=== riu_decode_stage_flat ===
Figure 1. Wiring by layer (riu_decode_stage_flat).
Drawn at 1.5 px/micron. Two of the layers only.
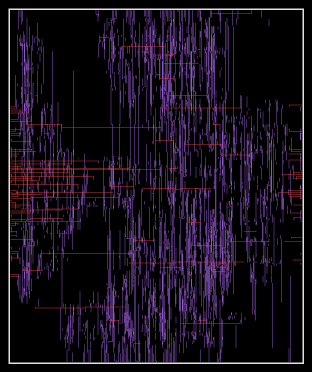
**src/rtl/riu_decode_stage_if.sv**
```systemverilog
// rtl/riu_decode_stage_if.sv - fetch-side and execute-side handshake bundle of the decode stage
interface riu_decode_stage_if #(
    parameter int XLEN = 32
);
    // fetch side
    logic            in_valid;
    logic            in_ready;
    logic [31:0]     in_instr;
    logic [XLEN-1:0] in_pc;

    // execute side
    logic            out_valid;
    logic            out_ready;
    logic [XLEN-1:0] out_pc;
    logic [6:0]      out_opcode;
    logic [4:0]      out_rd;
    logic [4:0]      out_rs1;
    logic [4:0]      out_rs2;
    logic [2:0]      out_funct3;
    logic [11:0]     out_csr;
    logic [XLEN-1:0] out_imm;
    logic [2:0]      out_itype;
    logic [4:0]      out_instr;
    logic            out_illegal;

    // environment: offers instructions and consumes decoded entries
    modport master (
        output in_valid, in_instr, in_pc, out_ready,
        input  in_ready, out_valid, out_pc, out_opcode, out_rd, out_rs1, out_rs2,
               out_funct3, out_csr, out_imm, out_itype, out_instr, out_illegal
    );

    // decode stage
    modport slave (
        input  in_valid, in_instr, in_pc, out_ready,
        output in_ready, out_valid, out_pc, out_opcode, out_rd, out_rs1, out_rs2,
               out_funct3, out_csr, out_imm, out_itype, out_instr, out_illegal
    );
endinterface

```
**src/rtl/riu_decode_stage.sv**
```systemverilog
// rtl/riu_decode_stage.sv - registered RV32 decode stage with decoded-entry FIFO
module riu_decode_stage #(
    parameter int XLEN     = 32,
    parameter int DEPTH    = 2,
    parameter int ENABLE_M = 1,
    parameter int CNT_W    = 8
) (
    input  logic                 clk,
    input  logic                 rst_n,
    input  logic                 flush,
    riu_decode_stage_if.slave    bus,
    output logic [CNT_W-1:0]     illegal_cnt
);

    localparam int PTR_W = (DEPTH > 1) ? $clog2(DEPTH) : 1;
    localparam int CNT_FW = $clog2(DEPTH + 1);

    // class codes
    localparam logic [2:0] IT_R   = 3'd0;
    localparam logic [2:0] IT_I   = 3'd1;
    localparam logic [2:0] IT_U   = 3'd2;
    localparam logic [2:0] IT_B   = 3'd3;
    localparam logic [2:0] IT_J   = 3'd4;
    localparam logic [2:0] IT_S   = 3'd5;
    localparam logic [2:0] IT_ILL = 3'd7;

    // operation codes
    localparam logic [4:0] OP_AND   = 5'd0;
    localparam logic [4:0] OP_OR    = 5'd1;
    localparam logic [4:0] OP_XOR   = 5'd2;
    localparam logic [4:0] OP_ADD   = 5'd3;
    localparam logic [4:0] OP_SUB   = 5'd4;
    localparam logic [4:0] OP_MUL   = 5'd5;
    localparam logic [4:0] OP_MULH  = 5'd6;
    localparam logic [4:0] OP_MULHU = 5'd7;
    localparam logic [4:0] OP_SLL   = 5'd8;
    localparam logic [4:0] OP_SRL   = 5'd9;
    localparam logic [4:0] OP_SLT   = 5'd10;
    localparam logic [4:0] OP_SRA   = 5'd11;
    localparam logic [4:0] OP_SLTU  = 5'd12;
    localparam logic [4:0] OP_CSRRW = 5'd13;
    localparam logic [4:0] OP_LUI   = 5'd14;
    localparam logic [4:0] OP_AUIPC = 5'd15;
    localparam logic [4:0] OP_BEQ   = 5'd16;
    localparam logic [4:0] OP_BNE   = 5'd17;
    localparam logic [4:0] OP_BLT   = 5'd18;
    localparam logic [4:0] OP_BGE   = 5'd19;
    localparam logic [4:0] OP_BLTU  = 5'd20;
    localparam logic [4:0] OP_BGEU  = 5'd21;
    localparam logic [4:0] OP_JAL   = 5'd22;
    localparam logic [4:0] OP_JALR  = 5'd23;
    localparam logic [4:0] OP_LW    = 5'd24;
    localparam logic [4:0] OP_SW    = 5'd25;

    // the raw word is kept so the plain field slices need no separate storage
    typedef struct packed {
        logic [XLEN-1:0] pc;
        logic [31:0]     word;
        logic [XLEN-1:0] imm;
        logic [2:0]      itype;
        logic [4:0]      op;
        logic            illegal;
    } entry_t;

    entry_t             mem [DEPTH];
    logic [PTR_W-1:0]   wr_ptr;
    logic [PTR_W-1:0]   rd_ptr;
    logic [CNT_FW-1:0]  count;

    logic [6:0]         opc;
    logic [2:0]         f3;
    logic [6:0]         f7;
    logic [2:0]         d_itype;
    logic [4:0]         d_op;
    logic [XLEN-1:0]    d_imm;
    logic               d_illegal;
    logic               accept;
    logic               pop;
    entry_t             head;
    entry_t             dec_entry;

    assign opc = bus.in_instr[6:0];
    assign f3  = bus.in_instr[14:12];
    assign f7  = bus.in_instr[31:25];

    function automatic logic [PTR_W-1:0] bump(input logic [PTR_W-1:0] p);
        return (p == PTR_W'(DEPTH - 1)) ? '0 : p + PTR_W'(1);
    endfunction

    // class and operation lookup; anything not matched stays illegal with op 0
    always_comb begin
        d_itype = IT_ILL;
        d_op    = OP_AND;
        case (opc)
            7'b0110011: begin
                if (f7 == 7'b0000000) begin
                    d_itype = IT_R;
                    case (f3)
                        3'b000:  d_op = OP_ADD;
                        3'b001:  d_op = OP_SLL;
                        3'b010:  d_op = OP_SLT;
                        3'b011:  d_op = OP_SLTU;
                        3'b100:  d_op = OP_XOR;
                        3'b101:  d_op = OP_SRL;
                        3'b110:  d_op = OP_OR;
                        default: d_op = OP_AND;
                    endcase
                end else if (f7 == 7'b0100000 && f3 == 3'b000) begin
                    {d_itype, d_op} = {IT_R, OP_SUB};
                end else if (f7 == 7'b0100000 && f3 == 3'b101) begin
                    {d_itype, d_op} = {IT_R, OP_SRA};
                end else if (f7 == 7'b0000001 && ENABLE_M != 0) begin
                    case (f3)
                        3'b000:  {d_itype, d_op} = {IT_R, OP_MUL};
                        3'b001:  {d_itype, d_op} = {IT_R, OP_MULH};
                        3'b011:  {d_itype, d_op} = {IT_R, OP_MULHU};
                        default: {d_itype, d_op} = {IT_ILL, OP_AND};
                    endcase
                end
            end
            7'b1110011: begin
                if (f3 == 3'b001) {d_itype, d_op} = {IT_R, OP_CSRRW};
            end
            7'b0010011: begin
                case (f3)
                    3'b000: {d_itype, d_op} = {IT_I, OP_ADD};
                    3'b010: {d_itype, d_op} = {IT_I, OP_SLT};
                    3'b011: {d_itype, d_op} = {IT_I, OP_SLTU};
                    3'b100: {d_itype, d_op} = {IT_I, OP_XOR};
                    3'b110: {d_itype, d_op} = {IT_I, OP_OR};
                    3'b111: {d_itype, d_op} = {IT_I, OP_AND};
                    3'b001: begin
                        if (f7 == 7'b0000000) {d_itype, d_op} = {IT_I, OP_SLL};
                    end
                    default: begin
                        if (f7 == 7'b0000000)      {d_itype, d_op} = {IT_I, OP_SRL};
                        else if (f7 == 7'b0100000) {d_itype, d_op} = {IT_I, OP_SRA};
                    end
                endcase
            end
            7'b0000011: begin
                if (f3 == 3'b010) {d_itype, d_op} = {IT_I, OP_LW};
            end
            7'b1100111: begin
                if (f3 == 3'b000) {d_itype, d_op} = {IT_I, OP_JALR};
            end
            7'b0110111: {d_itype, d_op} = {IT_U, OP_LUI};
            7'b0010111: {d_itype, d_op} = {IT_U, OP_AUIPC};
            7'b1100011: begin
                case (f3)
                    3'b000:  {d_itype, d_op} = {IT_B, OP_BEQ};
                    3'b001:  {d_itype, d_op} = {IT_B, OP_BNE};
                    3'b100:  {d_itype, d_op} = {IT_B, OP_BLT};
                    3'b101:  {d_itype, d_op} = {IT_B, OP_BGE};
                    3'b110:  {d_itype, d_op} = {IT_B, OP_BLTU};
                    3'b111:  {d_itype, d_op} = {IT_B, OP_BGEU};
                    default: {d_itype, d_op} = {IT_ILL, OP_AND};
                endcase
            end
            7'b1101111: {d_itype, d_op} = {IT_J, OP_JAL};
            7'b0100011: begin
                if (f3 == 3'b010) {d_itype, d_op} = {IT_S, OP_SW};
            end
            default: {d_itype, d_op} = {IT_ILL, OP_AND};
        endcase
    end

    assign d_illegal = (d_itype == IT_ILL);

    // immediate assembly by class, sign-extended from bit 31
    always_comb begin
        d_imm = '0;
        case (d_itype)
            IT_I: d_imm = {{(XLEN-12){bus.in_instr[31]}}, bus.in_instr[31:20]};
            IT_S: d_imm = {{(XLEN-12){bus.in_instr[31]}}, bus.in_instr[31:25], bus.in_instr[11:7]};
            IT_B: d_imm = {{(XLEN-13){bus.in_instr[31]}}, bus.in_instr[31], bus.in_instr[7],
                           bus.in_instr[30:25], bus.in_instr[11:8], 1'b0};
            IT_U: d_imm = {{(XLEN-32){bus.in_instr[31]}}, bus.in_instr[31:12], 12'b0};
            IT_J: d_imm = {{(XLEN-21){bus.in_instr[31]}}, bus.in_instr[31], bus.in_instr[19:12],
                           bus.in_instr[20], bus.in_instr[30:21], 1'b0};
            default: d_imm = '0;
        endcase
    end

    assign dec_entry = '{pc: bus.in_pc, word: bus.in_instr, imm: d_imm,
                         itype: d_itype, op: d_op, illegal: d_illegal};

    // ready looks only at the registered count, so a pop never frees a slot in the same cycle
    assign bus.in_ready  = (count < CNT_FW'(DEPTH));
    assign bus.out_valid = (count != '0);
    assign accept        = bus.in_valid & bus.in_ready;
    assign pop           = bus.out_valid & bus.out_ready;

    assign head            = mem[rd_ptr];
    assign bus.out_pc      = head.pc;
    assign bus.out_opcode  = head.word[6:0];
    assign bus.out_rd      = head.word[11:7];
    assign bus.out_rs1     = head.word[19:15];
    assign bus.out_rs2     = head.word[24:20];
    assign bus.out_funct3  = head.word[14:12];
    assign bus.out_csr     = head.word[31:20];
    assign bus.out_imm     = head.imm;
    assign bus.out_itype   = head.itype;
    assign bus.out_instr   = head.op;
    assign bus.out_illegal = head.illegal;

    // FIFO storage, pointers, occupancy and the saturating illegal counter
    always_ff @(posedge clk or negedge rst_n) begin
        if (!rst_n) begin
            for (int i = 0; i < DEPTH; i++) mem[i] <= '0;
            wr_ptr      <= '0;
            rd_ptr      <= '0;
            count       <= '0;
            illegal_cnt <= '0;
        end else if (flush) begin
            // stale storage is left in place; out_valid is low so nobody reads it
            wr_ptr <= '0;
            rd_ptr <= '0;
            count  <= '0;
        end else begin
            if (accept) begin
                mem[wr_ptr] <= dec_entry;
                wr_ptr      <= bump(wr_ptr);
                if (d_illegal && illegal_cnt != {CNT_W{1'b1}})
                    illegal_cnt <= illegal_cnt + CNT_W'(1);
            end
            if (pop) rd_ptr <= bump(rd_ptr);
            if (accept && !pop)      count <= count + CNT_FW'(1);
            else if (!accept && pop) count <= count - CNT_FW'(1);
        end
    end

endmodule

```
**src/flat_wrapper.sv**
```systemverilog
// flat-port wrapper written by rule: the top's interface ports become plain ports
module riu_decode_stage_flat 
#(
    parameter int XLEN     = 32,
    parameter int DEPTH    = 2,
    parameter int ENABLE_M = 1,
    parameter int CNT_W    = 8
)
  (clk, rst_n, flush, illegal_cnt, bus_in_valid, bus_in_instr, bus_in_pc, bus_out_ready, bus_in_ready, bus_out_valid, bus_out_pc, bus_out_opcode, bus_out_rd, bus_out_rs1, bus_out_rs2, bus_out_funct3, bus_out_csr, bus_out_imm, bus_out_itype, bus_out_instr, bus_out_illegal);
  riu_decode_stage_if #(.XLEN(XLEN)) bus_i ();
  input  logic clk;
  input  logic rst_n;
  input  logic flush;
  output logic [CNT_W-1:0] illegal_cnt;
  input wire logic [$bits(bus_i.in_valid)-1:0] bus_in_valid;
  input wire logic [$bits(bus_i.in_instr)-1:0] bus_in_instr;
  input wire logic [$bits(bus_i.in_pc)-1:0] bus_in_pc;
  input wire logic [$bits(bus_i.out_ready)-1:0] bus_out_ready;
  output wire logic [$bits(bus_i.in_ready)-1:0] bus_in_ready;
  output wire logic [$bits(bus_i.out_valid)-1:0] bus_out_valid;
  output wire logic [$bits(bus_i.out_pc)-1:0] bus_out_pc;
  output wire logic [$bits(bus_i.out_opcode)-1:0] bus_out_opcode;
  output wire logic [$bits(bus_i.out_rd)-1:0] bus_out_rd;
  output wire logic [$bits(bus_i.out_rs1)-1:0] bus_out_rs1;
  output wire logic [$bits(bus_i.out_rs2)-1:0] bus_out_rs2;
  output wire logic [$bits(bus_i.out_funct3)-1:0] bus_out_funct3;
  output wire logic [$bits(bus_i.out_csr)-1:0] bus_out_csr;
  output wire logic [$bits(bus_i.out_imm)-1:0] bus_out_imm;
  output wire logic [$bits(bus_i.out_itype)-1:0] bus_out_itype;
  output wire logic [$bits(bus_i.out_instr)-1:0] bus_out_instr;
  output wire logic [$bits(bus_i.out_illegal)-1:0] bus_out_illegal;
  assign bus_i.in_valid = bus_in_valid;
  assign bus_i.in_instr = bus_in_instr;
  assign bus_i.in_pc = bus_in_pc;
  assign bus_i.out_ready = bus_out_ready;
  assign bus_in_ready = bus_i.in_ready;
  assign bus_out_valid = bus_i.out_valid;
  assign bus_out_pc = bus_i.out_pc;
  assign bus_out_opcode = bus_i.out_opcode;
  assign bus_out_rd = bus_i.out_rd;
  assign bus_out_rs1 = bus_i.out_rs1;
  assign bus_out_rs2 = bus_i.out_rs2;
  assign bus_out_funct3 = bus_i.out_funct3;
  assign bus_out_csr = bus_i.out_csr;
  assign bus_out_imm = bus_i.out_imm;
  assign bus_out_itype = bus_i.out_itype;
  assign bus_out_instr = bus_i.out_instr;
  assign bus_out_illegal = bus_i.out_illegal;
  riu_decode_stage #(.XLEN(XLEN), .DEPTH(DEPTH), .ENABLE_M(ENABLE_M), .CNT_W(CNT_W)) u_core (.clk(clk), .rst_n(rst_n), .flush(flush), .bus(bus_i), .illegal_cnt(illegal_cnt));
endmodule
```
**config.mk**
```make
export PLATFORM = sky130hd
export DESIGN_NAME = riu_decode_stage_flat
export DESIGN_NICKNAME = d
export VERILOG_FILES = /design/src/rtl/riu_decode_stage_if.sv /design/src/rtl/riu_decode_stage.sv /design/src/flat_wrapper.sv
export SDC_FILE = /design/constraint.sdc
export NUM_CORES = 1
export LEC_CHECK = 0
export CAP_MARGIN = 20
export CORE_AREA = 3 3 192 232
export CTS_CLUSTER_SIZE = 30
export DETAILED_ROUTE_END_ITERATION = 8
export DIE_AREA = 0 0 195 235
export PLACE_DENSITY = 0.47
export SLEW_MARGIN = 20
export SYNTH_ARGS = -nofsm -noshare
export SYNTH_HDL_FRONTEND = slang
export SYNTH_SLANG_ARGS = --single-unit
export TNS_END_PERCENT = 10
```
**constraint.sdc**
```tcl
create_clock -name clk -period 2.3 [get_ports clk]
set_clock_uncertainty 0.15 [all_clocks]
set_input_delay 0.23 -clock clk [delete_from_list [all_inputs] [get_ports clk]]
set_output_delay 0.23 -clock clk [all_outputs]
set_load 0.005 [all_outputs]
```
==> results_dict.tcl <==
# flow metrics
set metrics [dict create \
    status "complete, but fails checks" \
    violations "negative setup slack" \
    slowest_stage "dfrtp_4" \
    largest_class "flip-flops and latches" \
    utilization_pct 35.4 \
    worst_slew_pin_slew_ns 0.618 \
    inv_count 8 \
    ff_type "dfrtp_1" \
    comb_share_pct 32.3 \
    area_delta_synth_final_pct 42.7 \
    netlist_logic_family_top "simple AND/OR/NAND/NOR gates" \
    seq_power_mw 5.07 \
    setup_violations 12 \
    taps 552 \
    ys_cells 1161 \
    die_height_microns 235 \
    p_sw_share_pct 28.8 \
    p_per_area_nw_per_um2 789 \
    reg2reg_depth 5 \
    synth.distinct_cells 62 \
    crit_type "flip-flop to primary output" \
    die_w_microns 195 \
    r2r-end "u_core.illegal_cnt[1]" \
    dpl_worst_slack_ns -0.839 \
    ant_nets 0 \
    maxCapViolations 0 \
    port_buffers 188 \
    num_vias 9030 \
    ys_sh_mux_pct 11.6 \
    dr.pass1.iters 5 \
    ios 189 \
    grt_max_degree 75 \
    setup_ws_ns -0.0316 \
    lay_top_cells "nand2_1 (466), dfrtp_1 (221), buf_4 (99), mux2_2 (80), clkdlybuf4s50_1 (66)" \
    h-tree-depth 1 \
    first_global_vias 9369 \
    fa_ha_area_share_pct 0.118 \
    numSynthFlops 222 \
]
About Figure 1:
legend:
  red:
    layer: met3
    wire_length: 1980 microns
  purple:
    layer: met2
    wire_length: 18400 microns

[how the worst min path moves through the flow]
stage | startpoint | to | slack (ns) | depth (start not counted)
2_1_floorplan | rst_n | u_core.count[0] | -0.22 | 0
3_3_place_gp | rst_n | u_core.mem[24] | 0.06 | 1
3_5_place_dp | rst_n | u_core.mem[123] | 0.06 | 1
4_1_cts | bus_in_pc[17] | u_core.mem[195] | 0.06 | 3
5_1_grt | bus_in_instr[28] | u_core.mem[69] | 0.01 | 4
6_report | bus_in_instr[29] | u_core.mem[175] | 0.01 | 4
[Yosys cell counts, drive strengths merged (3+ instances only)]
cell type  count
a211oi         5
a21oi         38
a22oi          4
and3           5
buf           18
clkbuf        62
dfrtp        222
inv            8
mux2         106
mux2i          3
nand2        468
nand2b         7
nand3         17
nor2          33
nor2b          5
nor3           9
nor4           5
o21a           3
o21ai         86
o31ai          4
o41ai          5
or3            3
xor2           9
[state kept, by name, indices dropped and copies added (netlist names)]
signal              count
u_core.wr_ptr           1
u_core.mem            210
u_core.rd_ptr           1
u_core.illegal_cnt      8
u_core.count            2
[layer usage]
metal	global-route usage (%)	wire length (microns)
met1	18.8	15000
met2	27.6	18400
met3	3.40	1980
met4	4.15	722
met5	0	0

=== cond_branch_unit ===
[config.mk]
export PLATFORM = sky130hd
export DESIGN_NAME = cond_branch_unit
export DESIGN_NICKNAME = d
export VERILOG_FILES = /design/src/rtl/cond_pkg.sv /design/src/rtl/cond_eval.sv /design/src/rtl/cond_branch_unit.sv
export SDC_FILE = /design/constraint.sdc
export NUM_CORES = 1
export LEC_CHECK = 0
export ABC_AREA = 1
export CAP_MARGIN = 30
export CORE_MARGIN = 2
export CORE_UTILIZATION = 39
export CTS_CLUSTER_DIAMETER = 40
export CTS_CLUSTER_SIZE = 8
export DETAILED_ROUTE_END_ITERATION = 6
export GPL_TIMING_DRIVEN = 0
export HOLD_SLACK_MARGIN = 0.02
export PLACE_DENSITY = 0.72
export SYNTH_ARGS = -nofsm -noshare
export SYNTH_HDL_FRONTEND = slang
export SYNTH_SLANG_ARGS = --single-unit
[constraint.sdc]
create_clock -name clk -period 1.5 [get_ports clk]
set_input_delay 0.3 -clock clk [delete_from_list [all_inputs] [get_ports clk]]
set_output_delay 0.3 -clock clk [all_outputs]
set_load 0.05 [all_outputs]
[src/rtl/cond_pkg.sv]
// Condition-code and flag-index definitions shared by the branch-condition unit
// and any later compare-and-branch logic.
package cond_pkg;

   localparam logic [3:0] COND_NEVER  = 4'd0;
   localparam logic [3:0] COND_EQ     = 4'd1;
   localparam logic [3:0] COND_LT     = 4'd2;
   localparam logic [3:0] COND_LE     = 4'd3;
   localparam logic [3:0] COND_ALWAYS = 4'd4;
   localparam logic [3:0] COND_NE     = 4'd5;
   localparam logic [3:0] COND_GE     = 4'd6;
   localparam logic [3:0] COND_GT     = 4'd7;
   localparam logic [3:0] COND_LTU    = 4'd8;
   localparam logic [3:0] COND_LEU    = 4'd9;
   localparam logic [3:0] COND_GEU    = 4'd10;
   localparam logic [3:0] COND_GTU    = 4'd11;
   localparam logic [3:0] COND_MI     = 4'd12;
   localparam logic [3:0] COND_PL     = 4'd13;
   localparam logic [3:0] COND_VS     = 4'd14;
   localparam logic [3:0] COND_VC     = 4'd15;

   localparam int FLAG_Z = 0;
   localparam int FLAG_N = 1;
   localparam int FLAG_C = 2;
   localparam int FLAG_V = 3;

endpackage

[src/rtl/cond_eval.sv]
// Combinational condition evaluator: {V,C,N,Z} flags and a 4-bit condition code
// give a taken/not-taken decision.
module cond_eval
   import cond_pkg::*;
(
   input  logic [3:0] flags,
   input  logic [3:0] cond,
   output logic       taken
);

   logic z;
   logic n;
   logic c;
   logic v;
   logic lt;

   always_comb begin
      z  = flags[FLAG_Z];
      n  = flags[FLAG_N];
      c  = flags[FLAG_C];
      v  = flags[FLAG_V];
      lt = n ^ v;
      taken = 1'b0;
      unique case (cond)
         COND_NEVER:  taken = 1'b0;
         COND_EQ:     taken = z;
         COND_LT:     taken = lt;
         COND_LE:     taken = z | lt;
         COND_ALWAYS: taken = 1'b1;
         COND_NE:     taken = !z;
         COND_GE:     taken = !lt;
         COND_GT:     taken = !z & !lt;
         COND_LTU:    taken = c;
         COND_LEU:    taken = c | z;
         COND_GEU:    taken = !c;
         COND_GTU:    taken = !c & !z;
         COND_MI:     taken = n;
         COND_PL:     taken = !n;
         COND_VS:     taken = v;
         COND_VC:     taken = !v;
         default:     taken = 1'b0;
      endcase
   end

endmodule

[src/rtl/cond_branch_unit.sv]
// Branch-condition unit: ALU flag register, condition requests via valid/ready,
// registered taken decision with tag, and a saturating taken-branch counter.
module cond_branch_unit
   import cond_pkg::*;
#(
   parameter int DATA_W = 8,
   parameter int TAG_W  = 3,
   parameter int FWD    = 1,
   parameter int CNT_W  = 16
) (
   input  logic              clk,
   input  logic              rst,
   input  logic              flag_we,
   input  logic [DATA_W-1:0] alu_result,
   input  logic              alu_carry,
   input  logic              alu_ovf,
   input  logic              req_valid,
   output logic              req_ready,
   input  logic [3:0]        req_cond,
   input  logic              req_src,
   input  logic [DATA_W-1:0] req_operand,
   input  logic [TAG_W-1:0]  req_tag,
   output logic              rsp_valid,
   input  logic              rsp_ready,
   output logic              rsp_taken,
   output logic [TAG_W-1:0]  rsp_tag,
   output logic [3:0]        flags_q,
   output logic [CNT_W-1:0]  taken_cnt
);

   logic [3:0] new_flags_p0;
   logic [3:0] live_flags_p0;
   logic [3:0] stored_flags_p0;
   logic [3:0] eval_flags_p0;
   logic       taken_p0;
   logic       accept_p0;
   logic       rsp_fire;

   // Stage p0: flag construction, forwarding select and condition evaluation
   always_comb begin
      new_flags_p0         = '0;
      new_flags_p0[FLAG_Z] = (alu_result == '0);
      new_flags_p0[FLAG_N] = alu_result[DATA_W-1];
      new_flags_p0[FLAG_C] = alu_carry;
      new_flags_p0[FLAG_V] = alu_ovf;

      // Live operands carry no carry/overflow information, matching the legacy checker.
      live_flags_p0         = '0;
      live_flags_p0[FLAG_Z] = (req_operand == '0);
      live_flags_p0[FLAG_N] = req_operand[DATA_W-1];

      stored_flags_p0 = (FWD != 0 && flag_we) ? new_flags_p0 : flags_q;
      eval_flags_p0   = req_src ? live_flags_p0 : stored_flags_p0;
   end

   cond_eval u_eval (
      .flags (eval_flags_p0),
      .cond  (req_cond),
      .taken (taken_p0)
   );

   assign req_ready = !rsp_valid || rsp_ready;
   assign accept_p0 = req_valid && req_ready;
   assign rsp_fire  = rsp_valid && rsp_ready;

   always_ff @(posedge clk or negedge rst) begin
      if (!rst) begin
         flags_q <= '0;
      end else if (flag_we) begin
         flags_q <= new_flags_p0;
      end
   end

   // Stage p1: response register, held while the consumer stalls
   always_ff @(posedge clk or negedge rst) begin
      if (!rst) begin
         rsp_valid <= 1'b0;
         rsp_taken <= 1'b0;
         rsp_tag   <= '0;
      end else if (accept_p0) begin
         rsp_valid <= 1'b1;
         rsp_taken <= taken_p0;
         rsp_tag   <= req_tag;
      end else if (rsp_ready) begin
         rsp_valid <= 1'b0;
      end
   end

   always_ff @(posedge clk or negedge rst) begin
      if (!rst) begin
         taken_cnt <= '0;
      end else if (rsp_fire && rsp_taken && (taken_cnt != '1)) begin
         taken_cnt <= taken_cnt + 1'b1;
      end
   end

endmodule
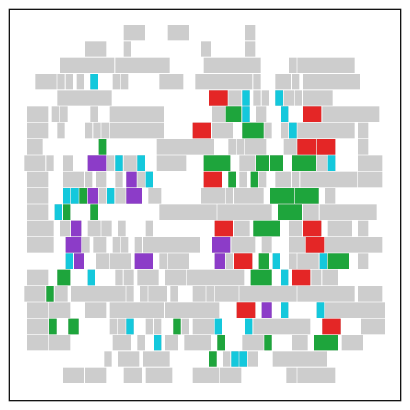
Figure 2: cond_branch_unit, gate-type map.
Drawn at 6 px/micron.
legend:
  red:
    family: XOR/XNOR gates
    cells: 13
    most_used: xor2_1
  cyan:
    family: inverters
    cells: 27
    most_used: inv_1
  green:
    family: NOR gates
    cells: 28
    most_used: nor2_1
  purple:
    family: inverting AOI/OAI gates
    cells: 11

==> results_dict.tcl <==
# flow metrics
set metrics [dict create \
    comb_cell_power_mw 1.09 \
    status "complete, but fails checks" \
    fin_skew_ns 0.00705 \
    met1_usage_pct 21.3 \
    cts_buffer_depth 2 \
    fillers 316 \
    fp_nets 222 \
    setup_ws_ns -0.0636 \
    place_area_sq_um 2130 \
    die_area_sq_um 4220 \
    violations "negative setup slack" \
    layout-drive-gt1-share_pct 30.6 \
    setup_violations 7 \
    fa_ha_area_share_pct 0.863 \
    ctsHoldBuffers 0 \
    worst-path-buf-inv 1 \
]
==> final timing paths <==
| kind | start | to | slack [ns] | cells past startpoint |
|---|---|---|---|---|
| max | taken_cnt[1] | taken_cnt[8] | -0.06 | 9 |
| min | rst | flags_q[0] | 0.36 | 1 |
| max reg2reg | taken_cnt[1] | taken_cnt[8] | -0.06 | 9 |
| min reg2reg | rsp_tag[2] | rsp_tag[2] | 0.49 | 2 |
| max in group asynchronous | rst | taken_cnt[6] | 0.66 | 2 |
| min in group clk | alu_result[1] | flags_q[0] | 0.41 | 5 |
==> cell usage in the layout (no fill, tap or decap), types with 3 or more instances in the layout <==
cell	count
nand2_1	55
inv_1	24
clkdlybuf4s50_1	23
dfrtp_2	16
nor2_1	12
nand3_1	10
xor2_1	10
clkbuf_2	10
dfrtp_1	9
clkdlybuf4s15_2	7
nand2_2	6
dlymetal6s2s_1	6
buf_4	6
nor2_4	5
nand3_2	5
clkdlybuf4s15_1	5
nand4_1	4
nor3_2	3
inv_2	3
xnor2_1	3
o21ai_0	3
a21oi_1	3
clkbuf_8	3
dlygate4sd2_1	3
==> repair_timing <==
action                     CTS  global route
pin swaps                    3            21
buffers inserted             5             2
gates resized               62            41
setup endpoints to repair   35            32

=== multiword_add_seq ===
**src/rtl/mwadd_pkg.sv**
```systemverilog
// Shared constants and FSM state type for the multi-word add/subtract sequencer.
package mwadd_pkg;

    localparam int unsigned BYTE_W = 8;

    typedef enum logic [1:0] {
        IDLE,
        RUN,
        DONE
    } mwadd_state_t;

endpackage

```
**src/rtl/parallel_adder.sv**
```systemverilog
// Combinational BYTE_W-bit ripple adder slice; the sequencer reuses it once per byte.
module parallel_adder
    import mwadd_pkg::*;
(
    input  logic [BYTE_W-1:0] a,
    input  logic [BYTE_W-1:0] b,
    input  logic              cin,
    output logic [BYTE_W-1:0] sum,
    output logic              cout
);

    assign {cout, sum} = {1'b0, a} + {1'b0, b} + {{BYTE_W{1'b0}}, cin};

endmodule

```
**src/rtl/multiword_add_seq.sv**
```systemverilog
// WORDS*8-bit add/subtract built from a single 8-bit adder, one byte per cycle, LSB first,
// with valid/ready handshakes on both the operand and the result side.
module multiword_add_seq
    import mwadd_pkg::*;
#(
    parameter int unsigned WORDS = 4
) (
    input  logic                    clk,
    input  logic                    rst,
    input  logic                    in_valid,
    output logic                    in_ready,
    input  logic [BYTE_W*WORDS-1:0] in_a,
    input  logic [BYTE_W*WORDS-1:0] in_b,
    input  logic                    in_cin,
    input  logic                    in_sub,
    output logic                    out_valid,
    input  logic                    out_ready,
    output logic [BYTE_W*WORDS-1:0] out_sum,
    output logic                    out_cout,
    output logic                    busy
);

    localparam int unsigned W     = BYTE_W * WORDS;
    localparam int unsigned CNT_W = $clog2(WORDS);
    localparam logic [CNT_W-1:0] LAST = CNT_W'(WORDS - 1);

    mwadd_state_t     state_q;
    logic [W-1:0]     a_q;
    logic [W-1:0]     b_q;
    logic [W-1:0]     result_q;
    logic             carry_q;
    logic             cout_q;
    logic [CNT_W-1:0] cnt_q;

    logic [BYTE_W-1:0] add_a;
    logic [BYTE_W-1:0] add_b;
    logic [BYTE_W-1:0] add_sum;
    logic              add_cout;
    logic              accept;

    assign add_a = a_q[cnt_q * BYTE_W +: BYTE_W];
    assign add_b = b_q[cnt_q * BYTE_W +: BYTE_W];

    parallel_adder u_adder (
        .a    (add_a),
        .b    (add_b),
        .cin  (carry_q),
        .sum  (add_sum),
        .cout (add_cout)
    );

    // A finished result can be retired and a new op captured in the same cycle.
    assign in_ready  = (state_q == IDLE) || ((state_q == DONE) && out_ready);
    assign accept    = in_valid && in_ready;
    assign out_valid = (state_q == DONE);
    assign busy      = (state_q != IDLE);
    assign out_sum   = result_q;
    assign out_cout  = cout_q;

    always_ff @(posedge clk) begin
        if (rst) begin
            state_q  <= IDLE;
            a_q      <= '0;
            b_q      <= '0;
            result_q <= '0;
            carry_q  <= 1'b0;
            cout_q   <= 1'b0;
            cnt_q    <= '0;
        end else if (accept) begin
            // Subtraction is A + ~B + 1, so in_cin is replaced by the forced carry.
            a_q     <= in_a;
            b_q     <= in_sub ? ~in_b : in_b;
            carry_q <= in_sub | in_cin;
            cnt_q   <= '0;
            state_q <= RUN;
        end else begin
            unique case (state_q)
                IDLE: ;
                RUN: begin
                    result_q[cnt_q * BYTE_W +: BYTE_W] <= add_sum;
                    carry_q <= add_cout;
                    cnt_q   <= cnt_q + CNT_W'(1);
                    if (cnt_q == LAST) begin
                        cout_q  <= add_cout;
                        state_q <= DONE;
                    end
                end
                DONE: begin
                    if (out_ready) begin
                        state_q <= IDLE;
                    end
                end
                default: state_q <= IDLE;
            endcase
        end
    end

endmodule

```
**config.mk**
```make
export PLATFORM = sky130hd
export DESIGN_NAME = multiword_add_seq
export DESIGN_NICKNAME = d
export VERILOG_FILES = /design/src/rtl/mwadd_pkg.sv /design/src/rtl/parallel_adder.sv /design/src/rtl/multiword_add_seq.sv
export SDC_FILE = /design/constraint.sdc
export NUM_CORES = 1
export LEC_CHECK = 0
export ABC_AREA = 1
export CAP_MARGIN = 20
export CORE_MARGIN = 10
export CORE_UTILIZATION = 51
export DETAILED_ROUTE_END_ITERATION = 8
export MAX_ROUTING_LAYER = met4
export PLACE_DENSITY = 0.77
export SETUP_SLACK_MARGIN = 0.15
export SLEW_MARGIN = 20
export SYNTH_ARGS = -nofsm -noshare
export SYNTH_HDL_FRONTEND = slang
export SYNTH_SLANG_ARGS = --single-unit
export TNS_END_PERCENT = 1
```
**constraint.sdc**
```tcl
create_clock -name clk -period 3.9 [get_ports clk]
set_clock_uncertainty 0.2 [all_clocks]
set_input_delay 0.78 -clock clk [delete_from_list [all_inputs] [get_ports clk]]
set_output_delay 0.78 -clock clk [all_outputs]
set_load 0.01 [all_outputs]
```
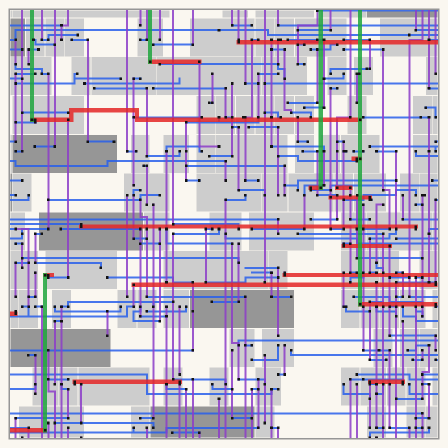
Figure 3: multiword_add_seq, zoomed window.
Region (44, 44) to (74, 74) microns. Cells in gray, sequential cells in the stronger gray; small squares are vias.
legend:
  red:
    layer: met3
  green:
    layer: met4
  blue:
    layer: met1
  purple:
    layer: met2
netlist names of flops here include: `a_q` (3)
most frequent: nand2_1 (29), inv_1 (17)
sequential cells in the window: 5
cells with their middle in the window: 92

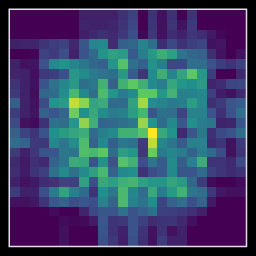
Figure 4: multiword_add_seq, wire density map.
Drawn at 2 px/micron. The die is cut into 24 by 24 equal tiles; dark purple is low, yellow is high, scaled to the fullest tile. Values are wire area over tile area, all layers added.
tiles over half the peak: 16%
densest ninth of the die: center
nearly empty tiles: 17%
fullest tile: 0.56

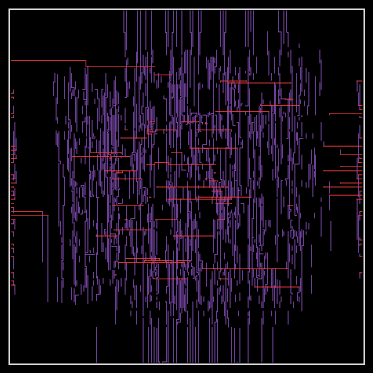
Figure 5: multiword_add_seq, wiring by layer.
Drawn at 3 px/micron. Two of the layers only.
legend:
  purple:
    layer: met2
    wire_length: 6390 microns
  red:
    layer: met3
    wire_length: 631 microns

==> results_dict.tcl <==
# flow metrics
set metrics [dict create \
    topCellsByArea "dfxtp_1 (42%), nand2_1 (16%), a21oi_1 (10%)" \
    top_cell "nand2_1" \
    die_w_microns 118 \
    ctsHoldBuffers 0 \
    clock.fmax_ghz 0.320 \
    fin_area_sq_um 6140 \
    cts_setup_buffers 0 \
    place_inst 863 \
    startpoint_type "flip-flop" \
    setup-tns-final_ns 0 \
    regArea_sq_um 2040 \
    netlist_logic_family_top "simple AND/OR/NAND/NOR gates" \
    status "finished clean" \
    drc 0 \
    setup_violations 0 \
    numCtsBuffers 9 \
    clock_area_share_pct 3.55 \
    power_mw 2.28 \
    antenna_found_initial 0 \
]
==> flip-flops by register name (all words and copies together), names as in the netlist <==
name	cells
a_q	32
b_q	32
out_sum	32
cnt_q	2
state_q	2
carry_q	1
out_cout	1
==> power groups by stage <==
| stage | sequential, mW | combinational (mW) | clock [mW] |
|---|---|---|---|
| 6_report | 1.12 | 0.451 | 0.706 |
| 5_1_grt | 1.13 | 0.505 | 0.756 |
| 3_5_place_dp | 1.15 | 0.450 | 0 |
| 3_3_place_gp | 1.15 | 0.442 | 0 |
| 2_1_floorplan | 1.14 | 0.288 | 0 |
| 4_1_cts | 1.12 | 0.453 | 0.716 |
==> critical path, stage by stage (launching register included) <==
cell      delay (ns)
dfxtp_1         0.35
clkinv_1        0.35
buf_4           0.37
o21ai_0         0.17
o22ai_1         0.12
fa_1            0.40
inv_1           0.08
fa_1            0.44
nor3_1          0.31
a22oi_1         0.12
nor2_1          0.12
==> per-layer routing <==
metal / GRT usage [%] / up-vias / wire [microns]
met2: 31.4 / 152 / 6390
met3: 3.36 / 20 / 631
li1: - / 2327 / -
met5: - / - / 0
met1: 22.0 / 2119 / 5590
met4: 5.10 / 0 / 196

=== battle_turn_ctrl ===
Figure 6. Gate-type map (battle_turn_ctrl).
Drawn at 4 px/micron.
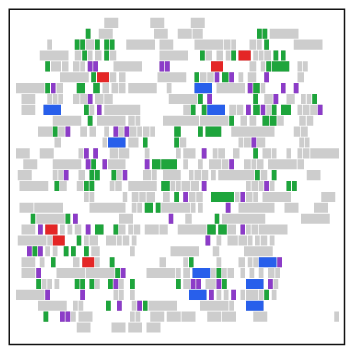
Figure 7. Wire density map (battle_turn_ctrl).
Drawn at 3 px/micron. The die is cut into 17 by 17 equal tiles; dark purple is low, yellow is high, scaled to the fullest tile. Values are wire area over tile area, all layers added.
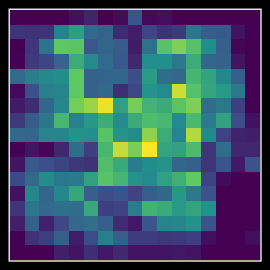
File: src/rtl/battle_pkg.sv
// Shared types and keycodes for the battle screen: phase and menu encodings
// plus the HID keycodes the menu logic responds to.
`timescale 1ns/1ps
package battle_pkg;

  typedef enum logic [2:0] {
    PH_IDLE   = 3'd0,
    PH_MENU   = 3'd1,
    PH_TEXT   = 3'd2,
    PH_ATTACK = 3'd3,
    PH_WIN    = 3'd4,
    PH_SPARED = 3'd5,
    PH_LOSE   = 3'd6
  } phase_t;

  typedef enum logic [1:0] {
    SEL_FIGHT = 2'd0,
    SEL_ACT   = 2'd1,
    SEL_ITEM  = 2'd2,
    SEL_MERCY = 2'd3
  } menu_t;

  localparam logic [7:0] KEY_LEFT  = 8'h50;
  localparam logic [7:0] KEY_RIGHT = 8'h4F;
  localparam logic [7:0] KEY_Z     = 8'h1D;
  localparam logic [7:0] KEY_ENTER = 8'h28;

  function automatic logic is_confirm(input logic [7:0] k);
    return (k == KEY_Z) || (k == KEY_ENTER);
  endfunction

endpackage

File: src/rtl/battle_turn_ctrl_key_press_detect.sv
// Turns a level keycode into a one-cycle press event: fires when a nonzero
// code differs from last cycle's code, so holds fire once and rollovers fire.
`timescale 1ns/1ps
module key_press_detect (
  input  logic       Clk,
  input  logic       Reset,
  input  logic [7:0] keycode,
  output logic       press,
  output logic [7:0] press_code
);

  logic [7:0] prev_key;

  always_ff @(posedge Clk) begin
    if (Reset) prev_key <= 8'h00;
    else       prev_key <= keycode;
  end

  assign press      = (keycode != 8'h00) && (keycode != prev_key);
  assign press_code = keycode;

endmodule

File: src/rtl/battle_turn_ctrl.sv
// Battle encounter sequencer: command menu, action text, timed enemy attack and
// win/spare/lose resolution. The phase output is the FSM state itself.
`timescale 1ns/1ps
module battle_turn_ctrl
  import battle_pkg::*;
#(
  parameter int unsigned PLAYER_HP_MAX = 20,
  parameter int unsigned ENEMY_HP_INIT = 40,
  parameter int unsigned FIGHT_DMG     = 6,
  parameter int unsigned HEAL_AMT      = 8,
  parameter int unsigned ITEM_COUNT    = 3,
  parameter int unsigned TEXT_FRAMES   = 90,
  parameter int unsigned ATTACK_FRAMES = 300
) (
  input  logic       Clk,
  input  logic       Reset,
  input  logic       battle_start,
  input  logic       frame_tick,
  input  logic [7:0] keycode,
  input  logic       hit,
  output logic [2:0] phase,
  output logic [1:0] menu_sel,
  output logic [4:0] player_hp,
  output logic [7:0] enemy_hp,
  output logic [1:0] items_left,
  output logic       attack_active,
  output logic       battle_done
);

  localparam logic [4:0] HP_MAX      = 5'(PLAYER_HP_MAX);
  localparam logic [7:0] E_INIT      = 8'(ENEMY_HP_INIT);
  localparam logic [7:0] SPARE_HP    = 8'(ENEMY_HP_INIT / 4);
  localparam logic [1:0] ITEMS_INIT  = 2'(ITEM_COUNT);
  localparam logic [8:0] TEXT_LAST   = 9'(TEXT_FRAMES - 1);
  localparam logic [8:0] ATTACK_LAST = 9'(ATTACK_FRAMES - 1);

  phase_t     state;
  menu_t      sel_q;
  logic [8:0] frame_cnt;
  logic       press;
  logic [7:0] press_code;

  key_press_detect u_keys (
    .Clk        (Clk),
    .Reset      (Reset),
    .keycode    (keycode),
    .press      (press),
    .press_code (press_code)
  );

  // HP arithmetic runs one bit wide so under/overflow shows up in the top bit.
  logic [8:0] enemy_sub;
  logic [7:0] enemy_after_fight;
  logic [5:0] heal_sum;
  logic [4:0] hp_after_heal;
  logic [5:0] hit_sub;
  logic       hit_kills;

  assign enemy_sub         = {1'b0, enemy_hp} - 9'(FIGHT_DMG);
  assign enemy_after_fight = enemy_sub[8] ? 8'd0 : enemy_sub[7:0];
  assign heal_sum          = {1'b0, player_hp} + 6'(HEAL_AMT);
  assign hp_after_heal     = (heal_sum > {1'b0, HP_MAX}) ? HP_MAX : heal_sum[4:0];
  assign hit_sub           = {1'b0, player_hp} - 6'd1;
  assign hit_kills         = hit_sub[5] || (hit_sub == 6'd0);

  always_ff @(posedge Clk) begin
    if (Reset) begin
      state         <= PH_IDLE;
      sel_q         <= SEL_FIGHT;
      player_hp     <= HP_MAX;
      enemy_hp      <= E_INIT;
      items_left    <= ITEMS_INIT;
      frame_cnt     <= 9'd0;
      attack_active <= 1'b0;
      battle_done   <= 1'b0;
    end else begin
      battle_done <= 1'b0;
      case (state)
        PH_IDLE: begin
          if (battle_start) begin
            player_hp  <= HP_MAX;
            enemy_hp   <= E_INIT;
            items_left <= ITEMS_INIT;
            sel_q      <= SEL_FIGHT;
            state      <= PH_MENU;
          end
        end
        PH_MENU: begin
          if (press) begin
            if (press_code == KEY_LEFT) begin
              sel_q <= menu_t'(sel_q - 2'd1);
            end else if (press_code == KEY_RIGHT) begin
              sel_q <= menu_t'(sel_q + 2'd1);
            end else if (is_confirm(press_code)) begin
              state     <= PH_TEXT;
              frame_cnt <= 9'd0;
              case (sel_q)
                SEL_FIGHT: enemy_hp <= enemy_after_fight;
                SEL_ITEM: begin
                  if (items_left != 2'd0) begin
                    player_hp  <= hp_after_heal;
                    items_left <= items_left - 2'd1;
                  end
                end
                SEL_MERCY: begin
                  if (enemy_hp <= SPARE_HP) begin
                    state       <= PH_SPARED;
                    battle_done <= 1'b1;
                  end
                end
                default: ;
              endcase
            end
          end
        end
        PH_TEXT: begin
          if (frame_tick) begin
            if (frame_cnt == TEXT_LAST) begin
              frame_cnt <= 9'd0;
              if (enemy_hp == 8'd0) begin
                state       <= PH_WIN;
                battle_done <= 1'b1;
              end else begin
                state         <= PH_ATTACK;
                attack_active <= 1'b1;
              end
            end else begin
              frame_cnt <= frame_cnt + 9'd1;
            end
          end
        end
        PH_ATTACK: begin
          // A fatal hit wins over the timer expiring in the same cycle.
          if (hit && hit_kills) begin
            player_hp     <= 5'd0;
            state         <= PH_LOSE;
            attack_active <= 1'b0;
            battle_done   <= 1'b1;
          end else begin
            if (hit) player_hp <= hit_sub[4:0];
            if (frame_tick) begin
              if (frame_cnt == ATTACK_LAST) begin
                frame_cnt     <= 9'd0;
                state         <= PH_MENU;
                attack_active <= 1'b0;
              end else begin
                frame_cnt <= frame_cnt + 9'd1;
              end
            end
          end
        end
        PH_WIN, PH_SPARED, PH_LOSE: begin
          if (press && is_confirm(press_code)) state <= PH_IDLE;
        end
        default: state <= PH_IDLE;
      endcase
    end
  end

  assign phase    = state;
  assign menu_sel = sel_q;

endmodule

File: config.mk
export PLATFORM = sky130hd
export DESIGN_NAME = battle_turn_ctrl
export DESIGN_NICKNAME = d
export VERILOG_FILES = /design/src/rtl/battle_pkg.sv /design/src/rtl/battle_turn_ctrl_key_press_detect.sv /design/src/rtl/battle_turn_ctrl.sv
export SDC_FILE = /design/constraint.sdc
export NUM_CORES = 1
export LEC_CHECK = 0
export ABC_AREA = 1
export ABC_CLOCK_PERIOD_IN_PS = 4500
export CORE_UTILIZATION = 40
export CTS_BUF_LIST = sky130_fd_sc_hd__clkbuf_16
export DETAILED_ROUTE_END_ITERATION = 16
export HOLD_SLACK_MARGIN = 0.06
export SETUP_SLACK_MARGIN = 0.3
export SLEW_MARGIN = 5
export SYNTH_ARGS = -nofsm -noshare
export SYNTH_HDL_FRONTEND = slang
export SYNTH_SLANG_ARGS = --single-unit
File: constraint.sdc
create_clock -name Clk -period 4.5 [get_ports Clk]
set_input_delay 1.125 -clock Clk [delete_from_list [all_inputs] [get_ports Clk]]
set_output_delay 1.125 -clock Clk [all_outputs]
set_load 0.005 [all_outputs]
==> results_dict.tcl <==
# flow metrics
set metrics [dict create \
    met2_length_microns 2850 \
    fin_cells 545 \
    cts.repair.resized 0 \
    crit_type "input port to flip-flop" \
    edf_count 0 \
    clockPowerShare_pct 26.6 \
    sh_seq_area_pct 23.6 \
    place_inst 537 \
    holdPathEnd "attack_active" \
    grt_max_degree 21 \
    cts_buffer_depth 2 \
    lay_top_count "nand2_1" \
    hold_ws_ns 0.493 \
    core_sq_um 6390 \
    arrival_ns 2.96 \
    wl_per_cell_microns 11.9 \
    syn_area_per_cell_sq_um 6.11 \
    warnings 30 \
    track_usage_pct 19.4 \
    taps 77 \
    fin_skew_ns 0.00754 \
    slew_viol_final 0 \
    wl_met1_microns 3430 \
    die_area_sq_um 6960 \
    maxCapViolations 0 \
    setup_violations 0 \
    h-tree-depth 2 \
    root_buffer "clkbuf_16" \
    status "finished clean" \
    maxSlewHeadroom_pct 55.9 \
    largest_reg_flops 9 \
    largest_class "multi-input combinational cells" \
    fp_nets 456 \
    period_used_pct 62.9 \
    ys_seq_share_pct 28.7 \
    numSynthFlops 38 \
    routed_wl_microns 6500 \
    internal_power_mw 1.02 \
    p_per_area_nw_per_um2 533 \
    route.met3.wl_microns 178 \
]
About Figure 6:
legend:
  purple:
    family: inverters
    cells: 60
    most_used: inv_1
    where: widely spread
  red:
    family: XOR/XNOR gates
    cells: 6
    most_used: xnor2_1
  green:
    family: NOR gates
    cells: 92
    most_used: nor2_1
    where: widely spread
  blue:
    family: adder and majority cells
    cells: 9
    most_used: ha_1

About Figure 7:
tiles over half the peak: 23%
mean over tiles: 0.14
fullest tile: 0.45
emptiest ninth of the die: lower right
densest ninth of the die: center
nearly empty tiles: 15%

-- synthesized netlist by cell type, drive strengths merged (3+ instances only) --
library cell,n,area [sq um]
nor3,8,51.3
a21oi,30,150
o211ai,3,22.5
xnor2,4,35.0
clkbuf,3,11.3
dfxtp,38,761
nor2,82,340
ha,9,113
nand2,112,425
o21ai,22,114
nand3,30,160
nand4,13,93.8
inv,60,225
buf,5,38.8
-- power by group through the flow --
stage	sequential (mW)	clock, mW	combinational [mW]
6_report	0.467	0.458	0.794
5_1_grt	0.479	0.484	0.900
4_1_cts	0.467	0.467	0.792
3_5_place_dp	0.474	0	0.784
3_3_place_gp	0.475	0	0.788
2_1_floorplan	0.462	0	0.585
-- cells by family after synthesis --
group	share of synthesized area (%)
other	0.141
adders and majority gates	4.24
xor gates and xnor gates	1.98
and+or+nand+nor	41.9
DFF	28.7
buffers and inverters	10.4
AOI/OAI and AO/OA	12.7
-- critical path, cell delays in order --
cell and delay [ns]:
clkdlybuf4s50_1 0.55, inv_1 0.08, nand3_1 0.11, nor2_2 0.07, nor2_1 0.22, nand3_1 0.13, nand2_1 0.12, nand2_1 0.13
nor2_1 0.18, nand2_1 0.09, nand2_1 0.07, nand3_1 0.07

=== screen_sequencer ===
**config.mk**
```make
export PLATFORM = sky130hd
export DESIGN_NAME = screen_sequencer
export DESIGN_NICKNAME = d
export VERILOG_FILES = /design/src/rtl/screen_seq_pkg.sv /design/src/rtl/screen_sequencer_btn_debounce.sv /design/src/rtl/screen_sequencer.sv
export SDC_FILE = /design/constraint.sdc
export NUM_CORES = 1
export LEC_CHECK = 0
export ABC_AREA = 0
export CORE_MARGIN = 5
export CORE_UTILIZATION = 29
export CTS_CLUSTER_SIZE = 12
export DETAILED_ROUTE_END_ITERATION = 8
export GPL_TIMING_DRIVEN = 0
export HOLD_SLACK_MARGIN = 0.06
export PLACE_DENSITY = 0.88
export SLEW_MARGIN = 5
export SYNTH_ARGS = -nofsm -noshare
export SYNTH_HDL_FRONTEND = slang
export SYNTH_SLANG_ARGS = --single-unit
```
**constraint.sdc**
```tcl
create_clock -name clk -period 1.8 [get_ports clk]
set_input_delay 0.18 -clock clk [delete_from_list [all_inputs] [get_ports clk]]
set_output_delay 0.18 -clock clk [all_outputs]
set_load 0.05 [all_outputs]
```
**src/rtl/screen_seq_pkg.sv**
```systemverilog
// Shared types and constants for the screen sequencer: FSM state encoding,
// the default idle pixel and the per-cycle step-request decode.
package screen_seq_pkg;

    typedef enum logic {
        IDLE = 1'b0,
        SHOW = 1'b1
    } state_t;

    typedef enum logic [1:0] {
        NONE = 2'd0,
        NEXT = 2'd1,
        PREV = 2'd2
    } step_t;

    localparam logic [15:0] BLANK_COLOR_DEFAULT = 16'h0000;

    // Simultaneous next and prev requests cancel each other out.
    function automatic step_t decode_step(input logic nxt, input logic prv);
        case ({nxt, prv})
            2'b10:   decode_step = NEXT;
            2'b01:   decode_step = PREV;
            default: decode_step = NONE;
        endcase
    endfunction

endpackage

```
**src/rtl/screen_sequencer_btn_debounce.sv**
```systemverilog
// Button debouncer: the level flips after DEBOUNCE_CYCLES consecutive cycles
// of disagreement; rise pulses for one cycle on each accepted press.
module btn_debounce
    import screen_seq_pkg::*;
#(
    parameter int DEBOUNCE_CYCLES = 4
) (
    input  logic clk,
    input  logic rst,
    input  logic raw,
    output logic level,
    output logic rise
);

    localparam int CNT_W = $clog2(DEBOUNCE_CYCLES + 1);

    logic [CNT_W-1:0] cnt;
    logic             level_q;

    always_ff @(posedge clk) begin
        if (rst) begin
            cnt     <= '0;
            level   <= 1'b0;
            level_q <= 1'b0;
        end else begin
            level_q <= level;
            if (raw == level) begin
                cnt <= '0;
            end else if (cnt == CNT_W'(DEBOUNCE_CYCLES - 1)) begin
                level <= raw;
                cnt   <= '0;
            end else begin
                cnt <= cnt + 1'b1;
            end
        end
    end

    assign rise = level & ~level_q;

endmodule

```
**src/rtl/screen_sequencer.sv**
```systemverilog
// Selects one of NUM_SCREENS renderer pixels for the OLED with debounced
// next/prev navigation. Optional autoplay: define SCREEN_SEQUENCER_AUTOPLAY_EN.
module screen_sequencer
    import screen_seq_pkg::*;
#(
    parameter int               NUM_SCREENS     = 11,
    parameter int               PIX_W           = 16,
    parameter int               DEBOUNCE_CYCLES = 4,
    parameter int               WRAP            = 1,
    parameter logic [PIX_W-1:0] BLANK_COLOR     = PIX_W'(BLANK_COLOR_DEFAULT),
`ifdef SCREEN_SEQUENCER_AUTOPLAY_EN
    parameter int               DWELL_FRAMES    = 120,
`endif
    localparam int              IDX_W           = $clog2(NUM_SCREENS)
) (
    input  logic                         clk,
    input  logic                         rst,
    input  logic                         enable,
    input  logic                         btn_next,
    input  logic                         btn_prev,
    input  logic                         frame_tick,
    input  logic [NUM_SCREENS*PIX_W-1:0] screen_pix,
    output logic [PIX_W-1:0]             oled_data,
    output logic [IDX_W-1:0]             screen_idx,
    output logic                         active
);

    localparam logic [IDX_W:0] LAST_IDX = (IDX_W + 1)'(NUM_SCREENS - 1);

    state_t         state, state_nxt;
    logic [IDX_W-1:0] idx_nxt;
    logic [IDX_W:0] idx_calc;
    logic           next_rise, prev_rise;
    logic           next_lvl_unused, prev_lvl_unused;
    step_t          step_req, step_sel;

    btn_debounce #(.DEBOUNCE_CYCLES(DEBOUNCE_CYCLES)) u_db_next (
        .clk   (clk),
        .rst   (rst),
        .raw   (btn_next),
        .level (next_lvl_unused),
        .rise  (next_rise)
    );

    btn_debounce #(.DEBOUNCE_CYCLES(DEBOUNCE_CYCLES)) u_db_prev (
        .clk   (clk),
        .rst   (rst),
        .raw   (btn_prev),
        .level (prev_lvl_unused),
        .rise  (prev_rise)
    );

    assign step_req = decode_step(next_rise, prev_rise);

    // One extra bit of headroom so the +1/-1 never aliases before the end checks.
    function automatic logic [IDX_W:0] step_idx(input logic [IDX_W:0] cur, input step_t dir);
        step_idx = cur;
        case (dir)
            NEXT: begin
                if (cur == LAST_IDX) step_idx = (WRAP != 0) ? '0 : cur;
                else                 step_idx = cur + 1'b1;
            end
            PREV: begin
                if (cur == '0) step_idx = (WRAP != 0) ? LAST_IDX : cur;
                else           step_idx = cur - 1'b1;
            end
            default: step_idx = cur;
        endcase
    endfunction

`ifdef SCREEN_SEQUENCER_AUTOPLAY_EN
    localparam int FRM_W = $clog2(DWELL_FRAMES + 1);
    logic [FRM_W-1:0] frame_cnt, frame_nxt;
`else
    logic frame_tick_unused;
    assign frame_tick_unused = frame_tick;
`endif

    always_ff @(posedge clk) begin
        if (rst) begin
            state      <= IDLE;
            screen_idx <= '0;
`ifdef SCREEN_SEQUENCER_AUTOPLAY_EN
            frame_cnt  <= '0;
`endif
        end else begin
            state      <= state_nxt;
            screen_idx <= idx_nxt;
`ifdef SCREEN_SEQUENCER_AUTOPLAY_EN
            frame_cnt  <= frame_nxt;
`endif
        end
    end

    // Dropping enable wins over any step; the index sits at 0 while idle.
    always_comb begin
        state_nxt = enable ? SHOW : IDLE;
        step_sel  = NONE;
`ifdef SCREEN_SEQUENCER_AUTOPLAY_EN
        frame_nxt = '0;
`endif
        if (state == SHOW && enable) begin
            step_sel = step_req;
`ifdef SCREEN_SEQUENCER_AUTOPLAY_EN
            frame_nxt = frame_cnt;
            if (step_req != NONE) begin
                frame_nxt = '0;
            end else if (frame_tick) begin
                if (frame_cnt == FRM_W'(DWELL_FRAMES - 1)) begin
                    frame_nxt = '0;
                    step_sel  = NEXT;
                end else begin
                    frame_nxt = frame_cnt + 1'b1;
                end
            end
`endif
        end
        idx_calc = step_idx({1'b0, screen_idx}, step_sel);
        idx_nxt  = (state == SHOW && enable) ? idx_calc[IDX_W-1:0] : '0;
    end

    always_comb begin
        oled_data = BLANK_COLOR;
        active    = 1'b0;
        if (state == SHOW) begin
            oled_data = screen_pix[int'(screen_idx)*PIX_W +: PIX_W];
            active    = 1'b1;
        end
    end

endmodule
```
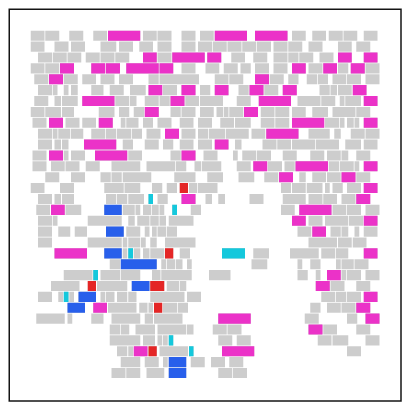
Figure 8: screen_sequencer, gate-type map.
Drawn at 4 px/micron.
legend:
  magenta:
    family: multiplexers
    cells: 66
    most_used: mux2i_1
    where: widely spread
  red:
    family: AND and OR gates
    cells: 6
    most_used: or3_1
  cyan:
    family: inverters
    cells: 8
    most_used: inv_1
  blue:
    family: adder and majority cells
    cells: 9
    most_used: ha_1

==> results_dict.tcl <==
# flow metrics
set metrics [dict create \
    ys_async_sr_fraction_pct 0 \
    drtIter0Drc 101 \
    drc 0 \
    setup_violations 16 \
    status "complete, but fails checks" \
    inv_count 8 \
    slew_viol_final 0 \
    violations "negative setup slack" \
    setup_ws_ns -0.337 \
    die_w_microns 97.6 \
    yosysTopAreaCell "mux2i_1" \
    sh_seq_area_pct 6.55 \
    fp_nets 449 \
    crit_fanout 5 \
    syn_area_sq_um 2220 \
    die_height_microns 97.6 \
    first_global_vias 3128 \
    worst_slew_pin_slew_ns 0.509 \
    grt_setup_unrepaired "yes" \
    synth.distinct_cells 38 \
    grt_use_met3_pct 6.03 \
    cts_setup_buffers 7 \
]
==> cells by family after synthesis <==
family | after synthesis | synth area share [%]
multiplexers | 66 | 38.9
AND/OR/NAND/NOR | 57 | 12.1
XOR/XNOR | 2 | 0.788
adder cells (fa/ha/maj) | 9 | 5.06
buffers and inverters | 33 | 8.05
AND-OR/OR-AND | 76 | 21.6
flip-flops | 15 | 13.5
==> power by group <==
| part | total (mW) | switching, mW | internal [mW] |
|---|---|---|---|
| sequential | 0.339 | 0.00374 | 0.335 |
| clock | 0.283 | 0.126 | 0.157 |
| combinational | 0.650 | 0.201 | 0.449 |
| total | 1.27 | 0.330 | 0.941 |
==> routing by layer <==
metal | part of all wire, % | vias to the layer above
met3 | 8.3 | 29
li1 | - | 1412
met4 | 3.2 | 0
met1 | 38 | 1473
met5 | 0 | -
met2 | 50 | 135
==> through the flow <==
stage                     utilization [%]  std cells  setup slack, ns
after floorplan                         -        258          -0.0532
after global placement               59.9        561           -0.926
after detailed placement             59.9        561            -1.01
after CTS                            63.1        570           -0.350
after global routing                 63.6        572           -0.386
final                                63.6        572           -0.337

=== motor_fault_supervisor_flat ===
<file path="config.mk">
export PLATFORM = sky130hd
export DESIGN_NAME = motor_fault_supervisor_flat
export DESIGN_NICKNAME = d
export VERILOG_FILES = /design/src/rtl/motor_fault_supervisor_if.sv /design/src/rtl/motor_fault_supervisor.sv /design/src/flat_wrapper.sv
export SDC_FILE = /design/constraint.sdc
export NUM_CORES = 1
export LEC_CHECK = 0
export CORE_MARGIN = 2
export CORE_UTILIZATION = 47
export CTS_BUF_LIST = sky130_fd_sc_hd__clkbuf_16
export DETAILED_ROUTE_END_ITERATION = 10
export PLACE_DENSITY = 0.8
export SETUP_SLACK_MARGIN = 0.05
export SKIP_LAST_GASP = 1
export SYNTH_ARGS = -nofsm -noshare
export SYNTH_HDL_FRONTEND = slang
export SYNTH_SLANG_ARGS = --single-unit
</file>
<file path="constraint.sdc">
create_clock -name clk -period 2.3 [get_ports clk]
set_input_delay 0.46 -clock clk [delete_from_list [all_inputs] [get_ports clk]]
set_output_delay 0.46 -clock clk [all_outputs]
set_load 0.01 [all_outputs]
</file>
<file path="src/rtl/motor_fault_supervisor_if.sv">
// Signal bundle between the motor controller and motor_fault_supervisor.
// The controller side uses the master modport; the supervisor uses the slave modport.
interface motor_fault_supervisor_if #(
    parameter int CNT_W = 8
);
    logic             enable;
    logic             fault_in;
    logic [15:0]      speed_in;
    logic             clear_req;
    logic             motor_en;
    logic             trip;
    logic [2:0]       state_o;
    logic [CNT_W-1:0] trip_count;
    logic [15:0]      trip_speed;

    modport master (
        output enable,
        output fault_in,
        output speed_in,
        output clear_req,
        input  motor_en,
        input  trip,
        input  state_o,
        input  trip_count,
        input  trip_speed
    );

    modport slave (
        input  enable,
        input  fault_in,
        input  speed_in,
        input  clear_req,
        output motor_en,
        output trip,
        output state_o,
        output trip_count,
        output trip_speed
    );
endinterface

</file>
<file path="src/rtl/motor_fault_supervisor.sv">
// Motor protection FSM: debounces the over-current flag, latches trips, enforces a cooldown before clear.
// Optional trip-speed logging is built when MOTOR_FAULT_SUPERVISOR_SPEED_LOG_EN is defined.
module motor_fault_supervisor #(
    parameter int DEBOUNCE_CYCLES = 8,
    parameter int COOLDOWN_CYCLES = 1000,
    parameter int CNT_W           = 8
) (
    input  logic                      clk,
    input  logic                      rst_n,
    motor_fault_supervisor_if.slave   bus
);
    localparam int DW = $clog2(DEBOUNCE_CYCLES + 1);
    localparam int CW = $clog2(COOLDOWN_CYCLES + 1);

    localparam logic [2:0] IDLE = 3'd0;
    localparam logic [2:0] RUN  = 3'd1;
    localparam logic [2:0] PEND = 3'd2;
    localparam logic [2:0] TRIP = 3'd3;
    localparam logic [2:0] COOL = 3'd4;

    localparam logic [DW-1:0] DEB_LAST = DW'(DEBOUNCE_CYCLES - 1);
    localparam logic [CW-1:0] COOL_MAX = CW'(COOLDOWN_CYCLES);

    logic [2:0]       state_q, state_d;
    logic [DW-1:0]    deb_q, deb_d;
    logic [CW-1:0]    cool_q, cool_d;
    logic [CNT_W-1:0] trip_count_q;
    logic             trip_entry;

    always_comb begin
        state_d    = state_q;
        deb_d      = deb_q;
        cool_d     = cool_q;
        trip_entry = 1'b0;
        case (state_q)
            IDLE: begin
                if (bus.enable) state_d = RUN;
            end
            RUN: begin
                if (!bus.enable) begin
                    state_d = IDLE;
                end else if (bus.fault_in) begin
                    if (DEBOUNCE_CYCLES == 1) begin
                        state_d    = TRIP;
                        trip_entry = 1'b1;
                    end else begin
                        state_d = PEND;
                        deb_d   = DW'(1);
                    end
                end
            end
            PEND: begin
                if (!bus.enable || !bus.fault_in) begin
                    state_d = bus.enable ? RUN : IDLE;
                    deb_d   = '0;
                end else if (deb_q == DEB_LAST) begin
                    // This edge samples the final consecutive fault, so motor_en drops now.
                    state_d    = TRIP;
                    deb_d      = '0;
                    trip_entry = 1'b1;
                end else begin
                    deb_d = deb_q + DW'(1);
                end
            end
            TRIP: begin
                if (!bus.fault_in) begin
                    state_d = COOL;
                    cool_d  = '0;
                end
            end
            COOL: begin
                if (bus.fault_in) begin
                    state_d = TRIP;
                    cool_d  = '0;
                end else if (cool_q == COOL_MAX && bus.clear_req) begin
                    state_d = bus.enable ? RUN : IDLE;
                    cool_d  = '0;
                end else if (cool_q != COOL_MAX) begin
                    cool_d = cool_q + CW'(1);
                end
            end
            default: begin
                state_d = IDLE;
                deb_d   = '0;
                cool_d  = '0;
            end
        endcase
    end

    always_ff @(posedge clk or negedge rst_n) begin
        if (!rst_n) begin
            state_q      <= IDLE;
            deb_q        <= '0;
            cool_q       <= '0;
            trip_count_q <= '0;
        end else begin
            state_q <= state_d;
            deb_q   <= deb_d;
            cool_q  <= cool_d;
            if (trip_entry && trip_count_q != '1) begin
                trip_count_q <= trip_count_q + CNT_W'(1);
            end
        end
    end

    assign bus.motor_en   = (state_q == RUN) || (state_q == PEND);
    assign bus.trip       = (state_q == TRIP) || (state_q == COOL);
    assign bus.state_o    = state_q;
    assign bus.trip_count = trip_count_q;

`ifdef MOTOR_FAULT_SUPERVISOR_SPEED_LOG_EN
    logic [15:0] trip_speed_q;

    always_ff @(posedge clk or negedge rst_n) begin
        if (!rst_n) begin
            trip_speed_q <= '0;
        end else if (trip_entry) begin
            trip_speed_q <= bus.speed_in;
        end
    end

    assign bus.trip_speed = trip_speed_q;
`else
    logic speed_unused;

    assign speed_unused   = ^bus.speed_in;
    assign bus.trip_speed = 16'd0;
`endif
endmodule

</file>
<file path="src/flat_wrapper.sv">
// flat-port wrapper written by rule: the top's interface ports become plain ports
module motor_fault_supervisor_flat 
#(
    parameter int DEBOUNCE_CYCLES = 8,
    parameter int COOLDOWN_CYCLES = 1000,
    parameter int CNT_W           = 8
)
  (clk, rst_n, bus_enable, bus_fault_in, bus_speed_in, bus_clear_req, bus_motor_en, bus_trip, bus_state_o, bus_trip_count, bus_trip_speed);
  motor_fault_supervisor_if #(.CNT_W(CNT_W)) bus_i ();
  input  logic clk;
  input  logic rst_n;
  input wire logic [$bits(bus_i.enable)-1:0] bus_enable;
  input wire logic [$bits(bus_i.fault_in)-1:0] bus_fault_in;
  input wire logic [$bits(bus_i.speed_in)-1:0] bus_speed_in;
  input wire logic [$bits(bus_i.clear_req)-1:0] bus_clear_req;
  output wire logic [$bits(bus_i.motor_en)-1:0] bus_motor_en;
  output wire logic [$bits(bus_i.trip)-1:0] bus_trip;
  output wire logic [$bits(bus_i.state_o)-1:0] bus_state_o;
  output wire logic [$bits(bus_i.trip_count)-1:0] bus_trip_count;
  output wire logic [$bits(bus_i.trip_speed)-1:0] bus_trip_speed;
  assign bus_i.enable = bus_enable;
  assign bus_i.fault_in = bus_fault_in;
  assign bus_i.speed_in = bus_speed_in;
  assign bus_i.clear_req = bus_clear_req;
  assign bus_motor_en = bus_i.motor_en;
  assign bus_trip = bus_i.trip;
  assign bus_state_o = bus_i.state_o;
  assign bus_trip_count = bus_i.trip_count;
  assign bus_trip_speed = bus_i.trip_speed;
  motor_fault_supervisor #(.DEBOUNCE_CYCLES(DEBOUNCE_CYCLES), .COOLDOWN_CYCLES(COOLDOWN_CYCLES), .CNT_W(CNT_W)) u_core (.clk(clk), .rst_n(rst_n), .bus(bus_i));
endmodule
</file>
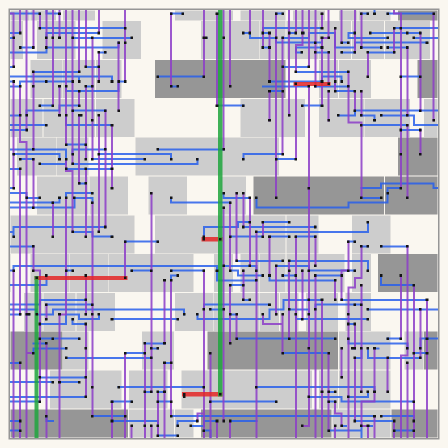
Figure 9: motor_fault_supervisor_flat, zoomed window.
Region (17, 17) to (47, 47) microns. Cells in gray, sequential cells in the stronger gray; small squares are vias.
legend:
  purple:
    layer: met2
  red:
    layer: met3
  green:
    layer: met4
  blue:
    layer: met1
cells with their middle in the window: 65
netlist names of flops here include: `u_core.bus.trip_count` (2), `u_core.cool_q` (2)
most frequent: buf_4 (7), nor2_1 (5), dfrtp_1 (5)
sequential cells in the window: 5

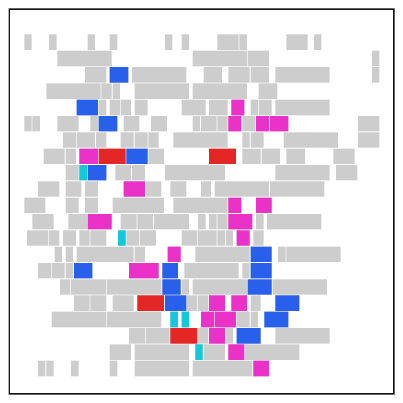
Figure 10: motor_fault_supervisor_flat, gate-type map.
Drawn at 6 px/micron.
legend:
  red:
    family: adder and majority cells
    cells: 4
    most_used: ha_1
  magenta:
    family: AND and OR gates
    cells: 20
    most_used: and3_2
  blue:
    family: AND-OR and OR-AND gates
    cells: 15
    most_used: a221o_2
  cyan:
    family: inverters
    cells: 5
    most_used: inv_1
    where: bottom center

==> results_dict.tcl <==
# flow metrics
set metrics [dict create \
    first_global_vias 1271 \
    clk_pin_slew_ns 0.06 \
    cts.repair.resized 0 \
    drtIter0Drc 45 \
    logic_area_sq_um 952 \
    core_sq_um 3390 \
    ys_seq_share_pct 37.2 \
    hold_depth 1 \
    top_area_share_pct 37.2 \
    ys_sh_mux_pct 1.93 \
    place_inst 235 \
    top_power_group "registers" \
    ant_nets 0 \
    yosysTopAreaCell "dfrtp_1" \
    logic_gates 131 \
    cts_setup_buffers 0 \
    status "finished clean" \
    taps 46 \
    comb_cell_power_mw 0.542 \
    dpl_worst_slack_ns 0.0419 \
    ctsHoldBuffers 0 \
    setup-tns-final_ns 0 \
    largest_class "multi-input combinational cells" \
    dp_hpwl_microns 2420 \
    antennaDiodeCount 0 \
    root_buffer "clkbuf_16" \
    aoi_share_pct 18.3 \
    cts_buffer_depth 2 \
    seq_cell_count 25 \
    p_sw_share_pct 32.6 \
    largest_reg_flops 10 \
    grt_max_degree 26 \
    sh_seq_area_pct 31.5 \
    edf_count 0 \
    clockPowerShare_pct 25.2 \
    antenna_found_initial 0 \
    grt_first_pass_wirelength_microns 5620 \
    p_leak_nw 0.915 \
]
==> logic make-up (layout without fill, tap and decap cells) <==
kind of cell / after synthesis / count (layout)
xor+xnor: 8 / 8
fa+ha+maj: 4 / 4
other cells: 1 / 16
flops: 25 / 25
buf+inv: 25 / 37
mux: 3 / 3
simple gates: 67 / 67
compound gates: 33 / 33
==> per-layer routing <==
metal	wire length [microns]	vias up	global-route usage, %
li1	-	636	-
met2	1680	27	29.4
met1	1410	657	21.3
met4	55	0	8.97
met3	76	5	1.06
met5	0	-	0
==> worst max-delay path: stages, from the launching register on <==
cell and delay, ns:
dfrtp_1 0.55, nand2b_1 0.18, a21oi_1 0.15, clkdlybuf4s50_1 0.55
==> cells in the final DEF, fill, tap and decap left out, drive strengths merged, types with 2 or more instances in the layout <==
cell,n
nand2,9
or3,3
ha,4
and3b,2
a2111oi,2
a22o,3
dfrtp,25
nor2b,7
clkbuf,3
nand3b,2
o21ai,4
a32o,2
xnor2,7
nand4,4
and3,9
mux2,2
nor2,9
nor3,5
nand2b,4
a21o,2
and4,2
nand3,5
buf,11
inv,6
clkdlybuf4s50,17
conb,16
a221o,5
a21oi,5

=== maxpool_stream ===
**src/rtl/maxpool_stream.sv**
```systemverilog
// 2x2 stride-2 max-pool over a raster CHANNELS-wide pixel stream.
// Define MAXPOOL_RELU_EN to clamp negative pooled values to zero (SIGNED=1).
module maxpool_stream #(
    parameter int CHANNELS = 8,
    parameter int DATA_W   = 8,
    parameter int WIDTH    = 26,
    parameter int HEIGHT   = 26,
    parameter int SIGNED   = 0
) (
    input  logic                         clk,
    input  logic                         rst_n,
    input  logic                         in_valid,
    input  logic [CHANNELS*DATA_W-1:0]   in_data,
    output logic                         out_valid,
    output logic [CHANNELS*DATA_W-1:0]   out_data,
    output logic                         frame_done
);

    localparam int OUT_W = WIDTH / 2;
    localparam int BUS_W = CHANNELS * DATA_W;
    localparam int CW    = $clog2(WIDTH);
    localparam int RW    = $clog2(HEIGHT);
    localparam int LBW   = (OUT_W > 1) ? $clog2(OUT_W) : 1;
    localparam bit ODD_W = (WIDTH % 2) != 0;
    localparam bit ODD_H = (HEIGHT % 2) != 0;
    localparam logic [CW-1:0] COL_LAST = CW'(WIDTH - 1);
    localparam logic [RW-1:0] ROW_LAST = RW'(HEIGHT - 1);

    logic [CW-1:0]    r_col;
    logic [RW-1:0]    r_row;
    logic [BUS_W-1:0] r_hold;
    logic [BUS_W-1:0] r_linebuf [OUT_W];
    logic             r_out_valid;
    logic [BUS_W-1:0] r_out_data;
    logic             r_frame_done;

    logic             w_col_last;
    logic             w_row_last;
    logic             w_col_in;
    logic             w_row_in;
    logic             w_hold_en;
    logic             w_pair;
    logic             w_lb_en;
    logic             w_out_en;
    logic [LBW-1:0]   w_lb_idx;
    logic [BUS_W-1:0] w_lb_rd;
    logic [BUS_W-1:0] w_hmax;
    logic [BUS_W-1:0] w_vmax;
    logic [BUS_W-1:0] w_pool;

    function automatic logic [DATA_W-1:0] f_max(
        input logic [DATA_W-1:0] a,
        input logic [DATA_W-1:0] b
    );
        logic gt;
        if (SIGNED != 0) gt = $signed(a) > $signed(b);
        else             gt = a > b;
        return gt ? a : b;
    endfunction

    function automatic logic [DATA_W-1:0] f_relu(
        input logic [DATA_W-1:0] a
    );
`ifdef MAXPOOL_RELU_EN
        if ((SIGNED != 0) && a[DATA_W-1]) return '0;
`endif
        return a;
    endfunction

    assign w_col_last = (r_col == COL_LAST);
    assign w_row_last = (r_row == ROW_LAST);
    // Trailing odd column/row is counted but never enters the datapath.
    assign w_col_in   = !ODD_W || !w_col_last;
    assign w_row_in   = !ODD_H || !w_row_last;
    assign w_hold_en  = in_valid && w_col_in && !r_col[0];
    assign w_pair     = in_valid && w_col_in && w_row_in && r_col[0];
    assign w_lb_en    = w_pair && !r_row[0];
    assign w_out_en   = w_pair && r_row[0];
    assign w_lb_idx   = LBW'(r_col >> 1);
    assign w_lb_rd    = r_linebuf[w_lb_idx];

    always_comb begin
        w_hmax = '0;
        w_vmax = '0;
        w_pool = '0;
        for (int c = 0; c < CHANNELS; c++) begin
            w_hmax[c*DATA_W +: DATA_W] =
                f_max(r_hold[c*DATA_W +: DATA_W],
                      in_data[c*DATA_W +: DATA_W]);
            w_vmax[c*DATA_W +: DATA_W] =
                f_max(w_lb_rd[c*DATA_W +: DATA_W],
                      w_hmax[c*DATA_W +: DATA_W]);
            w_pool[c*DATA_W +: DATA_W] =
                f_relu(w_vmax[c*DATA_W +: DATA_W]);
        end
    end

    always_ff @(posedge clk or negedge rst_n) begin
        if (!rst_n) begin
            r_col <= '0;
            r_row <= '0;
        end else if (in_valid) begin
            if (w_col_last) begin
                r_col <= '0;
                r_row <= w_row_last ? '0 : r_row + 1'b1;
            end else begin
                r_col <= r_col + 1'b1;
            end
        end
    end

    always_ff @(posedge clk or negedge rst_n) begin
        if (!rst_n) begin
            r_out_valid  <= 1'b0;
            r_out_data   <= '0;
            r_frame_done <= 1'b0;
        end else begin
            r_out_valid  <= w_out_en;
            r_frame_done <= in_valid && w_col_last && w_row_last;
            if (w_out_en) r_out_data <= w_pool;
        end
    end

    // Datapath storage is always written before it is read within a frame.
    always_ff @(posedge clk) begin
        if (w_hold_en) r_hold <= in_data;
        if (w_lb_en)   r_linebuf[w_lb_idx] <= w_hmax;
    end

    assign out_valid  = r_out_valid;
    assign out_data   = r_out_data;
    assign frame_done = r_frame_done;

endmodule

```
**config.mk**
```make
export PLATFORM = sky130hd
export DESIGN_NAME = maxpool_stream
export DESIGN_NICKNAME = d
export VERILOG_FILES = /design/src/rtl/maxpool_stream.sv
export SDC_FILE = /design/constraint.sdc
export NUM_CORES = 1
export LEC_CHECK = 0
export CORE_MARGIN = 3
export CORE_UTILIZATION = 55
export DETAILED_ROUTE_END_ITERATION = 10
export PLACE_DENSITY = 0.71
export SYNTH_ARGS = -nofsm -noshare
export SYNTH_HDL_FRONTEND = slang
export SYNTH_SLANG_ARGS = --single-unit
```
**constraint.sdc**
```tcl
create_clock -name clk -period 5.65 [get_ports clk]
set_clock_uncertainty 0.1 [all_clocks]
set_input_delay 1.13 -clock clk [delete_from_list [all_inputs] [get_ports clk]]
set_output_delay 1.13 -clock clk [all_outputs]
set_load 0.005 [all_outputs]
```
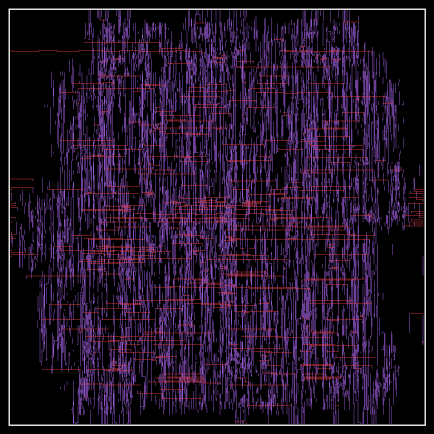
Figure 11: maxpool_stream, wiring by layer.
Drawn at 1.5 px/micron. Two of the layers only.
legend:
  red:
    layer: met3
    wire_length: 6710 microns
  purple:
    layer: met2
    wire_length: 45.6 mm

==> results_dict.tcl <==
# flow metrics
set metrics [dict create \
    topCellsByArea "edfxtp_1 (67%), mux4_2 (11%), dfrtp_1 (4.7%)" \
    h-tree-depth 3 \
    ios 133 \
    status "finished clean" \
    cts.sink_count 972 \
    slew_viol_final 0 \
    dr.pass1.iters 5 \
    cts_setup_buffers 0 \
    synthCells 2247 \
    worst_slew_pin_slew_ns 1.15 \
    ctsHoldBuffers 0 \
    pwr-share-comb_pct 28.6 \
    power_frac_seq_pct 41.6 \
    num_vias 21800 \
    drtIter0Drc 2247 \
    reg2reg_depth 11 \
    clockPowerShare_pct 29.8 \
    first_global_vias 23100 \
    warnings 28 \
    ff_type "edfxtp_1" \
    ys_cells 2247 \
    seq_power_mw 9.06 \
    fin_area_sq_um 46100 \
    ys_chip_area_sq_um 40200 \
    drc 0 \
    layout-drive-gt1-share_pct 16.9 \
]
[stage by stage]
stage	util [%]	instances
floorplan	-	2247
global placement	59.5	3296
detailed placement	59.5	3296
CTS	64.0	3478
global route	64.0	3479
finish	64.0	3479
[final cells by class]
class | instances | area, sq um
well taps | 950 | 1190
repair buffers | 188 | 1880
fillers | 4814 | 25900
inverters | 141 | 529
diodes | 1 | 2.50
multi-input cells | 1045 | 10400
clock inverters | 51 | 582
clock buffers | 131 | 2650
flip-flops and latches | 972 | 28800
[metal layers]
layer  global-route usage [%]  up-vias
met5                        0        -
met2                     39.9      911
met1                     32.6    11300
li1                         -     9422
met4                     7.81        0
met3                     4.04      152
[worst max-delay path, stage by stage]
cell and delay [ns]:
clkdlybuf4s50_1 0.49, inv_1 0.05, ha_1 0.29, nor2b_1 0.14
o211ai_1 0.20, a21oi_1 0.12, o22ai_2 0.44, mux2i_1 0.40
ha_1 0.22, and3_1 0.21, a221o_1 0.15, a21oi_1 0.09
a311oi_1 0.93, a22oi_1 0.17, o21ai_1 0.15
[registers in the layout (all words and copies together), names as in the netlist]
name	count
r_linebuf	832
out_data	64
r_hold	64
r_col	5
r_row	5
frame_done	1
out_valid	1

=== pipe_hazard_ctrl ===
Figure 12. Zoomed window (pipe_hazard_ctrl).
Region (33, 33) to (63, 63) microns. Cells in gray, sequential cells in the stronger gray; small squares are vias.
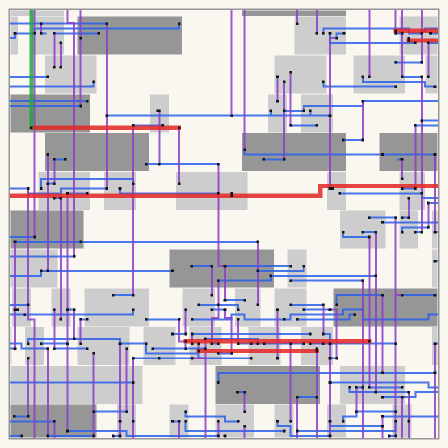
Figure 13. Wire density map (pipe_hazard_ctrl).
Drawn at 3 px/micron. The die is cut into 19 by 19 equal tiles; dark purple is low, yellow is high, scaled to the fullest tile. Values are wire area over tile area, all layers added.
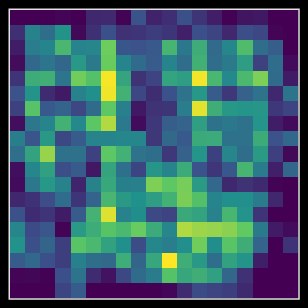
Figure 14. Placement view (pipe_hazard_ctrl).
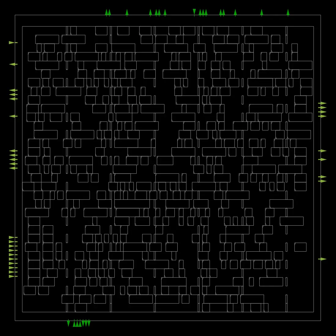
[src/rtl/pipe_hazard_ctrl_pkg.sv]
// Shared definitions for the pipeline hazard controller.
//   state_t      : sequencer state encodings (BOOT / RUN / MULTI)
//   DEF_REG_AW   : default register-address width of the 16-bit core
//   R0_IDX       : index of r0, which is hardwired to zero and never a hazard source
//   SEQ_CNT_W    : width of the shared BOOT/MULTI down-counter
package pipe_hazard_ctrl_pkg;

  typedef enum logic [1:0] {
    ST_BOOT  = 2'd0,
    ST_RUN   = 2'd1,
    ST_MULTI = 2'd2
  } state_t;

  localparam int DEF_REG_AW = 3;
  localparam int R0_IDX     = 0;
  localparam int SEQ_CNT_W  = 16;

endpackage

[src/rtl/pipe_hazard_ctrl_sat_event_counter.sv]
// Saturating event counter.
//   clk   : clock
//   rst   : synchronous active-low reset, clears count
//   inc   : count this cycle
//   count : number of cycles inc was high since reset, holds at all-ones
module sat_event_counter #(
  parameter int CNT_W = 16
) (
  input  logic             clk,
  input  logic             rst,
  input  logic             inc,
  output logic [CNT_W-1:0] count
);

  always_ff @(posedge clk) begin
    if (!rst)                     count <= '0;
    else if (inc && count != '1)  count <= count + 1'b1;
  end

endmodule

[src/rtl/pipe_hazard_ctrl.sv]
// Pipeline sequencer for the 16-bit 5-stage core.
// Holds fetch idle after reset, resolves load-use and taken-branch hazards,
// freezes the front end during multi-cycle execute ops, and counts stall/flush
// cycles for debug.
//   clk, rst            : clock, synchronous active-low reset
//   rs1_d, rs2_d        : source regs of the instruction in decode
//   rd_e, mem_read_e    : dest reg / load flag of the instruction in execute
//   pc_select_e         : taken branch resolved in execute
//   mul_start_e         : multi-cycle op entered execute this cycle
//   imem_ready          : instruction memory data valid
//   stall_f/d/e         : hold PC, F->D, D->E registers
//   flush_d/e           : bubble into D, E registers
//   busy                : sequencer not in RUN
//   stall_cnt/flush_cnt : saturating counts of stall_f / flush_e cycles
module pipe_hazard_ctrl
  import pipe_hazard_ctrl_pkg::*;
#(
  parameter int REG_AW      = DEF_REG_AW,
  parameter int BOOT_CYCLES = 4,
  parameter int MUL_CYCLES  = 4,
  parameter int CNT_W       = 16
) (
  input  logic              clk,
  input  logic              rst,
  input  logic [REG_AW-1:0] rs1_d,
  input  logic [REG_AW-1:0] rs2_d,
  input  logic [REG_AW-1:0] rd_e,
  input  logic              mem_read_e,
  input  logic              pc_select_e,
  input  logic              mul_start_e,
  input  logic              imem_ready,
  output logic              stall_f,
  output logic              stall_d,
  output logic              stall_e,
  output logic              flush_d,
  output logic              flush_e,
  output logic              busy,
  output logic [CNT_W-1:0]  stall_cnt,
  output logic [CNT_W-1:0]  flush_cnt
);

  localparam logic [SEQ_CNT_W-1:0] BOOT_LOAD = SEQ_CNT_W'(BOOT_CYCLES - 1);
  // The start cycle is spent in RUN, so MULTI lasts MUL_CYCLES-1 cycles.
  localparam logic [SEQ_CNT_W-1:0] MUL_LOAD  = SEQ_CNT_W'(MUL_CYCLES - 2);

  state_t               state, state_n;
  logic [SEQ_CNT_W-1:0] cnt, cnt_n;
  logic                 load_use;

  assign load_use = mem_read_e && (rd_e != REG_AW'(R0_IDX)) &&
                    ((rd_e == rs1_d) || (rd_e == rs2_d));

  always_ff @(posedge clk) begin
    if (!rst) begin
      state <= ST_BOOT;
      cnt   <= BOOT_LOAD;
    end else begin
      state <= state_n;
      cnt   <= cnt_n;
    end
  end

  always_comb begin
    state_n = ST_BOOT;
    cnt_n   = cnt;
    stall_f = 1'b0;
    stall_d = 1'b0;
    stall_e = 1'b0;
    flush_d = 1'b0;
    flush_e = 1'b0;
    busy    = 1'b0;
    case (state)
      ST_BOOT: begin
        stall_f = 1'b1;
        stall_d = 1'b1;
        flush_d = 1'b1;
        flush_e = 1'b1;
        busy    = 1'b1;
        if (cnt == '0) begin
          state_n = ST_RUN;
        end else begin
          state_n = ST_BOOT;
          cnt_n   = cnt - 1'b1;
        end
      end
      ST_RUN: begin
        state_n = ST_RUN;
        if (pc_select_e) begin
          // Taken branch kills wrong-path D/E and wins over every stall.
          flush_d = 1'b1;
          flush_e = 1'b1;
        end else if (mul_start_e) begin
          stall_f = 1'b1;
          stall_d = 1'b1;
          stall_e = 1'b1;
          state_n = ST_MULTI;
          cnt_n   = MUL_LOAD;
        end else if (load_use) begin
          stall_f = 1'b1;
          stall_d = 1'b1;
          flush_e = 1'b1;
        end else if (!imem_ready) begin
          stall_f = 1'b1;
          flush_d = 1'b1;
        end
      end
      ST_MULTI: begin
        stall_f = 1'b1;
        stall_d = 1'b1;
        stall_e = 1'b1;
        busy    = 1'b1;
        if (cnt == '0) begin
          state_n = ST_RUN;
        end else begin
          state_n = ST_MULTI;
          cnt_n   = cnt - 1'b1;
        end
      end
      default: begin
        // Illegal encoding: behave like BOOT and restart the boot hold.
        stall_f = 1'b1;
        stall_d = 1'b1;
        flush_d = 1'b1;
        flush_e = 1'b1;
        busy    = 1'b1;
        state_n = ST_BOOT;
        cnt_n   = BOOT_LOAD;
      end
    endcase
  end

  sat_event_counter #(.CNT_W(CNT_W)) u_stall_cnt (
    .clk   (clk),
    .rst   (rst),
    .inc   (stall_f),
    .count (stall_cnt)
  );

  sat_event_counter #(.CNT_W(CNT_W)) u_flush_cnt (
    .clk   (clk),
    .rst   (rst),
    .inc   (flush_e),
    .count (flush_cnt)
  );

endmodule

[config.mk]
export PLATFORM = sky130hd
export DESIGN_NAME = pipe_hazard_ctrl
export DESIGN_NICKNAME = d
export VERILOG_FILES = /design/src/rtl/pipe_hazard_ctrl_pkg.sv /design/src/rtl/pipe_hazard_ctrl_sat_event_counter.sv /design/src/rtl/pipe_hazard_ctrl.sv
export SDC_FILE = /design/constraint.sdc
export NUM_CORES = 1
export LEC_CHECK = 0
export CAP_MARGIN = 20
export CELL_PAD_IN_SITES_DETAIL_PLACEMENT = 1
export CELL_PAD_IN_SITES_GLOBAL_PLACEMENT = 2
export CORE_MARGIN = 2
export CORE_UTILIZATION = 35
export CTS_BUF_LIST = sky130_fd_sc_hd__clkbuf_2 sky130_fd_sc_hd__clkbuf_4 sky130_fd_sc_hd__clkbuf_8
export DETAILED_ROUTE_END_ITERATION = 7
export PLACE_DENSITY_LB_ADDON = 0.1
export SETUP_SLACK_MARGIN = 0.2
export SYNTH_ARGS = -nofsm -noshare
export SYNTH_HDL_FRONTEND = slang
export SYNTH_HIERARCHICAL = 1
export SYNTH_SLANG_ARGS = --single-unit
export TNS_END_PERCENT = 30
[constraint.sdc]
create_clock -name clk -period 6.15 [get_ports clk]
set_clock_uncertainty 0.15 [all_clocks]
set_input_delay 0.9225 -clock clk [delete_from_list [all_inputs] [get_ports clk]]
set_output_delay 0.9225 -clock clk [all_outputs]
set_load 0.005 [all_outputs]
==> results_dict.tcl <==
# flow metrics
set metrics [dict create \
    status "finished clean" \
    top_area_share_pct 33.7 \
    ir_worst_vdd_mv 0.0978 \
    ys_chip_area_sq_um 2970 \
    crit_family "buffers and inverters" \
    startpoint "rd_e[0]" \
    p_sw_mw 0.313 \
    num_vias 2899 \
    track_usage_pct 18.2 \
    pwr-share-comb_pct 28.1 \
    power_mw 0.932 \
    topRoutingLayerUsed "met4" \
    drc 0 \
    dpl_worst_slack_ns 1.87 \
    topCellsByArea "dfxtp_1 (34%), nand2_1 (4.0%), a21oi_1 (3.5%)" \
    route.met3.wl_microns 290 \
    rows 33 \
    top_power_group "registers" \
    path_depth 6 \
    clockPowerShare_pct 25.9 \
    cts_tree "yes" \
    ys_async_sr_fraction_pct 0 \
    holdCritStartpoint "cnt[9]" \
    drtIter0Drc 73 \
    yosysWarnings 6 \
    dr.pass1.iters 4 \
    largest_class "multi-input combinational cells" \
    logic_gates 273 \
    pwr.group.clock_mw 0.241 \
    setup_violations 0 \
    r2r-end "u_flush_cnt/count[9]" \
    grt_first_pass_wirelength_microns 13500 \
    wl_met1_microns 3950 \
    crit_fanout 8 \
    worstSetupEndpoint "flush_e" \
    p_per_area_nw_per_um2 252 \
    internal_power_mw 0.619 \
    ff_type "dfxtp_1" \
]
## Picture notes: Figure 12
legend:
  purple:
    layer: met2
  green:
    layer: met4
  blue:
    layer: met1
  red:
    layer: met3
netlist names of flops here include: `cnt` (5), `u_flush_cnt/count` (2), `u_stall_cnt/count` (2)
most frequent: dfxtp_1 (10), nor2_1 (8)
cells with their middle in the window: 49
sequential cells in the window: 10

## Picture notes: Figure 13
nearly empty tiles: 11%
mean over tiles: 0.14
tiles over half the peak: 28%
fullest tile: 0.38

## Picture notes: Figure 14
# Taps: 105
fillers: 981
core area: 8220 sq um
Layout Cells excl Fill: 507
post-layout util: 45.0%

==> logic make-up (layout without fill, tap and decap cells) <==
group | count (synthesis) | count (layout) | share of synthesized area [%]
and+or+nand+nor | 154 | 154 | 31.8
adders and majority gates | 7 | 7 | 2.95
DFF | 50 | 50 | 33.7
buffers and inverters | 27 | 79 | 4.09
AOI/OAI and AO/OA | 93 | 93 | 21.4
xor gates and xnor gates | 10 | 10 | 2.95
muxes | 9 | 9 | 3.04
==> layer usage <==
| metal | vias to the layer above | global-route usage [%] |
|---|---|---|
| met5 | - | 0 |
| met4 | 0 | 3.57 |
| met3 | 5 | 2.74 |
| met2 | 51 | 31.5 |
| met1 | 1395 | 24.1 |
| li1 | 1448 | - |
==> state kept, by name, summed over array words and instances (netlist names) <==
register,count
u_flush_cnt/count,16
state,2
cnt,16
u_stall_cnt/count,16
==> worst reg2reg max path, delay by kind of cell (launching register included) <==
kind                     cells  cell delay (ns)
buffers and inverters        1             0.13
AND/OR/NAND/NOR              3             1.14
adder cells (fa/ha/maj)      1             0.38
flip-flops                   1             0.36
AND-OR/OR-AND                2             0.84

=== stopwatch_ctrl ===
Figure 15. Gate-type map (stopwatch_ctrl).
Drawn at 3 px/micron.
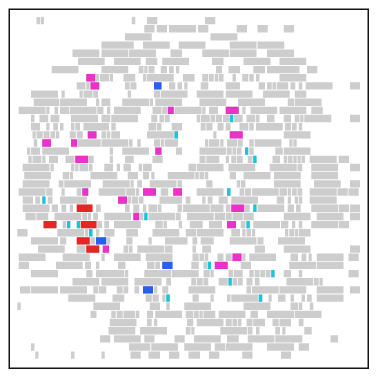
Figure 16. Wiring by layer (stopwatch_ctrl).
Drawn at 3 px/micron. Two of the layers only.
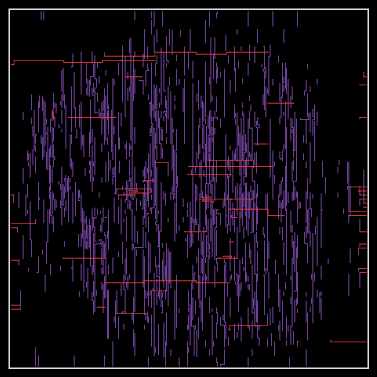
**config.mk**
```make
export PLATFORM = sky130hd
export DESIGN_NAME = stopwatch_ctrl
export DESIGN_NICKNAME = d
export VERILOG_FILES = /design/src/rtl/stopwatch_ctrl.sv
export SDC_FILE = /design/constraint.sdc
export NUM_CORES = 1
export LEC_CHECK = 0
export CAP_MARGIN = 20
export CORE_MARGIN = 2
export CORE_UTILIZATION = 45
export CTS_CLUSTER_SIZE = 12
export DETAILED_ROUTE_END_ITERATION = 8
export HOLD_SLACK_MARGIN = 0.12
export PLACE_DENSITY = 0.66
export SLEW_MARGIN = 10
export SYNTH_ARGS = -nofsm -noshare
export SYNTH_HDL_FRONTEND = slang
export SYNTH_SLANG_ARGS = --single-unit
```
**constraint.sdc**
```tcl
create_clock -name clk -period 2.9 [get_ports clk]
set_input_delay 0.87 -clock clk [delete_from_list [all_inputs] [get_ports clk]]
set_output_delay 0.87 -clock clk [all_outputs]
set_load 0.01 [all_outputs]
```
**src/rtl/stopwatch_ctrl.sv**
```systemverilog
// stopwatch_ctrl: stopwatch sequencer for the lab seven-segment display.
//   A tick prescaler drives a BCD digit counter. Start/stop, clear and lap
//   keys run a four-state control FSM (IDLE/RUN/LAP/PAUSE).
// Ports:
//   clk, rst_n                 clock, asynchronous active-low reset
//   key_ss, key_clr, key_lap   raw key levels (asynchronous to clk)
//   number                     registered BCD display value, digit 0 in [3:0]
//   dots                       constant one-hot dot enable at dot_pos
//   running                    high in RUN or LAP
//   lap_active                 high in LAP (display frozen on the snapshot)
//   tick                       one-cycle pulse, one cycle after each increment edge
//   overflow                   sticky wrap flag, cleared by clear in PAUSE
module stopwatch_ctrl #(
    parameter int clk_mhz  = 50,
    parameter int w_digit  = 8,
    parameter int tick_div = clk_mhz * 10000,
    parameter int dot_pos  = 2
) (
    input  logic                 clk,
    input  logic                 rst_n,
    input  logic                 key_ss,
    input  logic                 key_clr,
    input  logic                 key_lap,
    output logic [4*w_digit-1:0] number,
    output logic [w_digit-1:0]   dots,
    output logic                 running,
    output logic                 lap_active,
    output logic                 tick,
    output logic                 overflow
);

    localparam int PW = $clog2(tick_div);
    localparam logic [PW-1:0] PRE_LAST = PW'(tick_div - 1);
    localparam logic [w_digit-1:0] DOTS =
        (dot_pos >= 0 && dot_pos < w_digit) ? (w_digit'(1) << dot_pos) : '0;

    typedef enum logic [1:0] {S_IDLE, S_RUN, S_LAP, S_PAUSE} state_e;

    // Key bit order: [0]=ss, [1]=clr, [2]=lap
    logic [2:0] key_s1_q, key_s2_q, key_prev_q, press;

    state_e                state_q, state_d;
    logic [PW-1:0]         pre_q, pre_d;
    logic [4*w_digit-1:0]  bcd_q, bcd_d, snap_q, snap_d, number_q, number_d;
    logic [4*w_digit-1:0]  bcd_inc;
    logic                  tick_q, tick_d, ovf_q, ovf_d;
    logic                  carry;

    assign press = key_s2_q & ~key_prev_q;

    // Ripple-carry BCD increment; carry out of the top digit means all-9s.
    always_comb begin
        bcd_inc = bcd_q;
        carry   = 1'b1;
        for (int i = 0; i < w_digit; i++) begin
            if (carry) begin
                if (bcd_q[4*i +: 4] == 4'd9) begin
                    bcd_inc[4*i +: 4] = 4'd0;
                end else begin
                    bcd_inc[4*i +: 4] = bcd_q[4*i +: 4] + 4'd1;
                    carry             = 1'b0;
                end
            end
        end
    end

    always_comb begin
        state_d = state_q;
        pre_d   = pre_q;
        bcd_d   = bcd_q;
        snap_d  = snap_q;
        ovf_d   = ovf_q;
        tick_d  = 1'b0;

        // Counting is decided by the current state, so the edge that leaves
        // RUN/LAP still applies its increment.
        if (state_q == S_RUN || state_q == S_LAP) begin
            if (pre_q == PRE_LAST) begin
                pre_d  = '0;
                tick_d = 1'b1;
                bcd_d  = bcd_inc;
                if (carry) ovf_d = 1'b1;
            end else begin
                pre_d = pre_q + PW'(1);
            end
        end

        // Priority ss > clr > lap; lower presses in the same cycle are dropped.
        unique case (state_q)
            S_IDLE: begin
                if (press[0]) begin
                    state_d = S_RUN;
                    pre_d   = '0;
                end
            end
            S_RUN: begin
                if (press[0]) begin
                    state_d = S_PAUSE;
                end else if (press[2]) begin
                    state_d = S_LAP;
                    snap_d  = bcd_q;
                end
            end
            S_LAP: begin
                if (press[0])      state_d = S_PAUSE;
                else if (press[2]) state_d = S_RUN;
            end
            S_PAUSE: begin
                if (press[0]) begin
                    state_d = S_RUN;
                end else if (press[1]) begin
                    state_d = S_IDLE;
                    bcd_d   = '0;
                    pre_d   = '0;
                    ovf_d   = 1'b0;
                    snap_d  = '0;
                end
            end
            default: state_d = S_IDLE;
        endcase

        number_d = (state_q == S_LAP) ? snap_q : bcd_q;
    end

    always_ff @(posedge clk or negedge rst_n) begin
        if (!rst_n) begin
            key_s1_q   <= '0;
            key_s2_q   <= '0;
            key_prev_q <= '0;
            state_q    <= S_IDLE;
            pre_q      <= '0;
            bcd_q      <= '0;
            snap_q     <= '0;
            number_q   <= '0;
            tick_q     <= 1'b0;
            ovf_q      <= 1'b0;
        end else begin
            key_s1_q   <= {key_lap, key_clr, key_ss};
            key_s2_q   <= key_s1_q;
            key_prev_q <= key_s2_q;
            state_q    <= state_d;
            pre_q      <= pre_d;
            bcd_q      <= bcd_d;
            snap_q     <= snap_d;
            number_q   <= number_d;
            tick_q     <= tick_d;
            ovf_q      <= ovf_d;
        end
    end

    assign number     = number_q;
    assign dots       = DOTS;
    assign running    = (state_q == S_RUN) || (state_q == S_LAP);
    assign lap_active = (state_q == S_LAP);
    assign tick       = tick_q;
    assign overflow   = ovf_q;

endmodule

```
==> results_dict.tcl <==
# flow metrics
set metrics [dict create \
    h-tree-depth 4 \
    synthCells 570 \
    dpl_worst_slack_ns 0.521 \
    hold_depth 0 \
    startpoint "state_q[0]" \
    ctsHoldBuffers 0 \
    final_net_count 617 \
    r2r-end "bcd_q[29]" \
    wl_per_cell_microns 14.5 \
    worst_slew_pin_slew_ns 0.631 \
    ys_seq_share_pct 53.7 \
    die_area_sq_um 14200 \
    holdPathEnd "key_s2_q[2]" \
    setup_violations 0 \
    cts.repair.resized 0 \
    cts_buffer_depth 2 \
    ys_chip_area_sq_um 5970 \
    p_sw_mw 1.31 \
    rrSetupSlack_ns 0.51 \
    syn_area_per_cell_sq_um 10.5 \
    dr.pass1.iters 4 \
    rows 42 \
    crit_type "flip-flop to primary output" \
    antennaDiodeCount 0 \
    ff_type "dfrtp_1" \
    ios 49 \
    track_usage_pct 18.1 \
    status "finished clean" \
    pwr.group.clock_mw 2.00 \
    area_delta_synth_final_pct 18.4 \
]
About Figure 15:
legend:
  magenta:
    family: AND and OR gates
    cells: 20
    most_used: and4_1
  red:
    family: adder and majority cells
    cells: 5
    most_used: ha_1
    where: middle left
  cyan:
    family: inverters
    cells: 17
    most_used: inv_1
  blue:
    family: AND-OR and OR-AND gates
    cells: 4

About Figure 16:
legend:
  red:
    layer: met3
    wire_length: 463 microns
  purple:
    layer: met2
    wire_length: 5670 microns

-- routing by layer --
layer / part of all wire [%] / global-route usage, %
met2: 49 / 29.9
met1: 45 / 22.1
met4: 2.0 / 7.14
met3: 4.0 / 5.65
met5: 0 / 0
-- cell type report --
cell class | instances | area (sq um) | share of cell area, %
Sequential cell | 128 | 3200 | 45.3
Inverter | 17 | 63.8 | 0.903
Tap cell | 176 | 220 | 3.12
Clock buffer | 25 | 465 | 6.59
Multi-Input combinational cell | 393 | 2540 | 36.0
Clock inverter | 7 | 85.1 | 1.20
Timing Repair Buffer | 50 | 485 | 6.87
-- logic make-up after synthesis --
group           share of synthesized area [%]
simple gates                             22.5
xor+xnor                                 3.96
fa+ha+maj                                1.05
compound gates                           8.89
flops                                    53.7
mux                                      5.31
buf+inv                                  4.47
other cells                             0.126
-- layout by cell type (no fill, tap or decap), drive strengths merged, types with 14 or more instances in the layout --
cell             n
mux2            21
nand2           65
nand2b          29
inv             17
clkdlybuf4s50   39
nor2            49
a21oi           20
nand4           18
xor2            14
clkbuf          25
nand3           22
dfrtp          128
o21ai           44

=== arbitro_decodificador ===
--- src/rtl/arbitro_decodificador.sv ---
// Round-robin arbiter sharing one SECDED(8,4) decoder between two requesters.
// Latency: result valid LAT_DEC+1 cycles after the handshake; res held under res_ready=0.
module arbitro_decodificador #(
  parameter int LAT_DEC = 1,
  parameter int CNT_W   = 8
) (
  input  logic             clk,
  input  logic             rst,
  input  logic             req0_valid,
  input  logic [7:0]       req0_palabra,
  output logic             req0_ready,
  input  logic             req1_valid,
  input  logic [7:0]       req1_palabra,
  output logic             req1_ready,
  output logic [7:0]       dec_palabra,
  input  logic [3:0]       dec_pos_error,
  input  logic [4:0]       dec_w_corregida,
  output logic             res_valid,
  input  logic             res_ready,
  output logic             res_id,
  output logic [3:0]       res_dato,
  output logic             res_doble,
  output logic [3:0]       res_pos_error,
  output logic [CNT_W-1:0] cnt_simple,
  output logic [CNT_W-1:0] cnt_doble,
  input  logic             clr_cnt,
  output logic             ocupado
);

  typedef enum logic [1:0] {INACTIVO, ESPERA, RESPUESTA} estado_t;

  localparam int CW = (LAT_DEC < 2) ? 1 : $clog2(LAT_DEC + 1);
  localparam logic [CNT_W-1:0] CNT_MAX = '1;

  estado_t       state, state_next;
  logic [CW-1:0] wait_cnt;
  logic          id_q;
  logic          prio;
  logic          gnt_vld;
  logic          gnt_id;
  logic          handshake;
  logic          capture;
  logic          res_hs;

  // Both valid: the pointer decides; otherwise the lone requester wins.
  always_comb begin
    gnt_vld = 1'b0;
    gnt_id  = 1'b0;
    if (req0_valid && req1_valid) begin
      gnt_vld = 1'b1;
      gnt_id  = prio;
    end else if (req1_valid) begin
      gnt_vld = 1'b1;
      gnt_id  = 1'b1;
    end else if (req0_valid) begin
      gnt_vld = 1'b1;
      gnt_id  = 1'b0;
    end
  end

  assign handshake = (state == INACTIVO) && gnt_vld;
  assign capture   = (state == ESPERA) && (wait_cnt == CW'(1));
  assign res_hs    = (state == RESPUESTA) && res_ready;

  always_ff @(posedge clk) begin
    if (rst) state <= INACTIVO;
    else     state <= state_next;
  end

  always_comb begin
    state_next = state;
    case (state)
      INACTIVO:  if (handshake) state_next = ESPERA;
      ESPERA:    if (capture)   state_next = RESPUESTA;
      RESPUESTA: if (res_hs)    state_next = INACTIVO;
      default:                  state_next = INACTIVO;
    endcase
  end

  always_comb begin
    req0_ready = (state == INACTIVO) && gnt_vld && !gnt_id;
    req1_ready = (state == INACTIVO) && gnt_vld &&  gnt_id;
    res_valid  = (state == RESPUESTA);
    ocupado    = (state != INACTIVO);
  end

  always_ff @(posedge clk) begin
    if (rst) begin
      dec_palabra   <= '0;
      id_q          <= 1'b0;
      prio          <= 1'b0;
      wait_cnt      <= '0;
      res_id        <= 1'b0;
      res_dato      <= '0;
      res_doble     <= 1'b0;
      res_pos_error <= '0;
    end else begin
      if (handshake) begin
        dec_palabra <= gnt_id ? req1_palabra : req0_palabra;
        id_q        <= gnt_id;
        prio        <= ~gnt_id;
        wait_cnt    <= CW'(LAT_DEC);
      end else if (state == ESPERA) begin
        wait_cnt <= wait_cnt - CW'(1);
      end
      if (capture) begin
        res_id        <= id_q;
        res_dato      <= dec_w_corregida[3:0];
        res_doble     <= dec_w_corregida[4];
        res_pos_error <= dec_pos_error;
      end
    end
  end

  // A clear coinciding with a capture wins over the increment.
  always_ff @(posedge clk) begin
    if (rst || clr_cnt) begin
      cnt_simple <= '0;
      cnt_doble  <= '0;
    end else if (capture) begin
      if (dec_w_corregida[4]) begin
        if (cnt_doble != CNT_MAX) cnt_doble <= cnt_doble + 1'b1;
      end else if (dec_pos_error != 4'd0) begin
        if (cnt_simple != CNT_MAX) cnt_simple <= cnt_simple + 1'b1;
      end
    end
  end

endmodule

--- config.mk ---
export PLATFORM = sky130hd
export DESIGN_NAME = arbitro_decodificador
export DESIGN_NICKNAME = d
export VERILOG_FILES = /design/src/rtl/arbitro_decodificador.sv
export SDC_FILE = /design/constraint.sdc
export NUM_CORES = 1
export LEC_CHECK = 0
export ABC_CLOCK_PERIOD_IN_PS = 4400
export CELL_PAD_IN_SITES_DETAIL_PLACEMENT = 0
export CELL_PAD_IN_SITES_GLOBAL_PLACEMENT = 1
export CORE_MARGIN = 10
export CORE_UTILIZATION = 47
export CTS_CLUSTER_DIAMETER = 40
export DETAILED_ROUTE_END_ITERATION = 10
export DONT_BUFFER_PORTS = 1
export PLACE_DENSITY = 0.83
export SETUP_SLACK_MARGIN = 0.05
export SYNTH_ARGS = -nofsm -noshare
export SYNTH_HDL_FRONTEND = slang
export SYNTH_SLANG_ARGS = --single-unit
--- constraint.sdc ---
create_clock -name clk -period 4.4 [get_ports clk]
set_input_delay 1.32 -clock clk [delete_from_list [all_inputs] [get_ports clk]]
set_output_delay 1.32 -clock clk [all_outputs]
set_load 0.005 [all_outputs]
==> results_dict.tcl <==
# flow metrics
set metrics [dict create \
    first_global_vias 1424 \
    cp_cell_sequence "nand2b_1 -> and3_1" \
    ir_worst_vdd_mv 0.200 \
    buffers 0 \
    area_delta_synth_final_pct 7.80 \
    clock.fmax_ghz 0.326 \
    max_stage_delay_ns 0.39 \
    crit_fanout 10 \
    ys_chip_area_sq_um 1650 \
    synthCells 191 \
    crit_family "simple AND/OR/NAND/NOR gates" \
    p_sw_share_pct 23.2 \
    p_per_area_nw_per_um2 416 \
    setup_ws_ns 1.33 \
    topCellsByArea "dfxtp_1 (47%), nand2_1 (6.1%), a21oi_1 (6.1%)" \
    synth.distinct_cells 32 \
    wl_per_cell_microns 17.2 \
    bufAreaShareNonClock_pct 0 \
    ys_seq_share_pct 47.3 \
    dpl_worst_slack_ns 1.33 \
    place_area_sq_um 1680 \
    comb_share_pct 46.4 \
    status "finished clean" \
    wl_met1_microns 1510 \
    maxSlewHeadroom_pct 13.9 \
    pwr-share-comb_pct 7.7 \
    syn_area_sq_um 1650 \
    fin_skew_ns 0.00795 \
    numCtsBuffers 5 \
    cts_buffer_depth 2 \
    hold_path.class "flip-flop to flip-flop" \
    grt_first_pass_wirelength_microns 6560 \
    cts_setup_buffers 0 \
    worst_slew_pin_slew_ns 1.28 \
    top_cell "dfxtp_1" \
    topRoutingLayerUsed "met4" \
]
==> power by group through the flow <==
stage	clock network, mW	logic (mW)	registers, mW
CTS	0.306	0.0582	0.387
detailed placement	0	0.0579	0.395
global placement	0	0.0550	0.395
finish	0.297	0.0573	0.387
global route	0.317	0.0657	0.390
floorplan	0	0.0524	0.390
==> worst paths after layout <==
kind	start	slack (ns)	cells past startpoint	end
worst max-delay path	req0_valid	1.33	2	req1_ready
worst min-delay path	res_dato[1]	0.48	2	res_dato[1]
worst max register to register	cnt_simple[0]	2.30	5	cnt_simple[7]
worst min register to register	res_dato[1]	0.48	2	res_dato[1]
==> kinds of logic (layout without fill, tap and decap cells) <==
logic type | Yosys count | count (layout) | synth area share [%]
AND-OR/OR-AND | 45 | 45 | 18.7
XOR/XNOR | 5 | 5 | 2.65
adder cells (fa/ha/maj) | 2 | 2 | 1.51
buffers and inverters | 12 | 11 | 2.73
flip-flops | 39 | 39 | 47.3
multiplexers | 2 | 2 | 1.21
AND/OR/NAND/NOR | 86 | 86 | 25.9
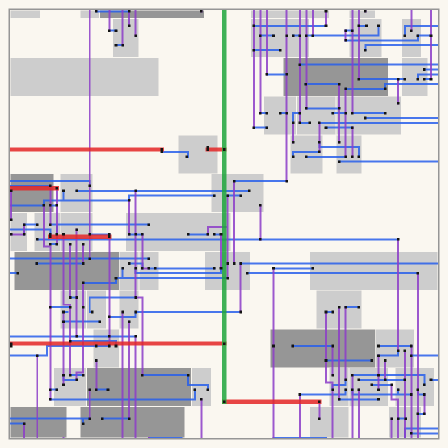
Figure 17: arbitro_decodificador, zoomed window.
Region (25, 25) to (55, 55) microns. Cells in gray, sequential cells in the stronger gray; small squares are vias.
legend:
  red:
    layer: met3
  purple:
    layer: met2
  green:
    layer: met4
  blue:
    layer: met1
most frequent: dfxtp_1 (6), nor2_1 (5), a21oi_1 (4)
sequential cells in the window: 6
cells with their middle in the window: 41

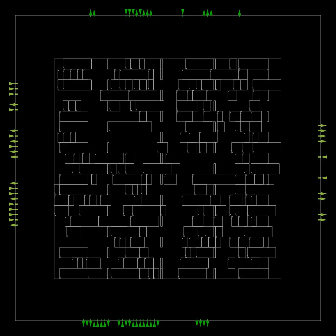
Figure 18: arbitro_decodificador, placement view.
post-layout util: 52.9%
core area: 3360 sq um
Layout Cells excl Fill: 236

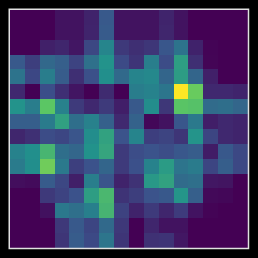
Figure 19: arbitro_decodificador, wire density map.
Drawn at 3 px/micron. The die is cut into 16 by 16 equal tiles; dark purple is low, yellow is high, scaled to the fullest tile. Values are wire area over tile area, all layers added.
fullest tile: 0.50
densest ninth of the die: middle left
tiles over half the peak: 9.0%
mean over tiles: 0.11
nearly empty tiles: 21%


=== icmp_tx ===
`src/rtl/icmp_tx.sv`:
```
// ICMP echo-reply transmitter: builds preamble, Ethernet/IPv4/ICMP headers, echoed payload,
// zero padding and FCS, and drives them onto GMII one byte per cycle.
module icmp_tx #(
  parameter logic [47:0] BOARD_MAC  = 48'h00_11_22_33_44_55,
  parameter logic [31:0] BOARD_IP   = {8'd192, 8'd168, 8'd1, 8'd10},
  parameter int          IFG_CYCLES = 12,
  parameter int          MIN_DATA   = 18
) (
  input  logic        clk,
  input  logic        rst,
  input  logic        tx_start_en,
  input  logic [47:0] des_mac,
  input  logic [31:0] des_ip,
  input  logic [15:0] icmp_id,
  input  logic [15:0] icmp_seq,
  input  logic [31:0] reply_checksum,
  input  logic [15:0] tx_byte_num,
  output logic        tx_req,
  input  logic [7:0]  tx_data,
  output logic        gmii_tx_en,
  output logic [7:0]  gmii_txd,
  output logic        tx_busy,
  output logic        tx_done
);

  typedef enum logic [3:0] {
    IDLE, CHKSUM, PREAMBLE, ETH_HEAD, IP_HEAD, ICMP_HEAD, TX_DATA, CRC, IFG
  } state_t;

  state_t      state_q;
  logic [15:0] cnt_q, ip_id_q, req_rem_q;
  logic        tx_req_q, gmii_tx_en_q, tx_busy_q, tx_done_q;
  logic [7:0]  gmii_txd_q;
  logic [47:0] des_mac_q;
  logic [31:0] des_ip_q, reply_sum_q, ip_sum_q, icmp_sum_q, crc_q;
  logic [15:0] icmp_id_q, icmp_seq_q, byte_num_q, ip_cks_q, icmp_cks_q;

  logic [15:0]  data_len_d, total_len_d;
  logic [31:0]  ip_sum_d, icmp_sum_d, crc_d;
  logic [111:0] eth_hdr_d;
  logic [159:0] ip_hdr_d;
  logic [63:0]  icmp_hdr_d;
  logic [7:0]   eth_byte_d, ip_byte_d, icmp_byte_d, pay_byte_d, crc_byte_d, emit_byte_d;

  // Byte-parallel reflected CRC-32: all eight bit steps resolve in one cycle.
  function automatic logic [31:0] crc32_byte(input logic [31:0] c, input logic [7:0] d);
    logic [31:0] r;
    r = c;
    for (int i = 0; i < 8; i++)
      r = (r[0] ^ d[i]) ? ((r >> 1) ^ 32'hEDB8_8320) : (r >> 1);
    return r;
  endfunction

  assign data_len_d  = (byte_num_q < 16'(MIN_DATA)) ? 16'(MIN_DATA) : byte_num_q;
  assign total_len_d = data_len_d + 16'd28;

  assign eth_hdr_d  = {des_mac_q, BOARD_MAC, 16'h0800};
  assign ip_hdr_d   = {16'h4500, total_len_d, ip_id_q, 16'h4000, 16'h8001, ip_cks_q,
                       BOARD_IP, des_ip_q};
  assign icmp_hdr_d = {16'h0000, icmp_cks_q, icmp_id_q, icmp_seq_q};

  // Header bytes are picked MSB-first by the byte counter.
  assign eth_byte_d  = 8'(eth_hdr_d >> (7'd104 - {cnt_q[3:0], 3'b000}));
  assign ip_byte_d   = 8'(ip_hdr_d >> (8'd152 - {cnt_q[4:0], 3'b000}));
  assign icmp_byte_d = 8'(icmp_hdr_d >> (6'd56 - {cnt_q[2:0], 3'b000}));
  assign pay_byte_d  = (cnt_q < byte_num_q) ? tx_data : 8'h00;
  assign crc_byte_d  = ~(8'(crc_q >> {cnt_q[1:0], 3'b000}));

  assign ip_sum_d = 32'h4500 + 32'(total_len_d) + 32'(ip_id_q) + 32'h4000 + 32'h8001
                  + 32'(BOARD_IP[31:16]) + 32'(BOARD_IP[15:0])
                  + 32'(des_ip_q[31:16]) + 32'(des_ip_q[15:0]);
  assign icmp_sum_d = 32'(icmp_id_q) + 32'(icmp_seq_q) + reply_sum_q;

  always_comb begin
    emit_byte_d = 8'h00;
    case (state_q)
      ETH_HEAD:  emit_byte_d = eth_byte_d;
      IP_HEAD:   emit_byte_d = ip_byte_d;
      ICMP_HEAD: emit_byte_d = icmp_byte_d;
      TX_DATA:   emit_byte_d = pay_byte_d;
      default:   emit_byte_d = 8'h00;
    endcase
  end

  assign crc_d = crc32_byte(crc_q, emit_byte_d);

  always_ff @(posedge clk) begin
    if (rst) begin
      state_q      <= IDLE;
      cnt_q        <= '0;
      ip_id_q      <= '0;
      req_rem_q    <= '0;
      tx_req_q     <= 1'b0;
      gmii_tx_en_q <= 1'b0;
      gmii_txd_q   <= '0;
      tx_busy_q    <= 1'b0;
      tx_done_q    <= 1'b0;
    end else begin
      tx_done_q <= 1'b0;
      if (req_rem_q != '0) begin
        tx_req_q  <= 1'b1;
        req_rem_q <= req_rem_q - 16'd1;
      end else begin
        tx_req_q <= 1'b0;
      end
      case (state_q)
        IDLE: begin
          if (tx_start_en) begin
            des_mac_q   <= des_mac;
            des_ip_q    <= des_ip;
            icmp_id_q   <= icmp_id;
            icmp_seq_q  <= icmp_seq;
            reply_sum_q <= reply_checksum;
            byte_num_q  <= tx_byte_num;
            tx_busy_q   <= 1'b1;
            cnt_q       <= '0;
            state_q     <= CHKSUM;
          end
        end
        CHKSUM: begin
          case (cnt_q[1:0])
            2'd0: begin
              ip_sum_q   <= ip_sum_d;
              icmp_sum_q <= icmp_sum_d;
            end
            2'd1: begin
              ip_sum_q   <= 32'(ip_sum_q[31:16]) + 32'(ip_sum_q[15:0]);
              icmp_sum_q <= 32'(icmp_sum_q[31:16]) + 32'(icmp_sum_q[15:0]);
            end
            default: begin
              ip_cks_q   <= ~(ip_sum_q[31:16] + ip_sum_q[15:0]);
              icmp_cks_q <= ~(icmp_sum_q[31:16] + icmp_sum_q[15:0]);
            end
          endcase
          // The last checksum cycle already launches the first preamble byte.
          if (cnt_q == 16'd2) begin
            crc_q        <= 32'hFFFF_FFFF;
            gmii_tx_en_q <= 1'b1;
            gmii_txd_q   <= 8'h55;
            cnt_q        <= 16'd1;
            state_q      <= PREAMBLE;
          end else begin
            cnt_q <= cnt_q + 16'd1;
          end
        end
        PREAMBLE: begin
          gmii_txd_q <= (cnt_q == 16'd7) ? 8'hD5 : 8'h55;
          if (cnt_q == 16'd7) begin
            cnt_q   <= '0;
            state_q <= ETH_HEAD;
          end else begin
            cnt_q <= cnt_q + 16'd1;
          end
        end
        ETH_HEAD, IP_HEAD, ICMP_HEAD, TX_DATA: begin
          gmii_txd_q <= emit_byte_d;
          crc_q      <= crc_d;
          cnt_q      <= cnt_q + 16'd1;
          // Requests run two cycles ahead of the payload bytes they fetch.
          if (state_q == ICMP_HEAD && cnt_q == 16'd6) begin
            tx_req_q  <= (byte_num_q != '0);
            req_rem_q <= (byte_num_q != '0) ? byte_num_q - 16'd1 : '0;
          end
          if (state_q == ETH_HEAD && cnt_q == 16'd13) begin
            cnt_q   <= '0;
            state_q <= IP_HEAD;
          end else if (state_q == IP_HEAD && cnt_q == 16'd19) begin
            cnt_q   <= '0;
            state_q <= ICMP_HEAD;
          end else if (state_q == ICMP_HEAD && cnt_q == 16'd7) begin
            cnt_q   <= '0;
            state_q <= TX_DATA;
          end else if (state_q == TX_DATA && cnt_q == data_len_d - 16'd1) begin
            cnt_q   <= '0;
            state_q <= CRC;
          end
        end
        CRC: begin
          gmii_txd_q <= crc_byte_d;
          if (cnt_q == 16'd3) begin
            cnt_q   <= '0;
            state_q <= IFG;
          end else begin
            cnt_q <= cnt_q + 16'd1;
          end
        end
        IFG: begin
          if (cnt_q == '0) begin
            gmii_tx_en_q <= 1'b0;
            gmii_txd_q   <= '0;
            tx_done_q    <= 1'b1;
            ip_id_q      <= ip_id_q + 16'd1;
          end
          if (cnt_q == 16'(IFG_CYCLES)) begin
            tx_busy_q <= 1'b0;
            cnt_q     <= '0;
            state_q   <= IDLE;
          end else begin
            cnt_q <= cnt_q + 16'd1;
          end
        end
        default: state_q <= IDLE;
      endcase
    end
  end

  assign tx_req     = tx_req_q;
  assign gmii_tx_en = gmii_tx_en_q;
  assign gmii_txd   = gmii_txd_q;
  assign tx_busy    = tx_busy_q;
  assign tx_done    = tx_done_q;

endmodule
```
`config.mk`:
```
export PLATFORM = sky130hd
export DESIGN_NAME = icmp_tx
export DESIGN_NICKNAME = d
export VERILOG_FILES = /design/src/rtl/icmp_tx.sv
export SDC_FILE = /design/constraint.sdc
export NUM_CORES = 1
export LEC_CHECK = 0
export ABC_AREA = 1
export CORE_MARGIN = 4
export CORE_UTILIZATION = 40
export DETAILED_ROUTE_END_ITERATION = 16
export MAX_ROUTING_LAYER = met4
export PLACE_DENSITY_LB_ADDON = 0.25
export SYNTH_ARGS = -nofsm -noshare
export SYNTH_HDL_FRONTEND = slang
export SYNTH_SLANG_ARGS = --single-unit
```
`constraint.sdc`:
```
create_clock -name clk -period 17.04 [get_ports clk]
set_input_delay 2.556 -clock clk [delete_from_list [all_inputs] [get_ports clk]]
set_output_delay 2.556 -clock clk [all_outputs]
set_load 0.02 [all_outputs]
```
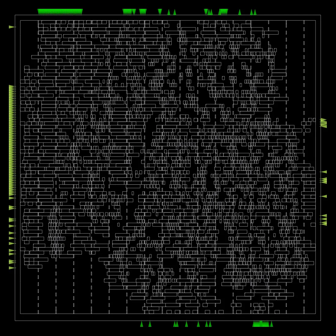
Figure 20: icmp_tx, placement view.
core area: 52600 sq um
sequential cell area share: 38.0%
post-layout util: 47.8%
Layout Cells excl Fill: 3359

==> results_dict.tcl <==
# flow metrics
set metrics [dict create \
    critPathRequiredTime_ns 17.36 \
    ys_async_sr_fraction_pct 0 \
    max_stage_delay_ns 0.57 \
    grt-busiest-layer "met2" \
    num_vias 18000 \
    cts.sink_count 339 \
    synthCells 2453 \
    clock.fmax_ghz 0.200 \
    clock_buffers 49 \
    ios 183 \
    topCellsByArea "edfxtp_1 (39%), nand2_1 (10%), ha_1 (6.1%)" \
    grt_max_degree 78 \
    worst-path-buf-inv 0 \
    routabilityCongestion 0.972 \
    cts_setup_buffers 0 \
    worstSetupEndpoint "ip_sum_q[17]" \
    aoi_share_pct 10.8 \
    period_used_pct 29.3 \
    yosysWarnings 0 \
    drc 0 \
    viasPerCell 5.36 \
    crit_family "AND-OR/OR-AND gates" \
    ant_nets 0 \
    dr.pass1.iters 6 \
    regArea_sq_um 9540 \
    yosysTopAreaCell "edfxtp_1" \
    ys_cells 2453 \
    worst_slew_pin_slew_ns 1.29 \
    routed_wl_microns 67500 \
    path_depth 19 \
    setup-tns-final_ns 0 \
    die_w_microns 238 \
    logic_gates 1728 \
    status "finished clean" \
    r2r-end "ip_sum_q[17]" \
    antennaDiodeCount 0 \
    arrival_ns 5.32 \
]
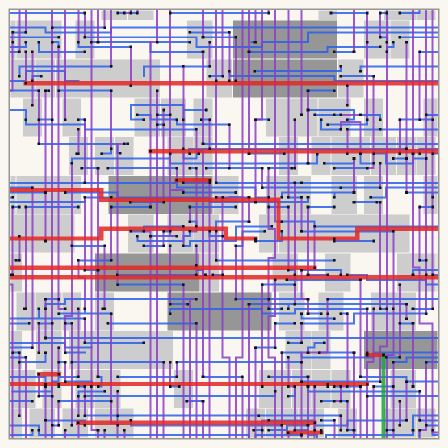
Figure 21: icmp_tx, zoomed window.
Region (104, 104) to (134, 134) microns. Cells in gray, sequential cells in the stronger gray; small squares are vias.
legend:
  blue:
    layer: met1
  red:
    layer: met3
  green:
    layer: met4
  purple:
    layer: met2
netlist names of flops here include: `ip_id_q` (6)
most frequent: inv_1 (17), nand2_1 (12), o21ai_0 (8)
cells with their middle in the window: 80
sequential cells in the window: 6

-- registers in the layout, indices dropped and copies added, names as in the netlist, 4 cells and up --
signal and count:
cnt_q 16, icmp_id_q 16, des_mac_q 48, reply_sum_q 32, req_rem_q 16, des_ip_q 32
gmii_txd 8, ip_sum_q 19, byte_num_q 16, icmp_cks_q 16, icmp_seq_q 16, state_q 4
ip_cks_q 16, crc_q 32, ip_id_q 16, icmp_sum_q 32
-- power by group --
part | total (mW) | switching [mW] | internal, mW
Combinational | 1.66 | 1.11 | 0.553
Clock | 0.894 | 0.369 | 0.526
Sequential | 1.18 | 0.0869 | 1.09
-- worst register-to-register path, delay by kind of cell (launching register included) --
kind,cells,cell delay [ns]
AND-OR/OR-AND,8,1.48
adder cells (fa/ha/maj),4,1.41
AND/OR/NAND/NOR,6,0.91
flip-flops,1,0.57
XOR/XNOR,1,0.39
-- routing by layer --
metal  part of all wire [%]  vias to the layer above
li1                       -                     8650
met1                     44                     8630
met2                     47                      610
met3                    6.2                      107
met4                    2.6                        0
met5                      0                        -


## Gallery

Zoomed window.
picture 1
Region (27, 27) to (57, 57) microns. Cells in gray, sequential cells in the stronger gray; small squares are vias.
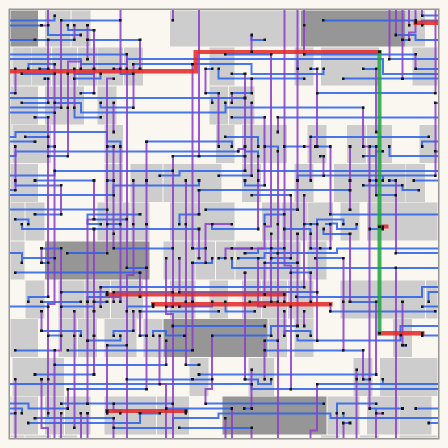
picture 2
Region (17, 17) to (47, 47) microns. Cells in gray, sequential cells in the stronger gray; small squares are vias.
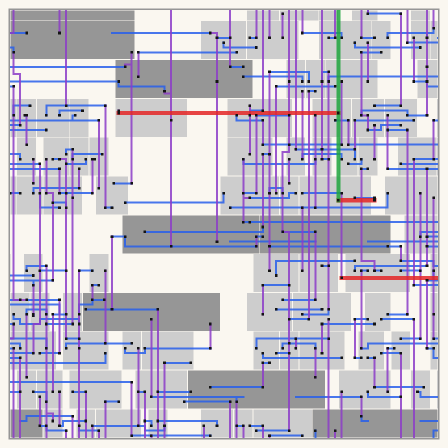
picture 3
Region (82, 102) to (112, 132) microns. Cells in gray, sequential cells in the stronger gray; small squares are vias.
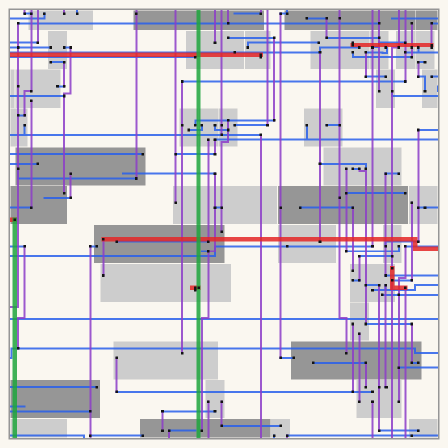
picture 4
Region (34, 34) to (64, 64) microns. Cells in gray, sequential cells in the stronger gray; small squares are vias.
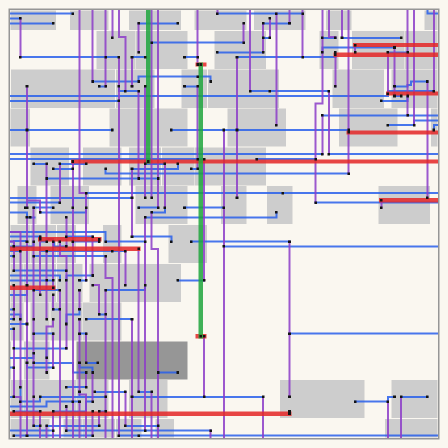
picture 5
Region (123, 123) to (153, 153) microns. Cells in gray, sequential cells in the stronger gray; small squares are vias.
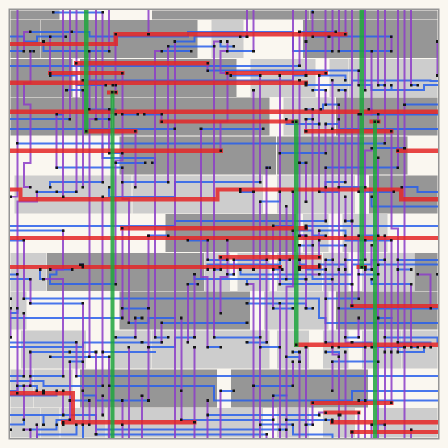
picture 6
Region (45, 45) to (75, 75) microns. Cells in gray, sequential cells in the stronger gray; small squares are vias.
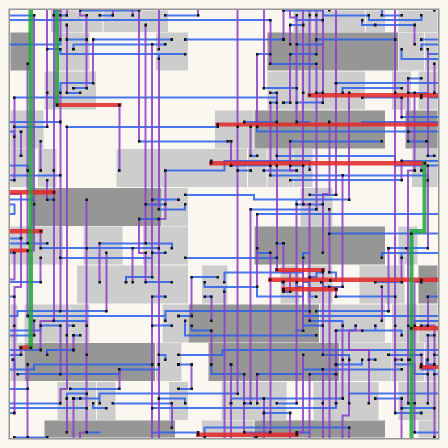
- riu_decode_stage_flat = picture 3
- stopwatch_ctrl = picture 6
- cond_branch_unit = picture 2
- screen_sequencer = picture 4
- maxpool_stream = picture 5
- battle_turn_ctrl = picture 1

Key to picture 5:
legend:
  red:
    layer: met3
  blue:
    layer: met1
  purple:
    layer: met2
  green:
    layer: met4
netlist names of flops here include: `r_linebuf` (7), `r_row` (4), `r_col` (3)
cells with their middle in the window: 50
most frequent: edfxtp_1 (7), o22ai_1 (4), dfrtp_1 (4)
sequential cells in the window: 14


==> gallery <==
Wire density map.
(a)
Drawn at 4 px/micron. The die is cut into 13 by 13 equal tiles; dark purple is low, yellow is high, scaled to the fullest tile. Values are wire area over tile area, all layers added.
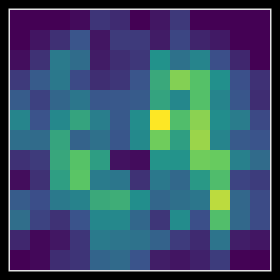
(b)
Drawn at 2 px/micron. The die is cut into 24 by 24 equal tiles; dark purple is low, yellow is high, scaled to the fullest tile. Values are wire area over tile area, all layers added.
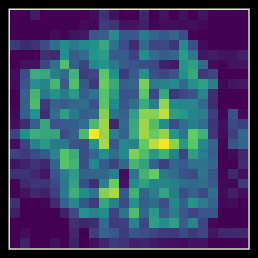
(c)
Drawn at 1 px/micron. The die is cut into 28 by 28 equal tiles; dark purple is low, yellow is high, scaled to the fullest tile. Values are wire area over tile area, all layers added.
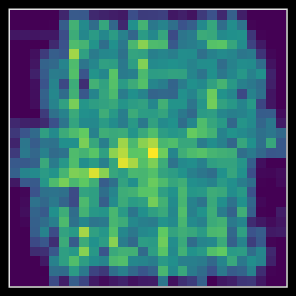
(d)
Drawn at 4 px/micron. The die is cut into 13 by 13 equal tiles; dark purple is low, yellow is high, scaled to the fullest tile. Values are wire area over tile area, all layers added.
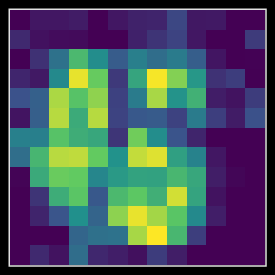
(e)
Drawn at 1 px/micron. The die is cut into 24 by 24 equal tiles; dark purple is low, yellow is high, scaled to the fullest tile. Values are wire area over tile area, all layers added.
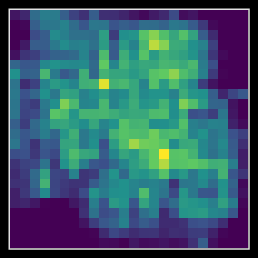
(f)
Drawn at 1 px/micron. The die is cut into 20 by 24 equal tiles; dark purple is low, yellow is high, scaled to the fullest tile. Values are wire area over tile area, all layers added.
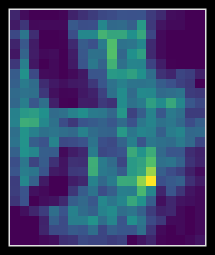
icmp_tx is (e).
maxpool_stream is (c).
riu_decode_stage_flat is (f).
stopwatch_ctrl is (b).
cond_branch_unit is (a).
motor_fault_supervisor_flat is (d).
Of these, largest die: (c)

Key to (a):
densest ninth of the die: middle right
emptiest ninth of the die: upper left
mean over tiles: 0.13
nearly empty tiles: 8.9%
tiles over half the peak: 17%

Power is estimated from default activity; no workload was simulated.
